# ---- block 1 ----
<file path="src/rtl/dtree_pkg.sv">
// Shared types and widths for the sequential decision-tree evaluator.
package dtree_pkg;

    localparam int DT_N_FEAT    = 16;
    localparam int DT_FEAT_W    = 8;
    localparam int DT_CLASS_W   = 4;
    localparam int DT_NODE_AW   = 6;
    localparam int DT_MAX_DEPTH = 15;
    localparam int DT_FIDX_W    = $clog2(DT_N_FEAT);

    typedef struct packed {
        logic                  is_leaf;
        logic [DT_FIDX_W-1:0]  feat_idx;
        logic [DT_FEAT_W-1:0]  thresh;
        logic [DT_NODE_AW-1:0] left;
        logic [DT_NODE_AW-1:0] right;
        logic [DT_CLASS_W-1:0] cls;
    } node_t;

    typedef enum logic [1:0] {
        LOAD = 2'd0,
        WALK = 2'd1,
        DONE = 2'd2
    } state_t;

endpackage

</file>
<file path="src/rtl/dtree_node_rom.sv">
// Combinational node table. This copy holds the small verification tree; the
// root's left child is a parameter so a self-looping root can be built.
module dtree_node_rom
    import dtree_pkg::*;
#(
    parameter logic [DT_NODE_AW-1:0] ROOT_LEFT = DT_NODE_AW'(1)
) (
    input  logic [DT_NODE_AW-1:0] i_addr,
    output node_t                 o_node
);

    always_comb begin
        // Any address not listed below reads as a class-0 leaf.
        o_node         = '0;
        o_node.is_leaf = 1'b1;
        case (i_addr)
            DT_NODE_AW'(0): begin
                o_node.is_leaf  = 1'b0;
                o_node.feat_idx = DT_FIDX_W'(15);
                o_node.thresh   = DT_FEAT_W'(127);
                o_node.left     = ROOT_LEFT;
                o_node.right    = DT_NODE_AW'(2);
            end
            DT_NODE_AW'(1): o_node.cls = DT_CLASS_W'(3);
            DT_NODE_AW'(2): o_node.cls = DT_CLASS_W'(7);
            default: ;
        endcase
    end

endmodule

</file>
<file path="src/rtl/dtree_seq_eval.sv">
// Decision-tree classifier: loads a feature vector serially, then walks the node
// table one node per cycle through a single shared comparator.
module dtree_seq_eval
    import dtree_pkg::*;
#(
    parameter int N_FEAT    = DT_N_FEAT,
    parameter int FEAT_W    = DT_FEAT_W,
    parameter int CLASS_W   = DT_CLASS_W,
    parameter int NODE_AW   = DT_NODE_AW,
    parameter int MAX_DEPTH = DT_MAX_DEPTH,
    parameter logic [DT_NODE_AW-1:0] ROOT_LEFT = DT_NODE_AW'(1)
) (
    input  logic               clk,
    input  logic               rst,
    input  logic               in_valid,
    output logic               in_ready,
    input  logic [FEAT_W-1:0]  in_data,
    input  logic               in_last,
    output logic               out_valid,
    input  logic               out_ready,
    output logic [CLASS_W-1:0] out_class,
    output logic               out_err,
    output logic               busy
);

    localparam int CNT_W   = $clog2(N_FEAT + 1);
    localparam int DEPTH_W = $clog2(MAX_DEPTH + 1);
    localparam int FIDX_W  = $clog2(N_FEAT);
    localparam logic [CNT_W-1:0]   CNT_FULL  = CNT_W'(N_FEAT);
    localparam logic [CNT_W-1:0]   CNT_LAST  = CNT_W'(N_FEAT - 1);
    localparam logic [DEPTH_W-1:0] DEPTH_LIM = DEPTH_W'(MAX_DEPTH - 1);

    state_t               r_state, w_state_nxt;
    logic [FEAT_W-1:0]    r_feat [N_FEAT];
    logic [CNT_W-1:0]     r_cnt, w_cnt_nxt;
    logic                 r_len_err, w_len_err_nxt;
    logic [NODE_AW-1:0]   r_node, w_node_nxt;
    logic [DEPTH_W-1:0]   r_depth, w_depth_nxt;
    logic [CLASS_W-1:0]   r_class, w_class_nxt;
    logic                 r_err, w_err_nxt;
    logic                 r_valid, w_valid_nxt;
    logic                 w_feat_we;
    logic                 w_beat;
    logic                 w_go_left;
    node_t                w_node;

    dtree_node_rom #(
        .ROOT_LEFT (ROOT_LEFT)
    ) u_rom (
        .i_addr (r_node),
        .o_node (w_node)
    );

    // in_ready is gated by rst so nothing is offered while reset is held.
    assign in_ready  = (r_state == LOAD) && !rst;
    assign w_beat    = in_valid && in_ready;
    assign w_go_left = (r_feat[w_node.feat_idx] <= w_node.thresh);
    assign out_valid = r_valid;
    assign out_class = r_class;
    assign out_err   = r_err;
    assign busy      = (r_state != LOAD);

    always_comb begin
        w_state_nxt   = r_state;
        w_cnt_nxt     = r_cnt;
        w_len_err_nxt = r_len_err;
        w_node_nxt    = r_node;
        w_depth_nxt   = r_depth;
        w_class_nxt   = r_class;
        w_err_nxt     = r_err;
        w_valid_nxt   = r_valid;
        w_feat_we     = 1'b0;
        unique case (r_state)
            LOAD: begin
                if (w_beat) begin
                    if (r_cnt < CNT_FULL) begin
                        w_feat_we = 1'b1;
                        w_cnt_nxt = r_cnt + CNT_W'(1);
                    end else begin
                        w_len_err_nxt = 1'b1;
                    end
                    if (in_last) begin
                        if ((r_cnt == CNT_LAST) && !r_len_err) begin
                            w_state_nxt = WALK;
                            w_node_nxt  = '0;
                            w_depth_nxt = '0;
                        end else begin
                            w_state_nxt = DONE;
                            w_err_nxt   = 1'b1;
                            w_class_nxt = '0;
                            w_valid_nxt = 1'b1;
                        end
                    end
                end
            end
            WALK: begin
                if (w_node.is_leaf) begin
                    w_state_nxt = DONE;
                    w_class_nxt = w_node.cls;
                    w_err_nxt   = 1'b0;
                    w_valid_nxt = 1'b1;
                end else if (r_depth == DEPTH_LIM) begin
                    // This internal visit is the MAX_DEPTH-th: treat the table as looping.
                    w_state_nxt = DONE;
                    w_class_nxt = '0;
                    w_err_nxt   = 1'b1;
                    w_valid_nxt = 1'b1;
                end else begin
                    w_node_nxt  = w_go_left ? w_node.left : w_node.right;
                    w_depth_nxt = r_depth + DEPTH_W'(1);
                end
            end
            DONE: begin
                if (out_ready) begin
                    w_state_nxt   = LOAD;
                    w_valid_nxt   = 1'b0;
                    w_cnt_nxt     = '0;
                    w_len_err_nxt = 1'b0;
                end
            end
            default: w_state_nxt = LOAD;
        endcase
    end

    always_ff @(posedge clk or posedge rst) begin
        if (rst) r_state <= LOAD;
        else     r_state <= w_state_nxt;
    end

    always_ff @(posedge clk or posedge rst) begin
        if (rst) begin
            r_cnt     <= '0;
            r_len_err <= 1'b0;
            r_node    <= '0;
            r_depth   <= '0;
            r_class   <= '0;
            r_err     <= 1'b0;
            r_valid   <= 1'b0;
            for (int i = 0; i < N_FEAT; i++) r_feat[i] <= '0;
        end else begin
            r_cnt     <= w_cnt_nxt;
            r_len_err <= w_len_err_nxt;
            r_node    <= w_node_nxt;
            r_depth   <= w_depth_nxt;
            r_class   <= w_class_nxt;
            r_err     <= w_err_nxt;
            r_valid   <= w_valid_nxt;
            if (w_feat_we) r_feat[r_cnt[FIDX_W-1:0]] <= in_data;
        end
    end

endmodule

</file>
<file path="config.mk">
export PLATFORM = sky130hd
export DESIGN_NAME = dtree_seq_eval
export DESIGN_NICKNAME = d
export VERILOG_FILES = /design/src/rtl/dtree_pkg.sv /design/src/rtl/dtree_node_rom.sv /design/src/rtl/dtree_seq_eval.sv
export SDC_FILE = /design/constraint.sdc
export NUM_CORES = 1
export LEC_CHECK = 0
export ABC_CLOCK_PERIOD_IN_PS = 2500
export CORE_MARGIN = 2
export CORE_UTILIZATION = 45
export DETAILED_ROUTE_END_ITERATION = 6
export MAX_ROUTING_LAYER = met4
export PLACE_DENSITY = 0.67
export SLEW_MARGIN = 25
export SYNTH_ARGS = -nofsm -noshare
export SYNTH_HDL_FRONTEND = slang
export SYNTH_SLANG_ARGS = --single-unit
</file>
<file path="constraint.sdc">
create_clock -name clk -period 2.5 [get_ports clk]
set_input_delay 0.625 -clock clk [delete_from_list [all_inputs] [get_ports clk]]
set_output_delay 0.625 -clock clk [all_outputs]
set_load 0.02 [all_outputs]
</file>
# ---- block 2 ----
## src/rtl/wptr_handler_lvl_pkg.sv

```systemverilog
// Shared async-FIFO helpers: Gray/binary conversion and depth derivation.
// Reused unchanged by the read pointer handler.
package afifo_pkg;

    localparam int unsigned PTR_W_MAX = 10;
    localparam int unsigned VEC_W     = PTR_W_MAX + 1;

    typedef logic [VEC_W-1:0] ptr_vec_t;

    function automatic int unsigned depth(input int unsigned ptr_w);
        return 1 << ptr_w;
    endfunction

    // Narrower pointers are passed zero-extended; leading zeros leave both conversions exact.
    function automatic ptr_vec_t bin2gray(input ptr_vec_t bin);
        return (bin >> 1) ^ bin;
    endfunction

    function automatic ptr_vec_t gray2bin(input ptr_vec_t gray);
        ptr_vec_t bin;
        for (int unsigned i = 0; i < VEC_W; i++) begin
            bin[i] = ^(gray >> i);
        end
        return bin;
    endfunction

endpackage

```

## src/rtl/wptr_handler_lvl_if.sv

```systemverilog
// Write-side pointer bus between the producer/sync logic and the write pointer handler.
interface wptr_handler_lvl_if #(
    parameter int unsigned Ptr_Width = 3
);
    logic                 w_en;
    logic                 clr_ovf;
    logic [Ptr_Width:0]   g_rptr_sync;
    logic [Ptr_Width:0]   b_wptr;
    logic [Ptr_Width:0]   g_wptr;
    logic                 w_ack;
    logic                 full;
    logic                 almost_full;
    logic [Ptr_Width:0]   wlevel;
    logic                 overflow;

    modport master (
        output w_en, clr_ovf, g_rptr_sync,
        input  b_wptr, g_wptr, w_ack, full, almost_full, wlevel, overflow
    );

    modport slave (
        input  w_en, clr_ovf, g_rptr_sync,
        output b_wptr, g_wptr, w_ack, full, almost_full, wlevel, overflow
    );
endinterface

```

## src/rtl/wptr_handler_lvl_gray2bin_conv.sv

```systemverilog
// Combinational Gray-to-binary converter: each binary bit is the XOR of all Gray bits at or above it.
module gray2bin_conv #(
    parameter int unsigned W = 4
) (
    input  logic [W-1:0] gray,
    output logic [W-1:0] bin
);
    always_comb begin
        bin = '0;
        for (int unsigned i = 0; i < W; i++) begin
            bin[i] = ^(gray >> i);
        end
    end
endmodule

```

## src/rtl/wptr_handler_lvl.sv

```systemverilog
// Write-domain pointer handler: binary/Gray write pointers, full/almost-full/level flags
// derived from the synchronised read Gray pointer, and a sticky overflow flag.
module wptr_handler_lvl
    import afifo_pkg::*;
#(
    parameter int unsigned Ptr_Width      = 3,
    parameter int unsigned Almost_Full_Th = 6
) (
    input logic            wclk,
    input logic            wrst,
    wptr_handler_lvl_if.slave bus
);
    localparam int unsigned P     = Ptr_Width;
    localparam int unsigned DEPTH = depth(P);
    localparam logic [P:0]  AF_TH = (P+1)'(Almost_Full_Th);

    logic [P:0] b_wptr_q, g_wptr_q, wlevel_q, g_rptr_prev;
    logic [P:0] b_next, g_next, rbin, lvl_next;
    logic       full_q, af_q, ovf_q, w_ack, wfull;

    gray2bin_conv #(.W(P + 1)) u_rbin (
        .gray (bus.g_rptr_sync),
        .bin  (rbin)
    );

    always_comb begin
        w_ack    = bus.w_en && !full_q;
        b_next   = b_wptr_q + {{P{1'b0}}, w_ack};
        g_next   = (b_next >> 1) ^ b_next;
        // Full when the next write pointer is exactly one lap ahead of the read pointer.
        wfull    = (g_next == {~bus.g_rptr_sync[P:P-1], bus.g_rptr_sync[P-2:0]});
        lvl_next = b_next - rbin;
    end

    always_ff @(posedge wclk or posedge wrst) begin
        if (wrst) begin
            b_wptr_q    <= '0;
            g_wptr_q    <= '0;
            wlevel_q    <= '0;
            full_q      <= 1'b0;
            af_q        <= 1'b0;
            ovf_q       <= 1'b0;
            g_rptr_prev <= '0;
        end else begin
            b_wptr_q    <= b_next;
            g_wptr_q    <= g_next;
            wlevel_q    <= lvl_next;
            full_q      <= wfull;
            af_q        <= (lvl_next >= AF_TH);
            g_rptr_prev <= bus.g_rptr_sync;
            if (bus.w_en && full_q) begin
                ovf_q <= 1'b1;
            end else if (bus.clr_ovf) begin
                ovf_q <= 1'b0;
            end
        end
    end

    assign bus.b_wptr      = b_wptr_q;
    assign bus.g_wptr      = g_wptr_q;
    assign bus.w_ack       = w_ack;
    assign bus.full        = full_q;
    assign bus.almost_full = af_q;
    assign bus.wlevel      = wlevel_q;
    assign bus.overflow    = ovf_q;

    // The synchronised read pointer may move at most one Gray step per write clock.
    a_rptr_one_step: assert property (@(posedge wclk) disable iff (wrst)
        $countones(bus.g_rptr_sync ^ g_rptr_prev) <= 1)
        else $error("g_rptr_sync moved more than one Gray step");

    a_depth_legal: assert property (@(posedge wclk) disable iff (wrst)
        DEPTH >= 4 && Almost_Full_Th >= 1 && Almost_Full_Th <= DEPTH);

endmodule

```

## src/flat_wrapper.sv

```systemverilog
// flat-port wrapper written by rule: the top's interface ports become plain ports
module wptr_handler_lvl_flat import afifo_pkg::*;
#(
    parameter int unsigned Ptr_Width      = 3,
    parameter int unsigned Almost_Full_Th = 6
)
  (wclk, wrst, bus_w_en, bus_clr_ovf, bus_g_rptr_sync, bus_b_wptr, bus_g_wptr, bus_w_ack, bus_full, bus_almost_full, bus_wlevel, bus_overflow);
  wptr_handler_lvl_if #(.Ptr_Width(Ptr_Width)) bus_i ();
  input logic wclk;
  input logic wrst;
  input wire logic [$bits(bus_i.w_en)-1:0] bus_w_en;
  input wire logic [$bits(bus_i.clr_ovf)-1:0] bus_clr_ovf;
  input wire logic [$bits(bus_i.g_rptr_sync)-1:0] bus_g_rptr_sync;
  output wire logic [$bits(bus_i.b_wptr)-1:0] bus_b_wptr;
  output wire logic [$bits(bus_i.g_wptr)-1:0] bus_g_wptr;
  output wire logic [$bits(bus_i.w_ack)-1:0] bus_w_ack;
  output wire logic [$bits(bus_i.full)-1:0] bus_full;
  output wire logic [$bits(bus_i.almost_full)-1:0] bus_almost_full;
  output wire logic [$bits(bus_i.wlevel)-1:0] bus_wlevel;
  output wire logic [$bits(bus_i.overflow)-1:0] bus_overflow;
  assign bus_i.w_en = bus_w_en;
  assign bus_i.clr_ovf = bus_clr_ovf;
  assign bus_i.g_rptr_sync = bus_g_rptr_sync;
  assign bus_b_wptr = bus_i.b_wptr;
  assign bus_g_wptr = bus_i.g_wptr;
  assign bus_w_ack = bus_i.w_ack;
  assign bus_full = bus_i.full;
  assign bus_almost_full = bus_i.almost_full;
  assign bus_wlevel = bus_i.wlevel;
  assign bus_overflow = bus_i.overflow;
  wptr_handler_lvl #(.Ptr_Width(Ptr_Width), .Almost_Full_Th(Almost_Full_Th)) u_core (.wclk(wclk), .wrst(wrst), .bus(bus_i));
endmodule
```

## config.mk

```make
export PLATFORM = sky130hd
export DESIGN_NAME = wptr_handler_lvl_flat
export DESIGN_NICKNAME = d
export VERILOG_FILES = /design/src/rtl/wptr_handler_lvl_pkg.sv /design/src/rtl/wptr_handler_lvl_if.sv /design/src/rtl/wptr_handler_lvl_gray2bin_conv.sv /design/src/rtl/wptr_handler_lvl.sv /design/src/flat_wrapper.sv
export SDC_FILE = /design/constraint.sdc
export NUM_CORES = 1
export LEC_CHECK = 0
export ABC_AREA = 1
export CAP_MARGIN = 25
export CORE_AREA = 2 2 54 56
export CTS_CLUSTER_DIAMETER = 150
export DETAILED_ROUTE_END_ITERATION = 7
export DIE_AREA = 0 0 56 58
export MAX_ROUTING_LAYER = met4
export PLACE_DENSITY_LB_ADDON = 0.15
export SETUP_SLACK_MARGIN = 0.3
export SYNTH_ARGS = -nofsm -noshare
export SYNTH_HDL_FRONTEND = slang
export SYNTH_SLANG_ARGS = --single-unit
```

## constraint.sdc

```tcl
create_clock -name wclk -period 2.25 [get_ports wclk]
set_input_delay 0.675 -clock wclk [delete_from_list [all_inputs] [get_ports wclk]]
set_output_delay 0.675 -clock wclk [all_outputs]
set_load 0.005 [all_outputs]
```

# ---- block 3 ----
**src/rtl/multi_cycle_controller.sv**
```systemverilog
`default_nettype none
// ============================================================================
// Module      : multi_cycle_controller
// Description : Control FSM for a multi-cycle processor. Sequences
//               FETCH/DECODE/EXEC/MEM/WB, drives the datapath strobes,
//               counts retired instructions and latches a fault code on
//               entry to HALT.
// Revision    : 1.0 - initial release
// ============================================================================
module multi_cycle_controller #(
    parameter int RETIRED_W = 19
) (
    input  logic                 clk,
    input  logic                 rst,
    input  logic                 run,
    input  logic [4:0]           opcode,
    input  logic                 zero,
    input  logic                 mem_ready,
    input  logic                 ras_full,
    input  logic                 ras_empty,
    output logic                 mem_req,
    output logic                 mem_we,
    output logic                 ir_write,
    output logic                 pc_write,
    output logic [1:0]           pc_src,
    output logic                 reg_write,
    output logic                 alu_src,
    output logic                 ras_push,
    output logic                 ras_pop,
    output logic [2:0]           state,
    output logic [1:0]           fault,
    output logic [RETIRED_W-1:0] retired
);

    typedef enum logic [2:0] {
        S_FETCH  = 3'd0,
        S_DECODE = 3'd1,
        S_EXEC   = 3'd2,
        S_MEM    = 3'd3,
        S_WB     = 3'd4,
        S_HALT   = 3'd7
    } state_t;

    localparam logic [4:0] OP_R    = 5'd0;
    localparam logic [4:0] OP_I    = 5'd1;
    localparam logic [4:0] OP_S    = 5'd2;
    localparam logic [4:0] OP_BEQ  = 5'd3;
    localparam logic [4:0] OP_BNE  = 5'd4;
    localparam logic [4:0] OP_JMP  = 5'd5;
    localparam logic [4:0] OP_CALL = 5'd6;
    localparam logic [4:0] OP_RET  = 5'd7;

    localparam logic [1:0] PC_INC = 2'b00;
    localparam logic [1:0] PC_BR  = 2'b01;
    localparam logic [1:0] PC_JMP = 2'b10;
    localparam logic [1:0] PC_RAS = 2'b11;

    localparam logic [1:0] FLT_NONE = 2'b00;
    localparam logic [1:0] FLT_ILL  = 2'b01;
    localparam logic [1:0] FLT_OVF  = 2'b10;
    localparam logic [1:0] FLT_UNF  = 2'b11;

    state_t     cur_state;
    state_t     nxt_state;
    logic [1:0] fault_q;
    logic [1:0] nxt_fault;
    logic       retire;

    assign state = cur_state;
    assign fault = fault_q;

    // State, fault code and retire counter; reset abandons any instruction in flight
    always_ff @(posedge clk or negedge rst) begin
        if (!rst) begin
            cur_state <= S_FETCH;
            fault_q   <= FLT_NONE;
            retired   <= '0;
        end else begin
            cur_state <= nxt_state;
            fault_q   <= nxt_fault;
            if (retire) begin
                retired <= retired + RETIRED_W'(1);
            end
        end
    end

    // Next-state, fault and strobe decode; strobes are forced low while reset is asserted
    always_comb begin
        nxt_state = cur_state;
        nxt_fault = fault_q;
        retire    = 1'b0;
        mem_req   = 1'b0;
        mem_we    = 1'b0;
        ir_write  = 1'b0;
        pc_write  = 1'b0;
        pc_src    = PC_INC;
        reg_write = 1'b0;
        alu_src   = 1'b0;
        ras_push  = 1'b0;
        ras_pop   = 1'b0;

        if (rst) begin
            case (cur_state)
                S_FETCH: begin
                    // Idle until run; a stalled fetch keeps the request up
                    if (run) begin
                        mem_req = 1'b1;
                        if (mem_ready) begin
                            ir_write  = 1'b1;
                            pc_write  = 1'b1;
                            pc_src    = PC_INC;
                            nxt_state = S_DECODE;
                        end
                    end
                end

                S_DECODE: begin
                    case (opcode)
                        OP_R, OP_I, OP_S, OP_BEQ, OP_BNE: begin
                            nxt_state = S_EXEC;
                        end
                        OP_JMP: begin
                            pc_write  = 1'b1;
                            pc_src    = PC_JMP;
                            retire    = 1'b1;
                            nxt_state = S_FETCH;
                        end
                        OP_CALL: begin
                            if (ras_full) begin
                                nxt_state = S_HALT;
                                nxt_fault = FLT_OVF;
                            end else begin
                                ras_push  = 1'b1;
                                pc_write  = 1'b1;
                                pc_src    = PC_JMP;
                                retire    = 1'b1;
                                nxt_state = S_FETCH;
                            end
                        end
                        OP_RET: begin
                            if (ras_empty) begin
                                nxt_state = S_HALT;
                                nxt_fault = FLT_UNF;
                            end else begin
                                ras_pop   = 1'b1;
                                pc_write  = 1'b1;
                                pc_src    = PC_RAS;
                                retire    = 1'b1;
                                nxt_state = S_FETCH;
                            end
                        end
                        default: begin
                            nxt_state = S_HALT;
                            nxt_fault = FLT_ILL;
                        end
                    endcase
                end

                S_EXEC: begin
                    // Immediate operand for I-type and for the store address
                    alu_src = (opcode == OP_I) || (opcode == OP_S);
                    case (opcode)
                        OP_R, OP_I: begin
                            nxt_state = S_WB;
                        end
                        OP_S: begin
                            nxt_state = S_MEM;
                        end
                        OP_BEQ: begin
                            if (zero) begin
                                pc_write = 1'b1;
                                pc_src   = PC_BR;
                            end
                            retire    = 1'b1;
                            nxt_state = S_FETCH;
                        end
                        OP_BNE: begin
                            if (!zero) begin
                                pc_write = 1'b1;
                                pc_src   = PC_BR;
                            end
                            retire    = 1'b1;
                            nxt_state = S_FETCH;
                        end
                        default: begin
                            // Only reachable if the IR changed under us
                            nxt_state = S_HALT;
                            nxt_fault = FLT_ILL;
                        end
                    endcase
                end

                S_MEM: begin
                    // Store: hold the write request until memory accepts it
                    mem_req = 1'b1;
                    mem_we  = 1'b1;
                    alu_src = 1'b1;
                    if (mem_ready) begin
                        retire    = 1'b1;
                        nxt_state = S_FETCH;
                    end
                end

                S_WB: begin
                    reg_write = 1'b1;
                    alu_src   = (opcode == OP_I);
                    retire    = 1'b1;
                    nxt_state = S_FETCH;
                end

                S_HALT: begin
                    nxt_state = S_HALT;
                end

                default: begin
                    // Unused codes 5 and 6
                    nxt_state = S_HALT;
                    nxt_fault = FLT_ILL;
                end
            endcase
        end
    end

endmodule
`default_nettype wire

```
**config.mk**
```make
export PLATFORM = sky130hd
export DESIGN_NAME = multi_cycle_controller
export DESIGN_NICKNAME = d
export VERILOG_FILES = /design/src/rtl/multi_cycle_controller.sv
export SDC_FILE = /design/constraint.sdc
export NUM_CORES = 1
export LEC_CHECK = 0
export CAP_MARGIN = 20
export CORE_MARGIN = 4
export CORE_UTILIZATION = 40
export DETAILED_ROUTE_END_ITERATION = 6
export PLACE_DENSITY = 0.78
export SETUP_SLACK_MARGIN = 0.05
export SLEW_MARGIN = 20
export SYNTH_ARGS = -nofsm -noshare
export SYNTH_HDL_FRONTEND = slang
export SYNTH_SLANG_ARGS = --single-unit
```
**constraint.sdc**
```tcl
create_clock -name clk -period 2.1 [get_ports clk]
set_input_delay 0.21 -clock clk [delete_from_list [all_inputs] [get_ports clk]]
set_output_delay 0.21 -clock clk [all_outputs]
set_load 0.1 [all_outputs]
```
### Sizing map, block 2

Scale: 6 px per um.
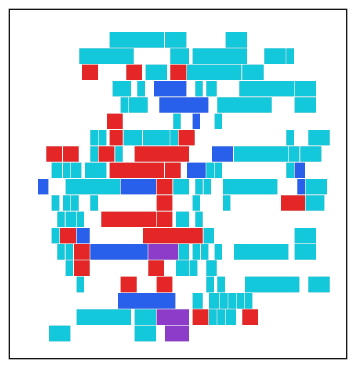
_3 and _4 cells -> red  # cells 26, share 19%, most used buf_4
_6 and larger -> purple  # cells 3, share 2.2%
_0 and _1 cells -> cyan  # cells 93, share 69%, most used nand2_1
_2 cells -> blue  # cells 12, share 9.0%

==> results.py, block 2 <==
# Generated from Yosys and OpenROAD reports
metrics = {
    "worst_hold_path": {
        "worstHoldEndpoint": "u_core.bus.overflow",
    },
    "drt": {
        "post_drt_wl_per_cell_um": 10.6,
    },
    "yosys": {
        "synth_cells": 91,
        "numSynthFlops": 14,
        "aoi_share": 0.0228,
        "top_cell_area_share": 0.456,
    },
    "power_and_ir_drop": {
        "power_mw": 2.00,
        "p_clk_mw": 0.183,
    },
    "floorplan": {
        "die_w_um": 56,
        "core.rowCount": 19,
        "coreArea_um2": 2660,
    },
    "worst_setup_path": {
        "cp-startpoint": "bus_g_rptr_sync[2]",
        "crit_arrival_ns": 2.13,
        "slowest_delay_ns": 0.52,
        "start_kind": "primary input",
    },
    "status": {
        "status": "finished clean",
    },
    "finish": {
        "n_all_buffers": 40,
    },
    "final_timing": {
        "drv_slew": 0,
    },
    "clock_network": {
        "cts_resized": 27,
    },
}
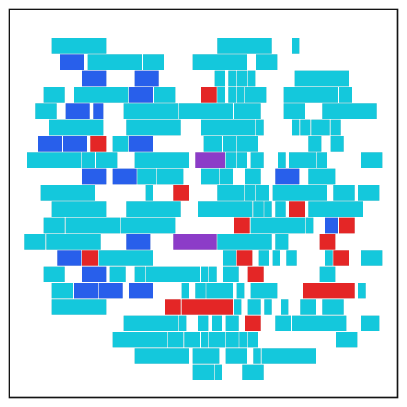
*Sizing map, block 1*
Scale: 6 px per um.
_3 and _4 cells -> red  # cells 15, share 8.7%, most used buf_4
_6 and larger -> purple  # cells 2, share 1.2%
_2 cells -> blue  # cells 19, share 11%, most used mux2_2
_0 and _1 cells -> cyan  # cells 136, share 79%, most used dfrtp_1

==> results.py, block 1 <==
# Generated from Yosys and OpenROAD reports
metrics = {
    "status": {
        "status": "finished clean",
    },
    "final_timing": {
        "finalWorstSetupSlack_ns": 0.275,
        "setup_viol": 0,
        "final.min_clock_period_ns": 2.23,
        "hold_violations": 0,
    },
    "finish": {
        "n_all_buffers": 27,
        "top_regs": "r_feat (16), r_cnt (5), r_depth (4)",
        "largest_class": "flip-flops and latches",
        "layout.cells.non_filler": 218,
        "regArea_um2": 851,
        "diodes": 0,
        "sh_seq_area": 0.426,
    },
    "yosys": {
        "synth.distinct_cells": 36,
        "ys_warn_count": 0,
        "synthAdderAreaFrac": 0.0608,
        "ys_sh_xor": 0,
        "avgSynthCellArea_um2": 11.7,
        "simple_gate_area_frac": 0.155,
        "top_cell": "dfrtp_1",
        "synthesis.area_um2": 1650,
        "synthTopCellsByArea": "dfrtp_1, mux2_2, ha_1",
        "async_reset_ff_frac": 1.00,
    },
    "run": {
        "maxCapViolations": 0,
    },
    "worst_hold_path": {
        "hold_start": "out_valid",
        "hold_path_depth": 1,
    },
    "power_and_ir_drop": {
        "combPwrFrac": 0.212,
        "seqPwrFrac": 0.547,
        "swShare": 0.284,
        "largestPowerGroup": "sequential cells",
        "power.share.clock": 0.241,
    },
    "global_routing": {
        "grt_max_degree": 35,
        "busiest_layer": "met2",
    },
    "clock_network": {
        "clock-sinks": 34,
    },
    "placed_design": {
        "place_area_um2": 1930,
        "pre_cts_ws_ns": -0.0154,
    },
    "worst_setup_path": {
        "end_kind": "output pin",
        "crit_cells": 3,
        "critical_path.cell_chain": "clkdlybuf4s50_1 > nor2_1 > dlygate4sd2_1",
    },
    "drt": {
        "highest_layer": "met4",
        "post_drt_wl_per_cell_um": 14.3,
    },
}
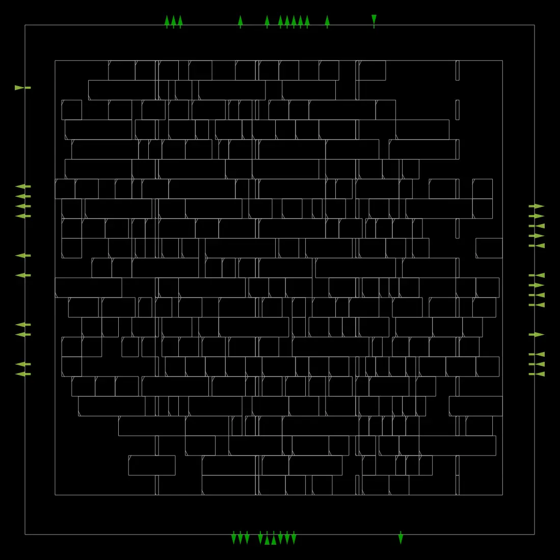
*Cell outlines without signal wires, block 3*
fin util: 0.709
Core ar.: 3690 um2

==> results.py, block 3 <==
# Generated from Yosys and OpenROAD reports
metrics = {
    "placed_design": {
        "dp_cells": 286,
    },
    "clock_network": {
        "clk_path_buf_depth": 2,
        "htree_levels": 1,
    },
    "yosys": {
        "ys_warn_count": 0,
        "numSynthFlops": 24,
        "synth_cells": 174,
    },
    "floorplan": {
        "die_w_um": 70.2,
        "fp-utilization": 0.419,
        "die_h_um": 70.2,
        "chipArea_um2": 4930,
    },
    "drt": {
        "highest_layer": "met4",
        "met1_length_um": 2000,
        "drc_errors": 0,
        "antenna_left": 0,
        "dr.pass1.iters": 4,
    },
    "finish": {
        "n_all_buffers": 77,
        "regMostFlops": "retired",
        "lay_top_count": "buf_4",
        "sh_seq_area": 0.234,
        "fillers": 282,
        "largest_reg_flops": 19,
    },
    "power_and_ir_drop": {
        "seqPwrFrac": 0.242,
        "pg_comb_mw": 1.51,
        "p_switching_mw": 1.25,
        "combPwrFrac": 0.592,
        "p_int_mw": 1.30,
    },
    "worst_setup_path": {
        "slowest_delay_ns": 0.53,
        "crit_cells": 6,
        "cpMostUsedCell": "nor2b_4",
        "cp_slowest_cell": "dfrtp_4",
        "cp.required_ns": 1.89,
    },
    "status": {
        "status": "finished, violations left",
        "failed_checks": "setup timing",
    },
    "final_timing": {
        "finalWorstSetupSlack_ns": -0.0602,
        "fin_setup_tns_ns": -0.235,
        "setup_viol": 6,
        "final.min_clock_period_ns": 2.16,
        "rsz0062_at_grt": "true",
    },
    "global_routing": {
        "grt_util_met2": 0.303,
        "grt_pass1_vias": 1585,
        "track_usage": 0.189,
        "grt_antenna_before_repair": 0,
    },
}

==> layout pictures side by side <==
Local utilization.
Plate I
Scale: 6 px per um. 6 x 6 tiles, from dark blue (low) to red (high), 0 to 100% covered.
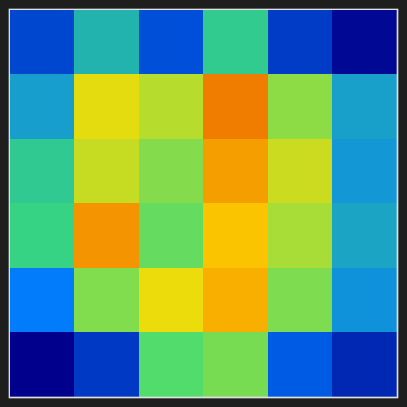
Plate II
Scale: 6 px per um. 7 x 7 tiles, from dark blue (low) to red (high), 0 to 100% covered.
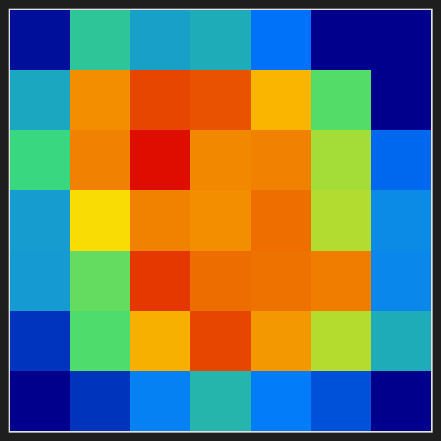
Plate III
Scale: 6 px per um. 11 x 12 tiles, from dark blue (low) to red (high), 0 to 100% covered.
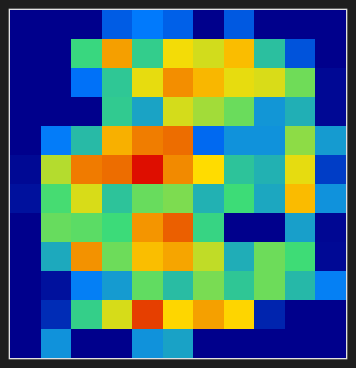
The one with the lowest utilization is Plate III.
For block 2, see Plate III.
For block 1, see Plate I.
For block 3, see Plate II.


# ---- block 4 ----
$ cat src/rtl/processor_pkg.sv
// Shared decode/ALU definitions: operation codes, opcode constants and the
// decoded-beat record carried through the decode stage buffers.
package processor_pkg;

    localparam int unsigned PC_ADDR_W = 32;

    localparam logic [4:0] ALU_ADD   = 5'd0;
    localparam logic [4:0] ALU_SUB   = 5'd1;
    localparam logic [4:0] ALU_SLL   = 5'd2;
    localparam logic [4:0] ALU_SLT   = 5'd3;
    localparam logic [4:0] ALU_SLTU  = 5'd4;
    localparam logic [4:0] ALU_XOR   = 5'd5;
    localparam logic [4:0] ALU_SRL   = 5'd6;
    localparam logic [4:0] ALU_SRA   = 5'd7;
    localparam logic [4:0] ALU_OR    = 5'd8;
    localparam logic [4:0] ALU_AND   = 5'd9;
    localparam logic [4:0] ALU_ADDI  = 5'd10;
    localparam logic [4:0] ALU_SLTI  = 5'd11;
    localparam logic [4:0] ALU_SLTIU = 5'd12;
    localparam logic [4:0] ALU_XORI  = 5'd13;
    localparam logic [4:0] ALU_ORI   = 5'd14;
    localparam logic [4:0] ALU_ANDI  = 5'd15;
    localparam logic [4:0] ALU_SLLI  = 5'd16;
    localparam logic [4:0] ALU_SRLI  = 5'd17;
    localparam logic [4:0] ALU_SRAI  = 5'd18;
    localparam logic [4:0] ALU_LUI   = 5'd19;
    localparam logic [4:0] ALU_AUIPC = 5'd20;
    // Outside every ALU case, so the ALU performs no register write.
    localparam logic [4:0] ALU_NOP   = 5'd31;

    localparam logic [6:0] OPC_OP     = 7'b0110011;
    localparam logic [6:0] OPC_OP_IMM = 7'b0010011;
    localparam logic [6:0] OPC_LUI    = 7'b0110111;
    localparam logic [6:0] OPC_AUIPC  = 7'b0010111;

    typedef struct packed {
        logic [PC_ADDR_W-1:0] pc;
        logic [4:0]           alu_control;
        logic [31:0]          imm;
        logic [4:0]           rs1;
        logic [4:0]           rs2;
        logic [4:0]           rd;
        logic                 illegal;
    } decode_t;

endpackage

$ cat src/rtl/rv32i_decode_comb.sv
// Combinational RV32I decoder for the OP, OP-IMM, LUI and AUIPC groups.
module rv32i_decode_comb
    import processor_pkg::*;
(
    input  logic [31:0]          instr_i,
    input  logic [PC_ADDR_W-1:0] pc_i,
    output decode_t              dec_o
);

    logic [6:0] opcode;
    logic [2:0] funct3;
    logic [6:0] funct7;
    logic [4:0] shamt;

    assign opcode = instr_i[6:0];
    assign funct3 = instr_i[14:12];
    assign funct7 = instr_i[31:25];
    assign shamt  = instr_i[24:20];

    always_comb begin
        dec_o             = '0;
        dec_o.pc          = pc_i;
        dec_o.rs1         = instr_i[19:15];
        dec_o.rs2         = instr_i[24:20];
        dec_o.rd          = instr_i[11:7];
        dec_o.alu_control = ALU_NOP;
        dec_o.illegal     = 1'b0;

        case (opcode)
            OPC_OP: begin
                if (funct7 == 7'b0000000) begin
                    case (funct3)
                        3'b000:  dec_o.alu_control = ALU_ADD;
                        3'b001:  dec_o.alu_control = ALU_SLL;
                        3'b010:  dec_o.alu_control = ALU_SLT;
                        3'b011:  dec_o.alu_control = ALU_SLTU;
                        3'b100:  dec_o.alu_control = ALU_XOR;
                        3'b101:  dec_o.alu_control = ALU_SRL;
                        3'b110:  dec_o.alu_control = ALU_OR;
                        default: dec_o.alu_control = ALU_AND;
                    endcase
                end else if (funct7 == 7'b0100000 && funct3 == 3'b000) begin
                    dec_o.alu_control = ALU_SUB;
                end else if (funct7 == 7'b0100000 && funct3 == 3'b101) begin
                    dec_o.alu_control = ALU_SRA;
                end else begin
                    dec_o.illegal = 1'b1;
                end
            end
            OPC_OP_IMM: begin
                dec_o.rs2 = '0;
                dec_o.imm = {{20{instr_i[31]}}, instr_i[31:20]};
                case (funct3)
                    3'b000: dec_o.alu_control = ALU_ADDI;
                    3'b010: dec_o.alu_control = ALU_SLTI;
                    3'b011: dec_o.alu_control = ALU_SLTIU;
                    3'b100: dec_o.alu_control = ALU_XORI;
                    3'b110: dec_o.alu_control = ALU_ORI;
                    3'b111: dec_o.alu_control = ALU_ANDI;
                    default: begin
                        // Shift amount is presented bit-reversed to match the ALU.
                        dec_o.imm = {27'd0, shamt[0], shamt[1], shamt[2], shamt[3], shamt[4]};
                        if (funct3 == 3'b001 && funct7 == 7'b0000000)
                            dec_o.alu_control = ALU_SLLI;
                        else if (funct3 == 3'b101 && funct7 == 7'b0000000)
                            dec_o.alu_control = ALU_SRLI;
                        else if (funct3 == 3'b101 && funct7 == 7'b0100000)
                            dec_o.alu_control = ALU_SRAI;
                        else
                            dec_o.illegal = 1'b1;
                    end
                endcase
            end
            OPC_LUI, OPC_AUIPC: begin
                dec_o.rs1         = '0;
                dec_o.rs2         = '0;
                dec_o.imm         = {instr_i[31:12], 12'd0};
                dec_o.alu_control = (opcode == OPC_LUI) ? ALU_LUI : ALU_AUIPC;
            end
            default: dec_o.illegal = 1'b1;
        endcase

        if (dec_o.illegal) begin
            dec_o.alu_control = ALU_NOP;
            dec_o.rd          = '0;
            dec_o.imm         = '0;
        end
    end

endmodule

$ cat src/rtl/rv32i_decode_stage.sv
// RV32I decode pipeline stage: valid/ready handshake with an output register
// plus one skid entry so backpressure never drops a beat.
module rv32i_decode_stage
    import processor_pkg::*;
#(
    parameter int unsigned PC_W = 32
) (
    input  logic            clk,
    input  logic            rst,
    input  logic            flush,
    input  logic            in_valid,
    output logic            in_ready,
    input  logic [31:0]     in_instr,
    input  logic [PC_W-1:0] in_pc,
    output logic            out_valid,
    input  logic            out_ready,
    output logic [PC_W-1:0] out_pc,
    output logic [4:0]      out_alu_control,
    output logic [31:0]     out_imm,
    output logic [4:0]      out_rs1_addr,
    output logic [4:0]      out_rs2_addr,
    output logic [4:0]      out_rd_addr,
    output logic            out_illegal
);

    decode_t dec_in;
    decode_t out_q, out_d;
    decode_t skid_q, skid_d;
    logic    out_valid_q, out_valid_d;
    logic    skid_valid_q, skid_valid_d;
    logic    accept;
    logic    drain;

    rv32i_decode_comb u_decode (
        .instr_i (in_instr),
        .pc_i    (PC_ADDR_W'(in_pc)),
        .dec_o   (dec_in)
    );

    assign in_ready = !skid_valid_q && !flush;
    assign accept   = in_valid && in_ready;
    assign drain    = !out_valid_q || out_ready;

    // A skid entry only exists while in_ready is low, so draining it and
    // accepting a new beat never happen on the same edge.
    always_comb begin
        out_d        = out_q;
        skid_d       = skid_q;
        out_valid_d  = out_valid_q;
        skid_valid_d = skid_valid_q;
        if (flush) begin
            out_valid_d  = 1'b0;
            skid_valid_d = 1'b0;
        end else if (drain) begin
            if (skid_valid_q) begin
                out_d        = skid_q;
                out_valid_d  = 1'b1;
                skid_valid_d = 1'b0;
            end else if (accept) begin
                out_d       = dec_in;
                out_valid_d = 1'b1;
            end else begin
                out_valid_d = 1'b0;
            end
        end else if (accept) begin
            skid_d       = dec_in;
            skid_valid_d = 1'b1;
        end
    end

    always_ff @(posedge clk or posedge rst) begin
        if (rst) begin
            out_q        <= '0;
            skid_q       <= '0;
            out_valid_q  <= 1'b0;
            skid_valid_q <= 1'b0;
        end else begin
            out_q        <= out_d;
            skid_q       <= skid_d;
            out_valid_q  <= out_valid_d;
            skid_valid_q <= skid_valid_d;
        end
    end

    assign out_valid       = out_valid_q;
    assign out_pc          = PC_W'(out_q.pc);
    assign out_alu_control = out_q.alu_control;
    assign out_imm         = out_q.imm;
    assign out_rs1_addr    = out_q.rs1;
    assign out_rs2_addr    = out_q.rs2;
    assign out_rd_addr     = out_q.rd;
    assign out_illegal     = out_q.illegal;

endmodule

$ cat config.mk
export PLATFORM = sky130hd
export DESIGN_NAME = rv32i_decode_stage
export DESIGN_NICKNAME = d
export VERILOG_FILES = /design/src/rtl/processor_pkg.sv /design/src/rtl/rv32i_decode_comb.sv /design/src/rtl/rv32i_decode_stage.sv
export SDC_FILE = /design/constraint.sdc
export NUM_CORES = 1
export LEC_CHECK = 0
export CAP_MARGIN = 10
export CELL_PAD_IN_SITES_DETAIL_PLACEMENT = 1
export CELL_PAD_IN_SITES_GLOBAL_PLACEMENT = 1
export CORE_MARGIN = 2
export CORE_UTILIZATION = 39
export CTS_CLUSTER_DIAMETER = 120
export DETAILED_ROUTE_END_ITERATION = 12
export HOLD_SLACK_MARGIN = 0.1
export MAX_ROUTING_LAYER = met4
export PLACE_DENSITY_LB_ADDON = 0.1
export RECOVER_POWER = 50
export SYNTH_ARGS = -nofsm -noshare
export SYNTH_HDL_FRONTEND = slang
export SYNTH_SLANG_ARGS = --single-unit
$ cat constraint.sdc
create_clock -name clk -period 6.3 [get_ports clk]
set_input_delay 0.945 -clock clk [delete_from_list [all_inputs] [get_ports clk]]
set_output_delay 0.945 -clock clk [all_outputs]
set_load 0.03 [all_outputs]
# ---- block 5 ----
===== config.mk =====
export PLATFORM = sky130hd
export DESIGN_NAME = retire_trace_serializer
export DESIGN_NICKNAME = d
export VERILOG_FILES = /design/src/rtl/retire_trace_serializer.sv
export SDC_FILE = /design/constraint.sdc
export NUM_CORES = 2
export LEC_CHECK = 0
export CAP_MARGIN = 20
export CORE_ASPECT_RATIO = 0.9
export CORE_MARGIN = 3
export CORE_UTILIZATION = 60
export CTS_CLUSTER_DIAMETER = 50
export DETAILED_ROUTE_END_ITERATION = 8
export PLACE_DENSITY_LB_ADDON = 0.1
export SLEW_MARGIN = 10
export SYNTH_ARGS = -nofsm -noshare
export SYNTH_HDL_FRONTEND = slang
export SYNTH_SLANG_ARGS = --single-unit

===== constraint.sdc =====
create_clock -name clock -period 60.7 [get_ports clock]
set_clock_uncertainty 0.1 [all_clocks]
set_input_delay 9.105 -clock clock [delete_from_list [all_inputs] [get_ports clock]]
set_output_delay 9.105 -clock clock [all_outputs]
set_load 0.1 [all_outputs]

===== src/rtl/retire_trace_serializer.sv =====
// Retirement trace serializer: compacts up to two retirements per cycle into
// a FIFO of sequence-numbered entries that a cosim consumer drains one by one.
module retire_trace_serializer #(
  parameter int DEPTH = 8
) (
  input  logic                     clock,
  input  logic                     reset,
  input  logic [1:0]               retire_valid_i,
  input  logic [63:0]              retire_pc_i,
  input  logic [63:0]              retire_inst_i,
  input  logic [1:0]               retire_rd_valid_i,
  input  logic [9:0]               retire_rd_addr_i,
  input  logic [63:0]              retire_rd_data_i,
  input  logic                     halt_i,
  output logic                     out_valid_o,
  input  logic                     out_ready_i,
  output logic [31:0]              out_seq_o,
  output logic [31:0]              out_pc_o,
  output logic [31:0]              out_inst_o,
  output logic [31:0]              out_rd_data_o,
  output logic                     out_rd_valid_o,
  output logic [4:0]               out_rd_addr_o,
  output logic [$clog2(DEPTH):0]   count_o,
  output logic                     overflow_o,
  output logic                     drained_o
);

  localparam int AW = $clog2(DEPTH);
  localparam int CW = AW + 1;
  // entry layout: {seq, pc, inst, rd_valid, rd_addr, rd_data}
  localparam int EW = 32 + 32 + 32 + 1 + 5 + 32;

  logic [EW-1:0] r_mem [DEPTH];
  logic [AW-1:0] r_wptr;
  logic [AW-1:0] r_rptr;
  logic [CW-1:0] r_count;
  logic [31:0]   r_seq;
  logic          r_overflow;
  logic          r_halted;

  logic [1:0]    w_v;
  logic [1:0]    w_p;
  logic [CW-1:0] w_free;
  logic          w_fits;
  logic          w_push;
  logic          w_pop;
  logic [EW-1:0] w_e0;
  logic [EW-1:0] w_e1;
  logic [EW-1:0] w_first;
  logic [EW-1:0] w_head;

  // Retirements on or after the halt cycle are invisible to the trace.
  assign w_v    = retire_valid_i & {2{~r_halted & ~halt_i}};
  assign w_p    = {1'b0, w_v[0]} + {1'b0, w_v[1]};
  assign w_free = CW'(DEPTH) - r_count;
  assign w_fits = CW'(w_p) <= w_free;
  assign w_push = (w_p != 2'd0) && w_fits;
  assign w_pop  = out_valid_o && out_ready_i;

  // Lane 1 takes the next number only when lane 0 consumed one.
  assign w_e0 = {r_seq, retire_pc_i[31:0], retire_inst_i[31:0],
                 retire_rd_valid_i[0], retire_rd_addr_i[4:0],
                 retire_rd_data_i[31:0]};
  assign w_e1 = {r_seq + {31'd0, w_v[0]},
                 retire_pc_i[63:32], retire_inst_i[63:32],
                 retire_rd_valid_i[1], retire_rd_addr_i[9:5],
                 retire_rd_data_i[63:32]};
  assign w_first = w_v[0] ? w_e0 : w_e1;

  // Entry storage needs no reset; occupancy is tracked by r_count.
  always_ff @(posedge clock) begin
    if (!reset && w_push) begin
      r_mem[r_wptr] <= w_first;
      if (w_p == 2'd2)
        r_mem[r_wptr + AW'(1)] <= w_e1;
    end
  end

  // Pointers, occupancy, sequence counter and sticky flags.
  always_ff @(posedge clock) begin
    if (reset) begin
      r_wptr     <= '0;
      r_rptr     <= '0;
      r_count    <= '0;
      r_seq      <= '0;
      r_overflow <= 1'b0;
      r_halted   <= 1'b0;
    end else begin
      if (w_push)
        r_wptr <= r_wptr + AW'(w_p);
      if (w_pop)
        r_rptr <= r_rptr + AW'(1);
      r_count <= r_count + (w_push ? CW'(w_p) : CW'(0))
                         - CW'(w_pop);
      r_seq <= r_seq + {30'd0, w_p};
      if ((w_p != 2'd0) && !w_fits)
        r_overflow <= 1'b1;
      if (halt_i)
        r_halted <= 1'b1;
    end
  end

  assign w_head = r_mem[r_rptr];

  assign out_valid_o    = r_count != '0;
  assign out_seq_o      = out_valid_o ? w_head[133:102] : '0;
  assign out_pc_o       = out_valid_o ? w_head[101:70]  : '0;
  assign out_inst_o     = out_valid_o ? w_head[69:38]   : '0;
  assign out_rd_valid_o = out_valid_o ? w_head[37]      : 1'b0;
  assign out_rd_addr_o  = out_valid_o ? w_head[36:32]   : '0;
  assign out_rd_data_o  = out_valid_o ? w_head[31:0]    : '0;
  assign count_o        = r_count;
  assign overflow_o     = r_overflow;
  assign drained_o      = r_halted && (r_count == '0);

endmodule


# ---- block 6 ----
<file path="src/rtl/multicycle_ctrl_pkg.sv">
// Shared encodings for the multi-cycle RV32I controller: FSM states, opcodes,
// datapath mux codes and the packed control vector.
package multicycle_ctrl_pkg;

  typedef enum logic [3:0] {
    ST_FETCH    = 4'd0,
    ST_DECODE   = 4'd1,
    ST_MEMADR   = 4'd2,
    ST_MEMREAD  = 4'd3,
    ST_MEMWB    = 4'd4,
    ST_MEMWRITE = 4'd5,
    ST_EXEC_R   = 4'd6,
    ST_EXEC_I   = 4'd7,
    ST_ALUWB    = 4'd8,
    ST_BRANCH   = 4'd9,
    ST_JAL      = 4'd10,
    ST_LUI      = 4'd11,
    ST_TRAP     = 4'd12
  } state_t;

  localparam logic [6:0] OPCODE_LOAD   = 7'b0000011;
  localparam logic [6:0] OPCODE_STORE  = 7'b0100011;
  localparam logic [6:0] OPCODE_RTYPE  = 7'b0110011;
  localparam logic [6:0] OPCODE_ITYPE  = 7'b0010011;
  localparam logic [6:0] OPCODE_BRANCH = 7'b1100011;
  localparam logic [6:0] OPCODE_JAL    = 7'b1101111;
  localparam logic [6:0] OPCODE_LUI    = 7'b0110111;

  localparam logic [2:0] EXT_IMM_I = 3'd0;
  localparam logic [2:0] EXT_IMM_S = 3'd1;
  localparam logic [2:0] EXT_IMM_B = 3'd2;
  localparam logic [2:0] EXT_IMM_U = 3'd3;
  localparam logic [2:0] EXT_IMM_J = 3'd4;

  localparam logic [2:0] FROM_ALU    = 3'd0;
  localparam logic [2:0] FROM_ALUOUT = 3'd1;
  localparam logic [2:0] FROM_MEM    = 3'd2;
  localparam logic [2:0] FROM_PC     = 3'd3;
  localparam logic [2:0] FROM_IMM    = 3'd4;

  localparam logic [2:0] ALUOP_LOAD_STORE = 3'd0;
  localparam logic [2:0] ALUOP_BRANCH     = 3'd1;
  localparam logic [2:0] ALUOP_RTYPE      = 3'd2;
  localparam logic [2:0] ALUOP_ITYPE      = 3'd3;

  localparam logic [1:0] SRC_A_PC    = 2'd0;
  localparam logic [1:0] SRC_A_OLDPC = 2'd1;
  localparam logic [1:0] SRC_A_RS1   = 2'd2;

  localparam logic [1:0] SRC_B_RS2  = 2'd0;
  localparam logic [1:0] SRC_B_IMM  = 2'd1;
  localparam logic [1:0] SRC_B_FOUR = 2'd2;

  localparam logic [3:0] FUNCT3_BNE = 4'd1;

  typedef struct packed {
    logic       pc_we;
    logic       oldpc_we;
    logic       ir_we;
    logic       adr_src;
    logic       mem_re;
    logic       dmem_we;
    logic       rf_we;
    logic [1:0] alu_src_a;
    logic [1:0] alu_src_b;
    logic [2:0] sel_ext;
    logic [2:0] result_src;
    logic [2:0] alu_op;
  } ctrl_t;

  // States that hold a memory request open until mem_ready.
  function automatic logic is_wait_state(state_t s);
    return (s == ST_FETCH) || (s == ST_MEMREAD) || (s == ST_MEMWRITE);
  endfunction

endpackage

</file>
<file path="src/rtl/multicycle_ctrl_outputs.sv">
// Combinational control vector: current state plus opcode/funct3 and the
// mem_ready / Zero qualifiers mapped onto every datapath enable and mux.
module mc_ctrl_outputs
  import multicycle_ctrl_pkg::*;
#(
  parameter bit SUPPORT_BNE = 1'b1
) (
  input  state_t     state,
  input  logic [6:0] opcode,
  input  logic [2:0] funct3,
  input  logic       zero,
  input  logic       mem_ready,
  output ctrl_t      ctrl
);

  logic is_bne;

  assign is_bne = SUPPORT_BNE && (funct3 == FUNCT3_BNE[2:0]);

  always_comb begin
    ctrl = '0;
    case (state)
      ST_FETCH: begin
        ctrl.mem_re    = 1'b1;
        ctrl.alu_src_a = SRC_A_PC;
        ctrl.alu_src_b = SRC_B_FOUR;
        ctrl.alu_op    = ALUOP_LOAD_STORE;
        ctrl.result_src = FROM_ALU;
        if (mem_ready) begin
          ctrl.ir_we    = 1'b1;
          ctrl.oldpc_we = 1'b1;
          ctrl.pc_we    = 1'b1;
        end
      end
      ST_DECODE: begin
        // Branch target is computed speculatively so BRANCH can load it from ALUOut.
        ctrl.alu_src_a = SRC_A_OLDPC;
        ctrl.alu_src_b = SRC_B_IMM;
        ctrl.sel_ext   = EXT_IMM_B;
        ctrl.alu_op    = ALUOP_LOAD_STORE;
      end
      ST_MEMADR: begin
        ctrl.alu_src_a = SRC_A_RS1;
        ctrl.alu_src_b = SRC_B_IMM;
        ctrl.sel_ext   = (opcode == OPCODE_STORE) ? EXT_IMM_S : EXT_IMM_I;
        ctrl.alu_op    = ALUOP_LOAD_STORE;
      end
      ST_MEMREAD: begin
        ctrl.mem_re  = 1'b1;
        ctrl.adr_src = 1'b1;
      end
      ST_MEMWB: begin
        ctrl.rf_we      = 1'b1;
        ctrl.result_src = FROM_MEM;
      end
      ST_MEMWRITE: begin
        ctrl.dmem_we = 1'b1;
        ctrl.adr_src = 1'b1;
      end
      ST_EXEC_R: begin
        ctrl.alu_src_a = SRC_A_RS1;
        ctrl.alu_src_b = SRC_B_RS2;
        ctrl.alu_op    = ALUOP_RTYPE;
      end
      ST_EXEC_I: begin
        ctrl.alu_src_a = SRC_A_RS1;
        ctrl.alu_src_b = SRC_B_IMM;
        ctrl.sel_ext   = EXT_IMM_I;
        ctrl.alu_op    = ALUOP_ITYPE;
      end
      ST_ALUWB: begin
        ctrl.rf_we      = 1'b1;
        ctrl.result_src = FROM_ALU;
      end
      ST_BRANCH: begin
        ctrl.alu_src_a  = SRC_A_RS1;
        ctrl.alu_src_b  = SRC_B_RS2;
        ctrl.alu_op     = ALUOP_BRANCH;
        ctrl.result_src = FROM_ALUOUT;
        ctrl.pc_we      = is_bne ? ~zero : zero;
      end
      ST_JAL: begin
        ctrl.sel_ext    = EXT_IMM_J;
        ctrl.alu_src_a  = SRC_A_OLDPC;
        ctrl.alu_src_b  = SRC_B_IMM;
        ctrl.alu_op     = ALUOP_LOAD_STORE;
        ctrl.pc_we      = 1'b1;
        ctrl.rf_we      = 1'b1;
        ctrl.result_src = FROM_PC;
      end
      ST_LUI: begin
        ctrl.sel_ext    = EXT_IMM_U;
        ctrl.rf_we      = 1'b1;
        ctrl.result_src = FROM_IMM;
      end
      default: ctrl = '0;
    endcase
  end

endmodule

</file>
<file path="src/rtl/multicycle_ctrl.sv">
// Multi-cycle RV32I control FSM with mem_ready handshake, wait watchdog,
// optional BNE and illegal-opcode trap.
//
//  state       | meaning
//  FETCH       | read instruction at PC, PC+4 on mem_ready
//  DECODE      | branch target into ALUOut, dispatch on opcode
//  MEMADR      | rs1 + imm address for load/store
//  MEMREAD     | data read, wait for mem_ready
//  MEMWB       | load data into rd
//  MEMWRITE    | data write, held until mem_ready
//  EXEC_R/I    | ALU op on rs1 with rs2 / imm
//  ALUWB       | ALU result into rd
//  BRANCH      | compare, conditionally load target
//  JAL         | jump, link PC+4 into rd
//  LUI         | upper immediate into rd
//  TRAP        | terminal until reset (illegal opcode or bus error)
module multicycle_ctrl
  import multicycle_ctrl_pkg::*;
#(
  parameter bit SUPPORT_BNE     = 1'b1,
  parameter bit TRAP_ON_ILLEGAL = 1'b1,
  parameter int WAIT_TIMEOUT    = 16,
  parameter int TO_W            = 5
) (
  input  logic        clk,
  input  logic        rst_n,
  input  logic [31:0] inst,
  input  logic        Zero,
  input  logic        mem_ready,
  output logic        pc_we,
  output logic        oldpc_we,
  output logic        ir_we,
  output logic        adr_src,
  output logic        mem_re,
  output logic        dmem_we,
  output logic        rf_we,
  output logic [1:0]  alu_src_a,
  output logic [1:0]  alu_src_b,
  output logic [2:0]  sel_ext,
  output logic [2:0]  ResultSrc,
  output logic [2:0]  ALUOp,
  output logic        illegal,
  output logic        bus_err,
  output logic [3:0]  state_o
);

  state_t          state, state_nxt;
  logic [TO_W-1:0] wd;
  logic            waiting;
  logic            timeout;
  logic            illegal_hit;
  logic [6:0]      opcode;
  ctrl_t           ctrl_raw, ctrl;
  logic            unused_inst;

  assign opcode      = inst[6:0];
  assign unused_inst = ^{inst[31:15], inst[11:7]};

  assign waiting = is_wait_state(state) && !mem_ready;
  // A ready on the final allowed cycle wins over the watchdog.
  assign timeout = waiting && (wd == TO_W'(WAIT_TIMEOUT - 1));

  always_comb begin
    state_nxt   = state;
    illegal_hit = 1'b0;
    case (state)
      ST_FETCH:    if (mem_ready) state_nxt = ST_DECODE;
      ST_DECODE: begin
        case (opcode)
          OPCODE_LOAD,
          OPCODE_STORE:  state_nxt = ST_MEMADR;
          OPCODE_RTYPE:  state_nxt = ST_EXEC_R;
          OPCODE_ITYPE:  state_nxt = ST_EXEC_I;
          OPCODE_BRANCH: state_nxt = ST_BRANCH;
          OPCODE_JAL:    state_nxt = ST_JAL;
          OPCODE_LUI:    state_nxt = ST_LUI;
          default: begin
            if (TRAP_ON_ILLEGAL) begin
              state_nxt   = ST_TRAP;
              illegal_hit = 1'b1;
            end else begin
              state_nxt = ST_FETCH;
            end
          end
        endcase
      end
      ST_MEMADR:   state_nxt = (opcode == OPCODE_LOAD) ? ST_MEMREAD : ST_MEMWRITE;
      ST_MEMREAD:  if (mem_ready) state_nxt = ST_MEMWB;
      ST_MEMWRITE: if (mem_ready) state_nxt = ST_FETCH;
      ST_EXEC_R,
      ST_EXEC_I:   state_nxt = ST_ALUWB;
      ST_MEMWB,
      ST_ALUWB,
      ST_BRANCH,
      ST_JAL,
      ST_LUI:      state_nxt = ST_FETCH;
      ST_TRAP:     state_nxt = ST_TRAP;
      default:     state_nxt = ST_FETCH;
    endcase
    if (timeout) state_nxt = ST_TRAP;
  end

  always_ff @(posedge clk or negedge rst_n) begin
    if (!rst_n) begin
      state   <= ST_FETCH;
      wd      <= '0;
      illegal <= 1'b0;
      bus_err <= 1'b0;
    end else begin
      state <= state_nxt;
      wd    <= waiting ? wd + TO_W'(1) : '0;
      if (timeout)     bus_err <= 1'b1;
      if (illegal_hit) illegal <= 1'b1;
    end
  end

  mc_ctrl_outputs #(
    .SUPPORT_BNE(SUPPORT_BNE)
  ) u_outputs (
    .state    (state),
    .opcode   (opcode),
    .funct3   (inst[14:12]),
    .zero     (Zero),
    .mem_ready(mem_ready),
    .ctrl     (ctrl_raw)
  );

  // Held in reset the FETCH request must not reach the bus, so gate combinationally.
  always_comb begin
    ctrl = ctrl_raw;
    if (!rst_n) ctrl = '0;
  end

  assign pc_we     = ctrl.pc_we;
  assign oldpc_we  = ctrl.oldpc_we;
  assign ir_we     = ctrl.ir_we;
  assign adr_src   = ctrl.adr_src;
  assign mem_re    = ctrl.mem_re;
  assign dmem_we   = ctrl.dmem_we;
  assign rf_we     = ctrl.rf_we;
  assign alu_src_a = ctrl.alu_src_a;
  assign alu_src_b = ctrl.alu_src_b;
  assign sel_ext   = ctrl.sel_ext;
  assign ResultSrc = ctrl.result_src;
  assign ALUOp     = ctrl.alu_op;
  assign state_o   = state;

endmodule
</file>
<file path="config.mk">
export PLATFORM = sky130hd
export DESIGN_NAME = multicycle_ctrl
export DESIGN_NICKNAME = d
export VERILOG_FILES = /design/src/rtl/multicycle_ctrl_pkg.sv /design/src/rtl/multicycle_ctrl_outputs.sv /design/src/rtl/multicycle_ctrl.sv
export SDC_FILE = /design/constraint.sdc
export NUM_CORES = 1
export LEC_CHECK = 0
export ABC_CLOCK_PERIOD_IN_PS = 1650
export CORE_UTILIZATION = 35
export CTS_BUF_LIST = sky130_fd_sc_hd__clkbuf_8
export DETAILED_ROUTE_END_ITERATION = 12
export PLACE_DENSITY = 0.8
export SLEW_MARGIN = 20
export SYNTH_ARGS = -nofsm -noshare
export SYNTH_HDL_FRONTEND = slang
export SYNTH_SLANG_ARGS = --single-unit
</file>
<file path="constraint.sdc">
create_clock -name clk -period 1.65 [get_ports clk]
set_input_delay 0.165 -clock clk [delete_from_list [all_inputs] [get_ports clk]]
set_output_delay 0.165 -clock clk [all_outputs]
set_load 0.02 [all_outputs]
</file>
# ---- block 7 ----
===== src/rtl/pn_gen_param.sv =====
// Parametrised Fibonacci-LFSR PN generator: PAR steps per enabled clock, runtime seed load, zero-lock protection.
// Optional error injection on y/dout[0] when PN_GEN_ERRINJ_EN is defined (adds input err_inj).

module pn_gen_step #(
  parameter int                 WIDTH = 4,
  parameter logic [WIDTH-1:0]   TAPS  = 4'b1001
) (
  input  logic [WIDTH-1:0] cur,
  output logic [WIDTH-1:0] nxt
);
  logic fb;

  assign fb  = ^(cur & TAPS);
  assign nxt = {fb, cur[WIDTH-1:1]};
endmodule

module pn_gen_param #(
  parameter int                 WIDTH = 4,
  parameter logic [WIDTH-1:0]   TAPS  = 4'b1001,
  parameter logic [WIDTH-1:0]   SEED  = 4'b1111,
  parameter int                 PAR   = 1
) (
  input  logic             clk,
  input  logic             res,
  input  logic             en,
  input  logic             load,
  input  logic [WIDTH-1:0] seed_in,
`ifdef PN_GEN_ERRINJ_EN
  input  logic             err_inj,
`endif
  output logic             y,
  output logic [PAR-1:0]   dout,
  output logic [WIDTH-1:0] state,
  output logic             sof,
  output logic             lockfix
);
  logic [WIDTH-1:0]          d;
  logic [PAR:0][WIDTH-1:0]   chain;
  logic [PAR-1:0]            look;
  logic [WIDTH-1:0]          stepped;

  // chain[k] is d advanced by k single steps; chain[PAR] is the next state.
  assign chain[0] = d;

  for (genvar k = 0; k < PAR; k++) begin : g_step
    pn_gen_step #(.WIDTH(WIDTH), .TAPS(TAPS)) u_step (
      .cur (chain[k]),
      .nxt (chain[k+1])
    );
    assign look[k] = chain[k][0];
  end

  // Degenerate taps (no TAPS[0]) can collapse to zero; fall back to SEED so the generator never stalls.
  assign stepped = (chain[PAR] == '0) ? SEED : chain[PAR];

  always_ff @(posedge clk) begin
    if (res) begin
      d       <= SEED;
      lockfix <= 1'b0;
    end else if (load) begin
      if (seed_in == '0) begin
        d       <= SEED;
        lockfix <= 1'b1;
      end else begin
        d       <= seed_in;
        lockfix <= 1'b0;
      end
    end else begin
      lockfix <= 1'b0;
      if (en) d <= stepped;
    end
  end

  assign state = d;
  assign sof   = (d == SEED);

`ifdef PN_GEN_ERRINJ_EN
  assign y = d[0] ^ err_inj;
  always_comb begin
    dout    = look;
    dout[0] = look[0] ^ err_inj;
  end
`else
  assign y    = d[0];
  assign dout = look;
`endif
endmodule

===== config.mk =====
export PLATFORM = sky130hd
export DESIGN_NAME = pn_gen_param
export DESIGN_NICKNAME = d
export VERILOG_FILES = /design/src/rtl/pn_gen_param.sv
export SDC_FILE = /design/constraint.sdc
export NUM_CORES = 1
export LEC_CHECK = 0
export CORE_AREA = 2 2 39 41
export CTS_BUF_LIST = sky130_fd_sc_hd__clkbuf_8 sky130_fd_sc_hd__clkbuf_16
export DETAILED_ROUTE_END_ITERATION = 10
export DIE_AREA = 0 0 41 43
export DONT_BUFFER_PORTS = 1
export GPL_TIMING_DRIVEN = 0
export SETUP_SLACK_MARGIN = 0.05
export SLEW_MARGIN = 0
export SYNTH_ARGS = -nofsm -noshare
export SYNTH_HDL_FRONTEND = slang
export SYNTH_SLANG_ARGS = --single-unit

===== constraint.sdc =====
create_clock -name clk -period 2.35 [get_ports clk]
set_clock_uncertainty 0.1 [all_clocks]
set_input_delay 0.3525 -clock clk [delete_from_list [all_inputs] [get_ports clk]]
set_output_delay 0.3525 -clock clk [all_outputs]
set_load 0.02 [all_outputs]

### Port wiring, block 4

Scale: 2 px per um.
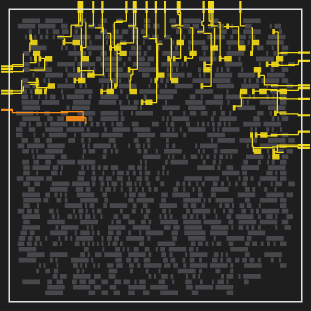
in_pc -> yellow  # bits 32, direction input, end cells 64, buffers 32, wire 1070 um
out_illegal -> orange  # bits 1, direction output, end cells 1, buffers 1, wire 49.0 um

==> results.py, block 4 <==
# Generated from Yosys and OpenROAD reports
metrics = {
    "power_and_ir_drop": {
        "p_int_mw": 2.06,
    },
    "worst_setup_path": {
        "cp_slowest_cell": "clkinvlp_2",
    },
    "yosys": {
        "yosys_area_um2": 7800,
        "ys_top_logic_family": "AND-OR/OR-AND gates",
        "ys_warn_count": 0,
        "synth.distinct_cells": 45,
    },
    "global_routing": {
        "grt_antenna_before_repair": 0,
    },
    "final_timing": {
        "rsz0062_at_grt": "false",
        "maxSlewHeadroom": -0.890,
        "drv_slew": 127,
        "finalWorstSetupSlack_ns": 2.00,
        "tightestPinTransition_ns": 2.82,
    },
    "finish": {
        "diodes": 0,
        "comb_area_um2": 3230,
        "final_area_um2": 10100,
        "lay_top_count": "nand2_1",
    },
    "floorplan": {
        "core.rowCount": 51,
        "coreArea_um2": 19500,
    },
    "run": {
        "maxCapViolations": 2,
    },
    "status": {
        "status": "finished, violations left",
        "failed_checks": "capacitance limit, slew limit",
    },
    "drt": {
        "vias_per_cell": 5.38,
        "wl_met2_um": 10800,
        "antenna_left": 0,
    },
}
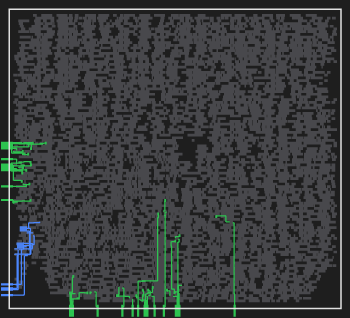
*Port wiring, block 5*
Scale: 1 px per um.
out_seq_o -> green  # bits 32, direction output, end cells 32, buffers 32, wire 1160 um
count_o -> blue  # bits 4, direction output, end cells 4, buffers 4, wire 361 um

==> results.py, block 5 <==
# Generated from Yosys and OpenROAD reports
metrics = {
    "status": {
        "status": "finished clean",
    },
    "worst_setup_path": {
        "worstRegToRegCells": 13,
        "crit_arrival_ns": 15.79,
        "worstPathMaxFanout": 77,
        "cp_slowest_cell": "o21ai_4",
        "path_buffers": 5,
        "path_class": "in -> reg",
        "reg2reg_from": "r_halted",
        "crit_cells": 14,
        "crit_path_end": "r_mem[6][103]",
        "cp-startpoint": "halt_i",
        "r2r_end": "r_mem[6][103]",
    },
    "final_timing": {
        "rsz0062_at_grt": "false",
        "final.min_clock_period_ns": 15.55,
        "setup_viol": 0,
        "maxSlewHeadroom": 0.230,
    },
    "yosys": {
        "synthesis.area_um2": 56800,
        "ys_top_logic_family": "multiplexers",
        "numSynthFlops": 1119,
        "flop_cell": "edfxtp_1",
        "edf_count": 1072,
        "top_cell": "edfxtp_1",
    },
    "clock_network": {
        "clock-sinks": 1119,
        "clk_pin_slew_worst_paths_ns": 0.05,
        "cts_buffers": 131,
        "postCtsSetupBuffers": 0,
        "clk_path_buf_depth": 3,
        "root_buffer": "clkbuf_16",
        "clock_latency_ns": 0.71,
    },
    "finish": {
        "logic_gates": 2180,
        "n_all_buffers": 407,
        "inv_count": 30,
        "final_area_um2": 65400,
        "comb_area_um2": 22500,
        "mostFrequentLayoutCells": "edfxtp_1, mux2_2, clkdlybuf4s50_1",
        "diodes": 22,
        "largest_class": "flip-flops and latches",
        "buffer_area_frac": 0.0616,
        "largest_reg_flops": 1072,
        "syn_to_final_growth_pct": 15.3,
        "lay_top_count": "edfxtp_1",
        "nets": 4102,
        "regMostFlops": "r_mem",
        "layout.cells.non_filler": 5233,
        "ff_count": 1119,
    },
    "global_routing": {
        "track_usage": 0.309,
        "met3_usage": 0.0557,
        "overflow": 0,
    },
    "drt": {
        "post_drt_wl_per_cell_um": 29.0,
        "vias_per_cell": 6.57,
        "drc_errors": 0,
        "met1_length_um": 59700,
        "highest_layer": "met5",
        "drt-total-wl_um": 152000,
        "wl_met2_um": 75700,
    },
    "floorplan": {
        "coreArea_um2": 93400,
        "nWellTaps": 1242,
        "ios": 351,
    },
    "power_and_ir_drop": {
        "largestPowerGroup": "combinational cells",
        "power.share.clock": 0.280,
        "p_switching_mw": 1.06,
        "p_int_mw": 1.62,
        "ir_drop_mv": 0.0789,
    },
    "placed_design": {
        "pre_cts_ws_ns": 44.52,
        "place_area_um2": 61300,
    },
    "worst_hold_path": {
        "worstHoldEndpoint": "overflow_o",
    },
}
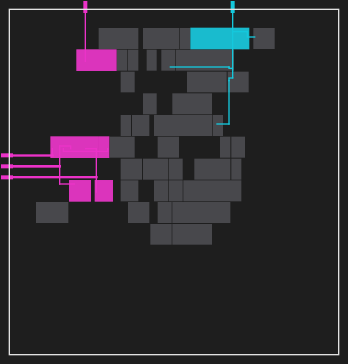
*Port wiring, block 7*
Scale: 8 px per um.
seed_in -> magenta  # bits 4, direction input, end cells 5, buffers 0, wire 49.3 um
dout -> cyan  # bits 1, direction output, end cells 1, buffers 0, wire 27.4 um

==> results.py, block 7 <==
# Generated from Yosys and OpenROAD reports
metrics = {
    "finish": {
        "comb_area_um2": 205,
        "nets": 53,
        "logic_gates": 29,
        "utilization": 0.292,
        "diodes": 0,
        "inv_count": 2,
    },
    "power_and_ir_drop": {
        "p_clk_mw": 0.151,
        "leakage_nw": 0.171,
        "largestPowerGroup": "clock",
        "seqPwrFrac": 0.354,
        "swShare": 0.253,
    },
    "floorplan": {
        "ios": 16,
        "chipArea_um2": 1760,
    },
    "final_timing": {
        "finalWorstSetupSlack_ns": 0.515,
        "drv_slew": 0,
        "hold_violations": 0,
        "maxSlewHeadroom": 0.574,
    },
    "yosys": {
        "ys_warn_count": 0,
        "simple_gate_area_frac": 0.402,
        "yosys-top-cells-count": "dfxtp_1, nor3_1, nand2_1, nor2_1",
        "ys_seq_share": 0.295,
        "ys_top_logic_family": "simple AND/OR/NAND/NOR gates",
        "yosysTopAreaCell": "dfxtp_1",
        "synth.distinct_cells": 20,
        "edf_count": 0,
    },
    "clock_network": {
        "cts_resized": 0,
        "clk_pin_slew_worst_paths_ns": 0.03,
        "cts_hold_buf": 0,
    },
    "global_routing": {
        "grtUsageMet1": 0.100,
        "grt_first_pass_wirelength_um": 1030,
        "track_usage": 0.0864,
    },
    "worst_setup_path": {
        "r2r_end": "state[1]",
        "crit_cells": 2,
    },
    "placed_design": {
        "port_buffers": 0,
    },
    "status": {
        "status": "finished clean",
    },
    "drt": {
        "antenna_left": 0,
        "highest_layer": "met4",
    },
}
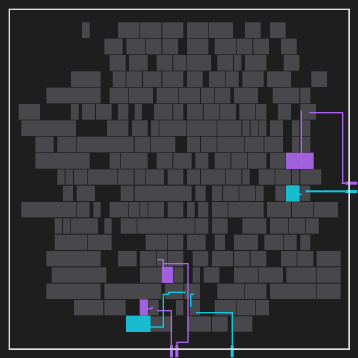
*Port wiring, block 6*
Scale: 6 px per um.
alu_src_b -> cyan  # bits 2, direction output, end cells 2, buffers 3, wire 32.7 um
ResultSrc -> purple  # bits 3, direction output, end cells 3, buffers 3, wire 60.5 um

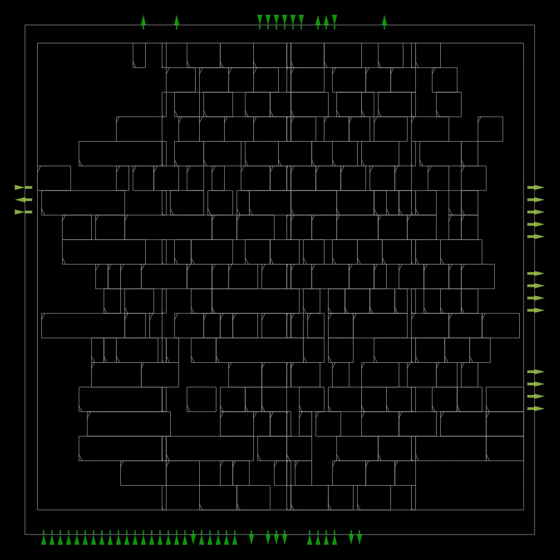
*Cell outlines without signal wires, block 6*
Final Non-Filler Cells: 238
Flops: 11
fin util: 0.675
Core Rows: 19

==> results.py, block 6 <==
# Generated from Yosys and OpenROAD reports
metrics = {
    "status": {
        "status": "finished, violations left",
        "failed_checks": "setup timing",
    },
    "placed_design": {
        "pre_cts_ws_ns": -0.649,
        "routabilityCongestion": 0.906,
        "place_area_um2": 1700,
    },
    "yosys": {
        "synth_cells": 132,
        "simple_gate_area_frac": 0.382,
        "synthTopCellsByArea": "dfrtp_1, nor2_1, nor3b_1",
        "synth.distinct_cells": 49,
        "synthAdderAreaFrac": 0.0242,
        "postSynthNetCount": 170,
        "ys_sh_mux": 0.0302,
        "yosysTopAreaCell": "dfrtp_1",
        "top_cell_area_share": 0.266,
        "yosys_area_um2": 1040,
        "ys_seq_share": 0.266,
    },
    "clock_network": {
        "clock_latency_ns": 0.24,
        "cts_buffers": 3,
        "postCtsSetupBuffers": 2,
        "clk_path_buf_depth": 2,
    },
    "power_and_ir_drop": {
        "p_switching_mw": 0.971,
        "leakage_nw": 0.824,
        "combPwrFrac": 0.712,
        "powerDensity_nw_per_um2": 1230,
        "p_int_mw": 1.34,
        "seqPwrFrac": 0.172,
        "seq_cell_power_mw": 0.397,
    },
    "finish": {
        "final_area_um2": 1880,
        "buffer_area_frac": 0.370,
        "n_all_buffers": 83,
        "clock_area_frac": 0.0240,
        "n_clock_buffer": 3,
        "lay_top_count": "buf_4",
        "inv_count": 3,
    },
    "final_timing": {
        "fin_worst_skew_ns": 0.00208,
        "min_period_over_period": 1.07,
        "timing.fmax_mhz": 568,
        "setup_viol": 6,
        "final.min_clock_period_ns": 1.76,
        "finalWorstSetupSlack_ns": -0.112,
    },
    "floorplan": {
        "die_w_um": 56.4,
        "fp-utilization": 0.372,
        "ios": 62,
        "die_h_um": 56.4,
    },
    "worst_setup_path": {
        "start_kind": "flip-flop",
        "path_class": "reg -> reg",
        "cp_slowest_cell": "or4_4",
        "r2r_slack_ns": -0.11,
    },
    "global_routing": {
        "grt_max_degree": 16,
        "busiest_layer": "met2",
        "track_usage": 0.220,
        "grt_first_pass_wirelength_um": 5540,
        "grtUsageMet1": 0.263,
        "grt_pass1_vias": 1284,
    },
    "drt": {
        "antenna_left": 0,
        "wl_met2_um": 1860,
        "via_count": 1290,
    },
    "run": {
        "maxCapViolations": 0,
    },
}


## Gallery

Port wiring.
Scale: 6 px per um.
panel A
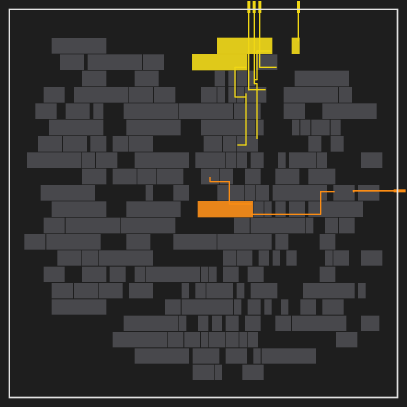
panel B
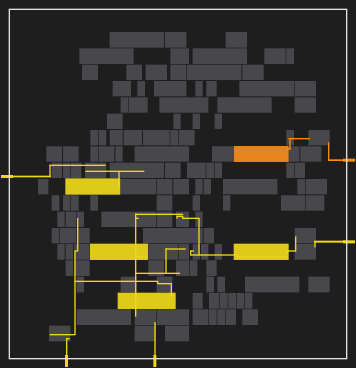
panel C
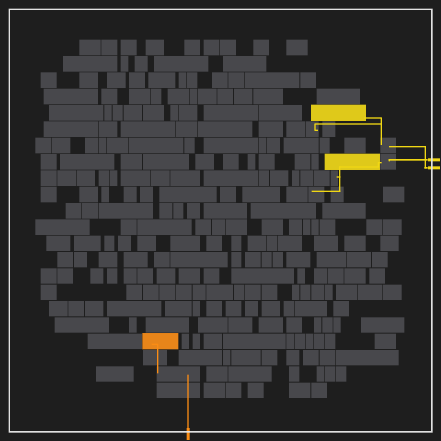
- fewest cells: panel B
For block 3, see panel C.
For block 1, see panel A.
For block 2, see panel B.


==> screenshots <==
M1 wires.
(a)
Scale: 10 px per um. Supply wires on this layer in gray.
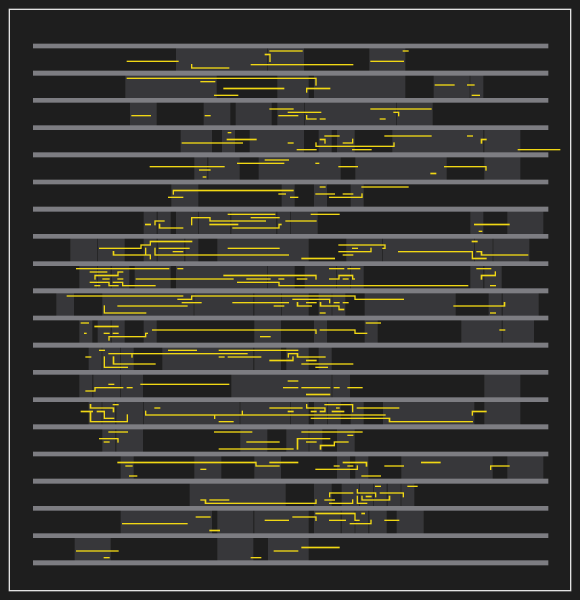
(b)
Scale: 12 px per um. Supply wires on this layer in gray.
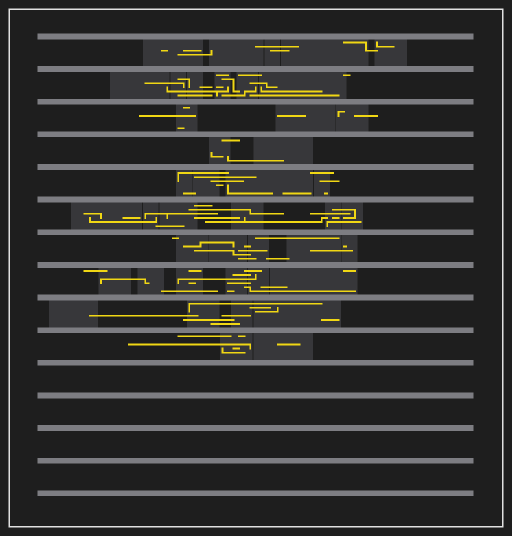
(c)
Scale: 8 px per um. Supply wires on this layer in gray.
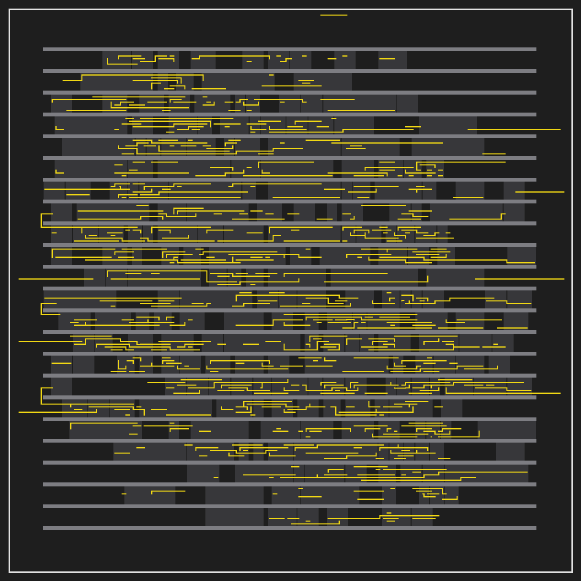
(d)
Scale: 1.5 px per um. Supply wires on this layer in gray.
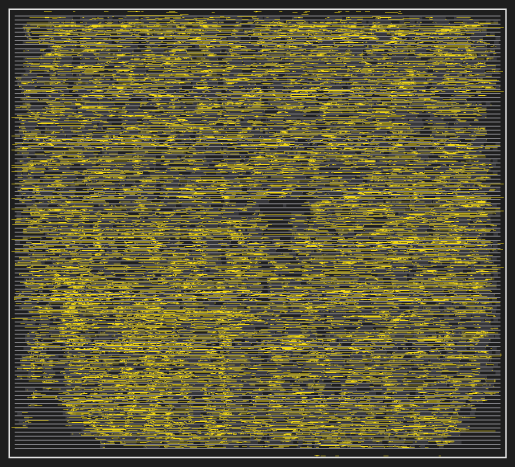
(e)
Scale: 4 px per um. Supply wires on this layer in gray.
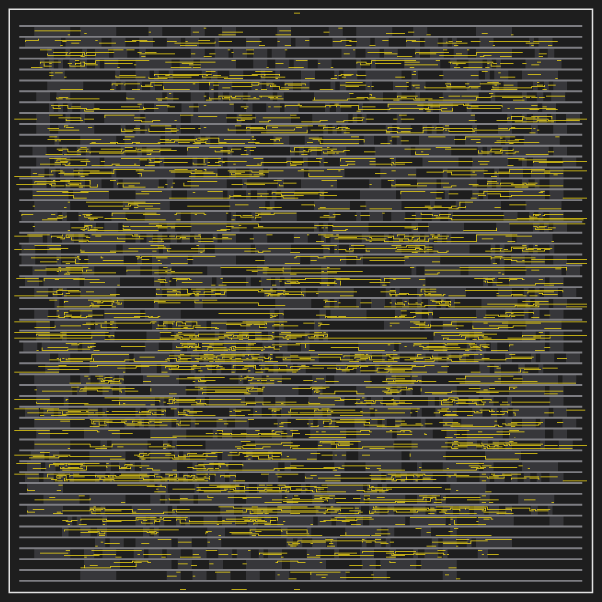
(f)
Scale: 10 px per um. Supply wires on this layer in gray.
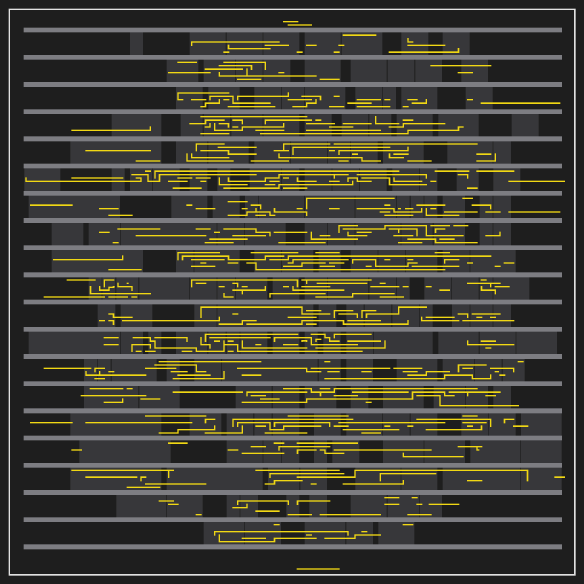
Of these, largest die: (d)
Of these, smallest die: (b)
| from | picture |
|---|---|
| block 6 | (f) |
| block 4 | (e) |
| block 7 | (b) |
| block 2 | (a) |
| block 5 | (d) |
| block 3 | (c) |

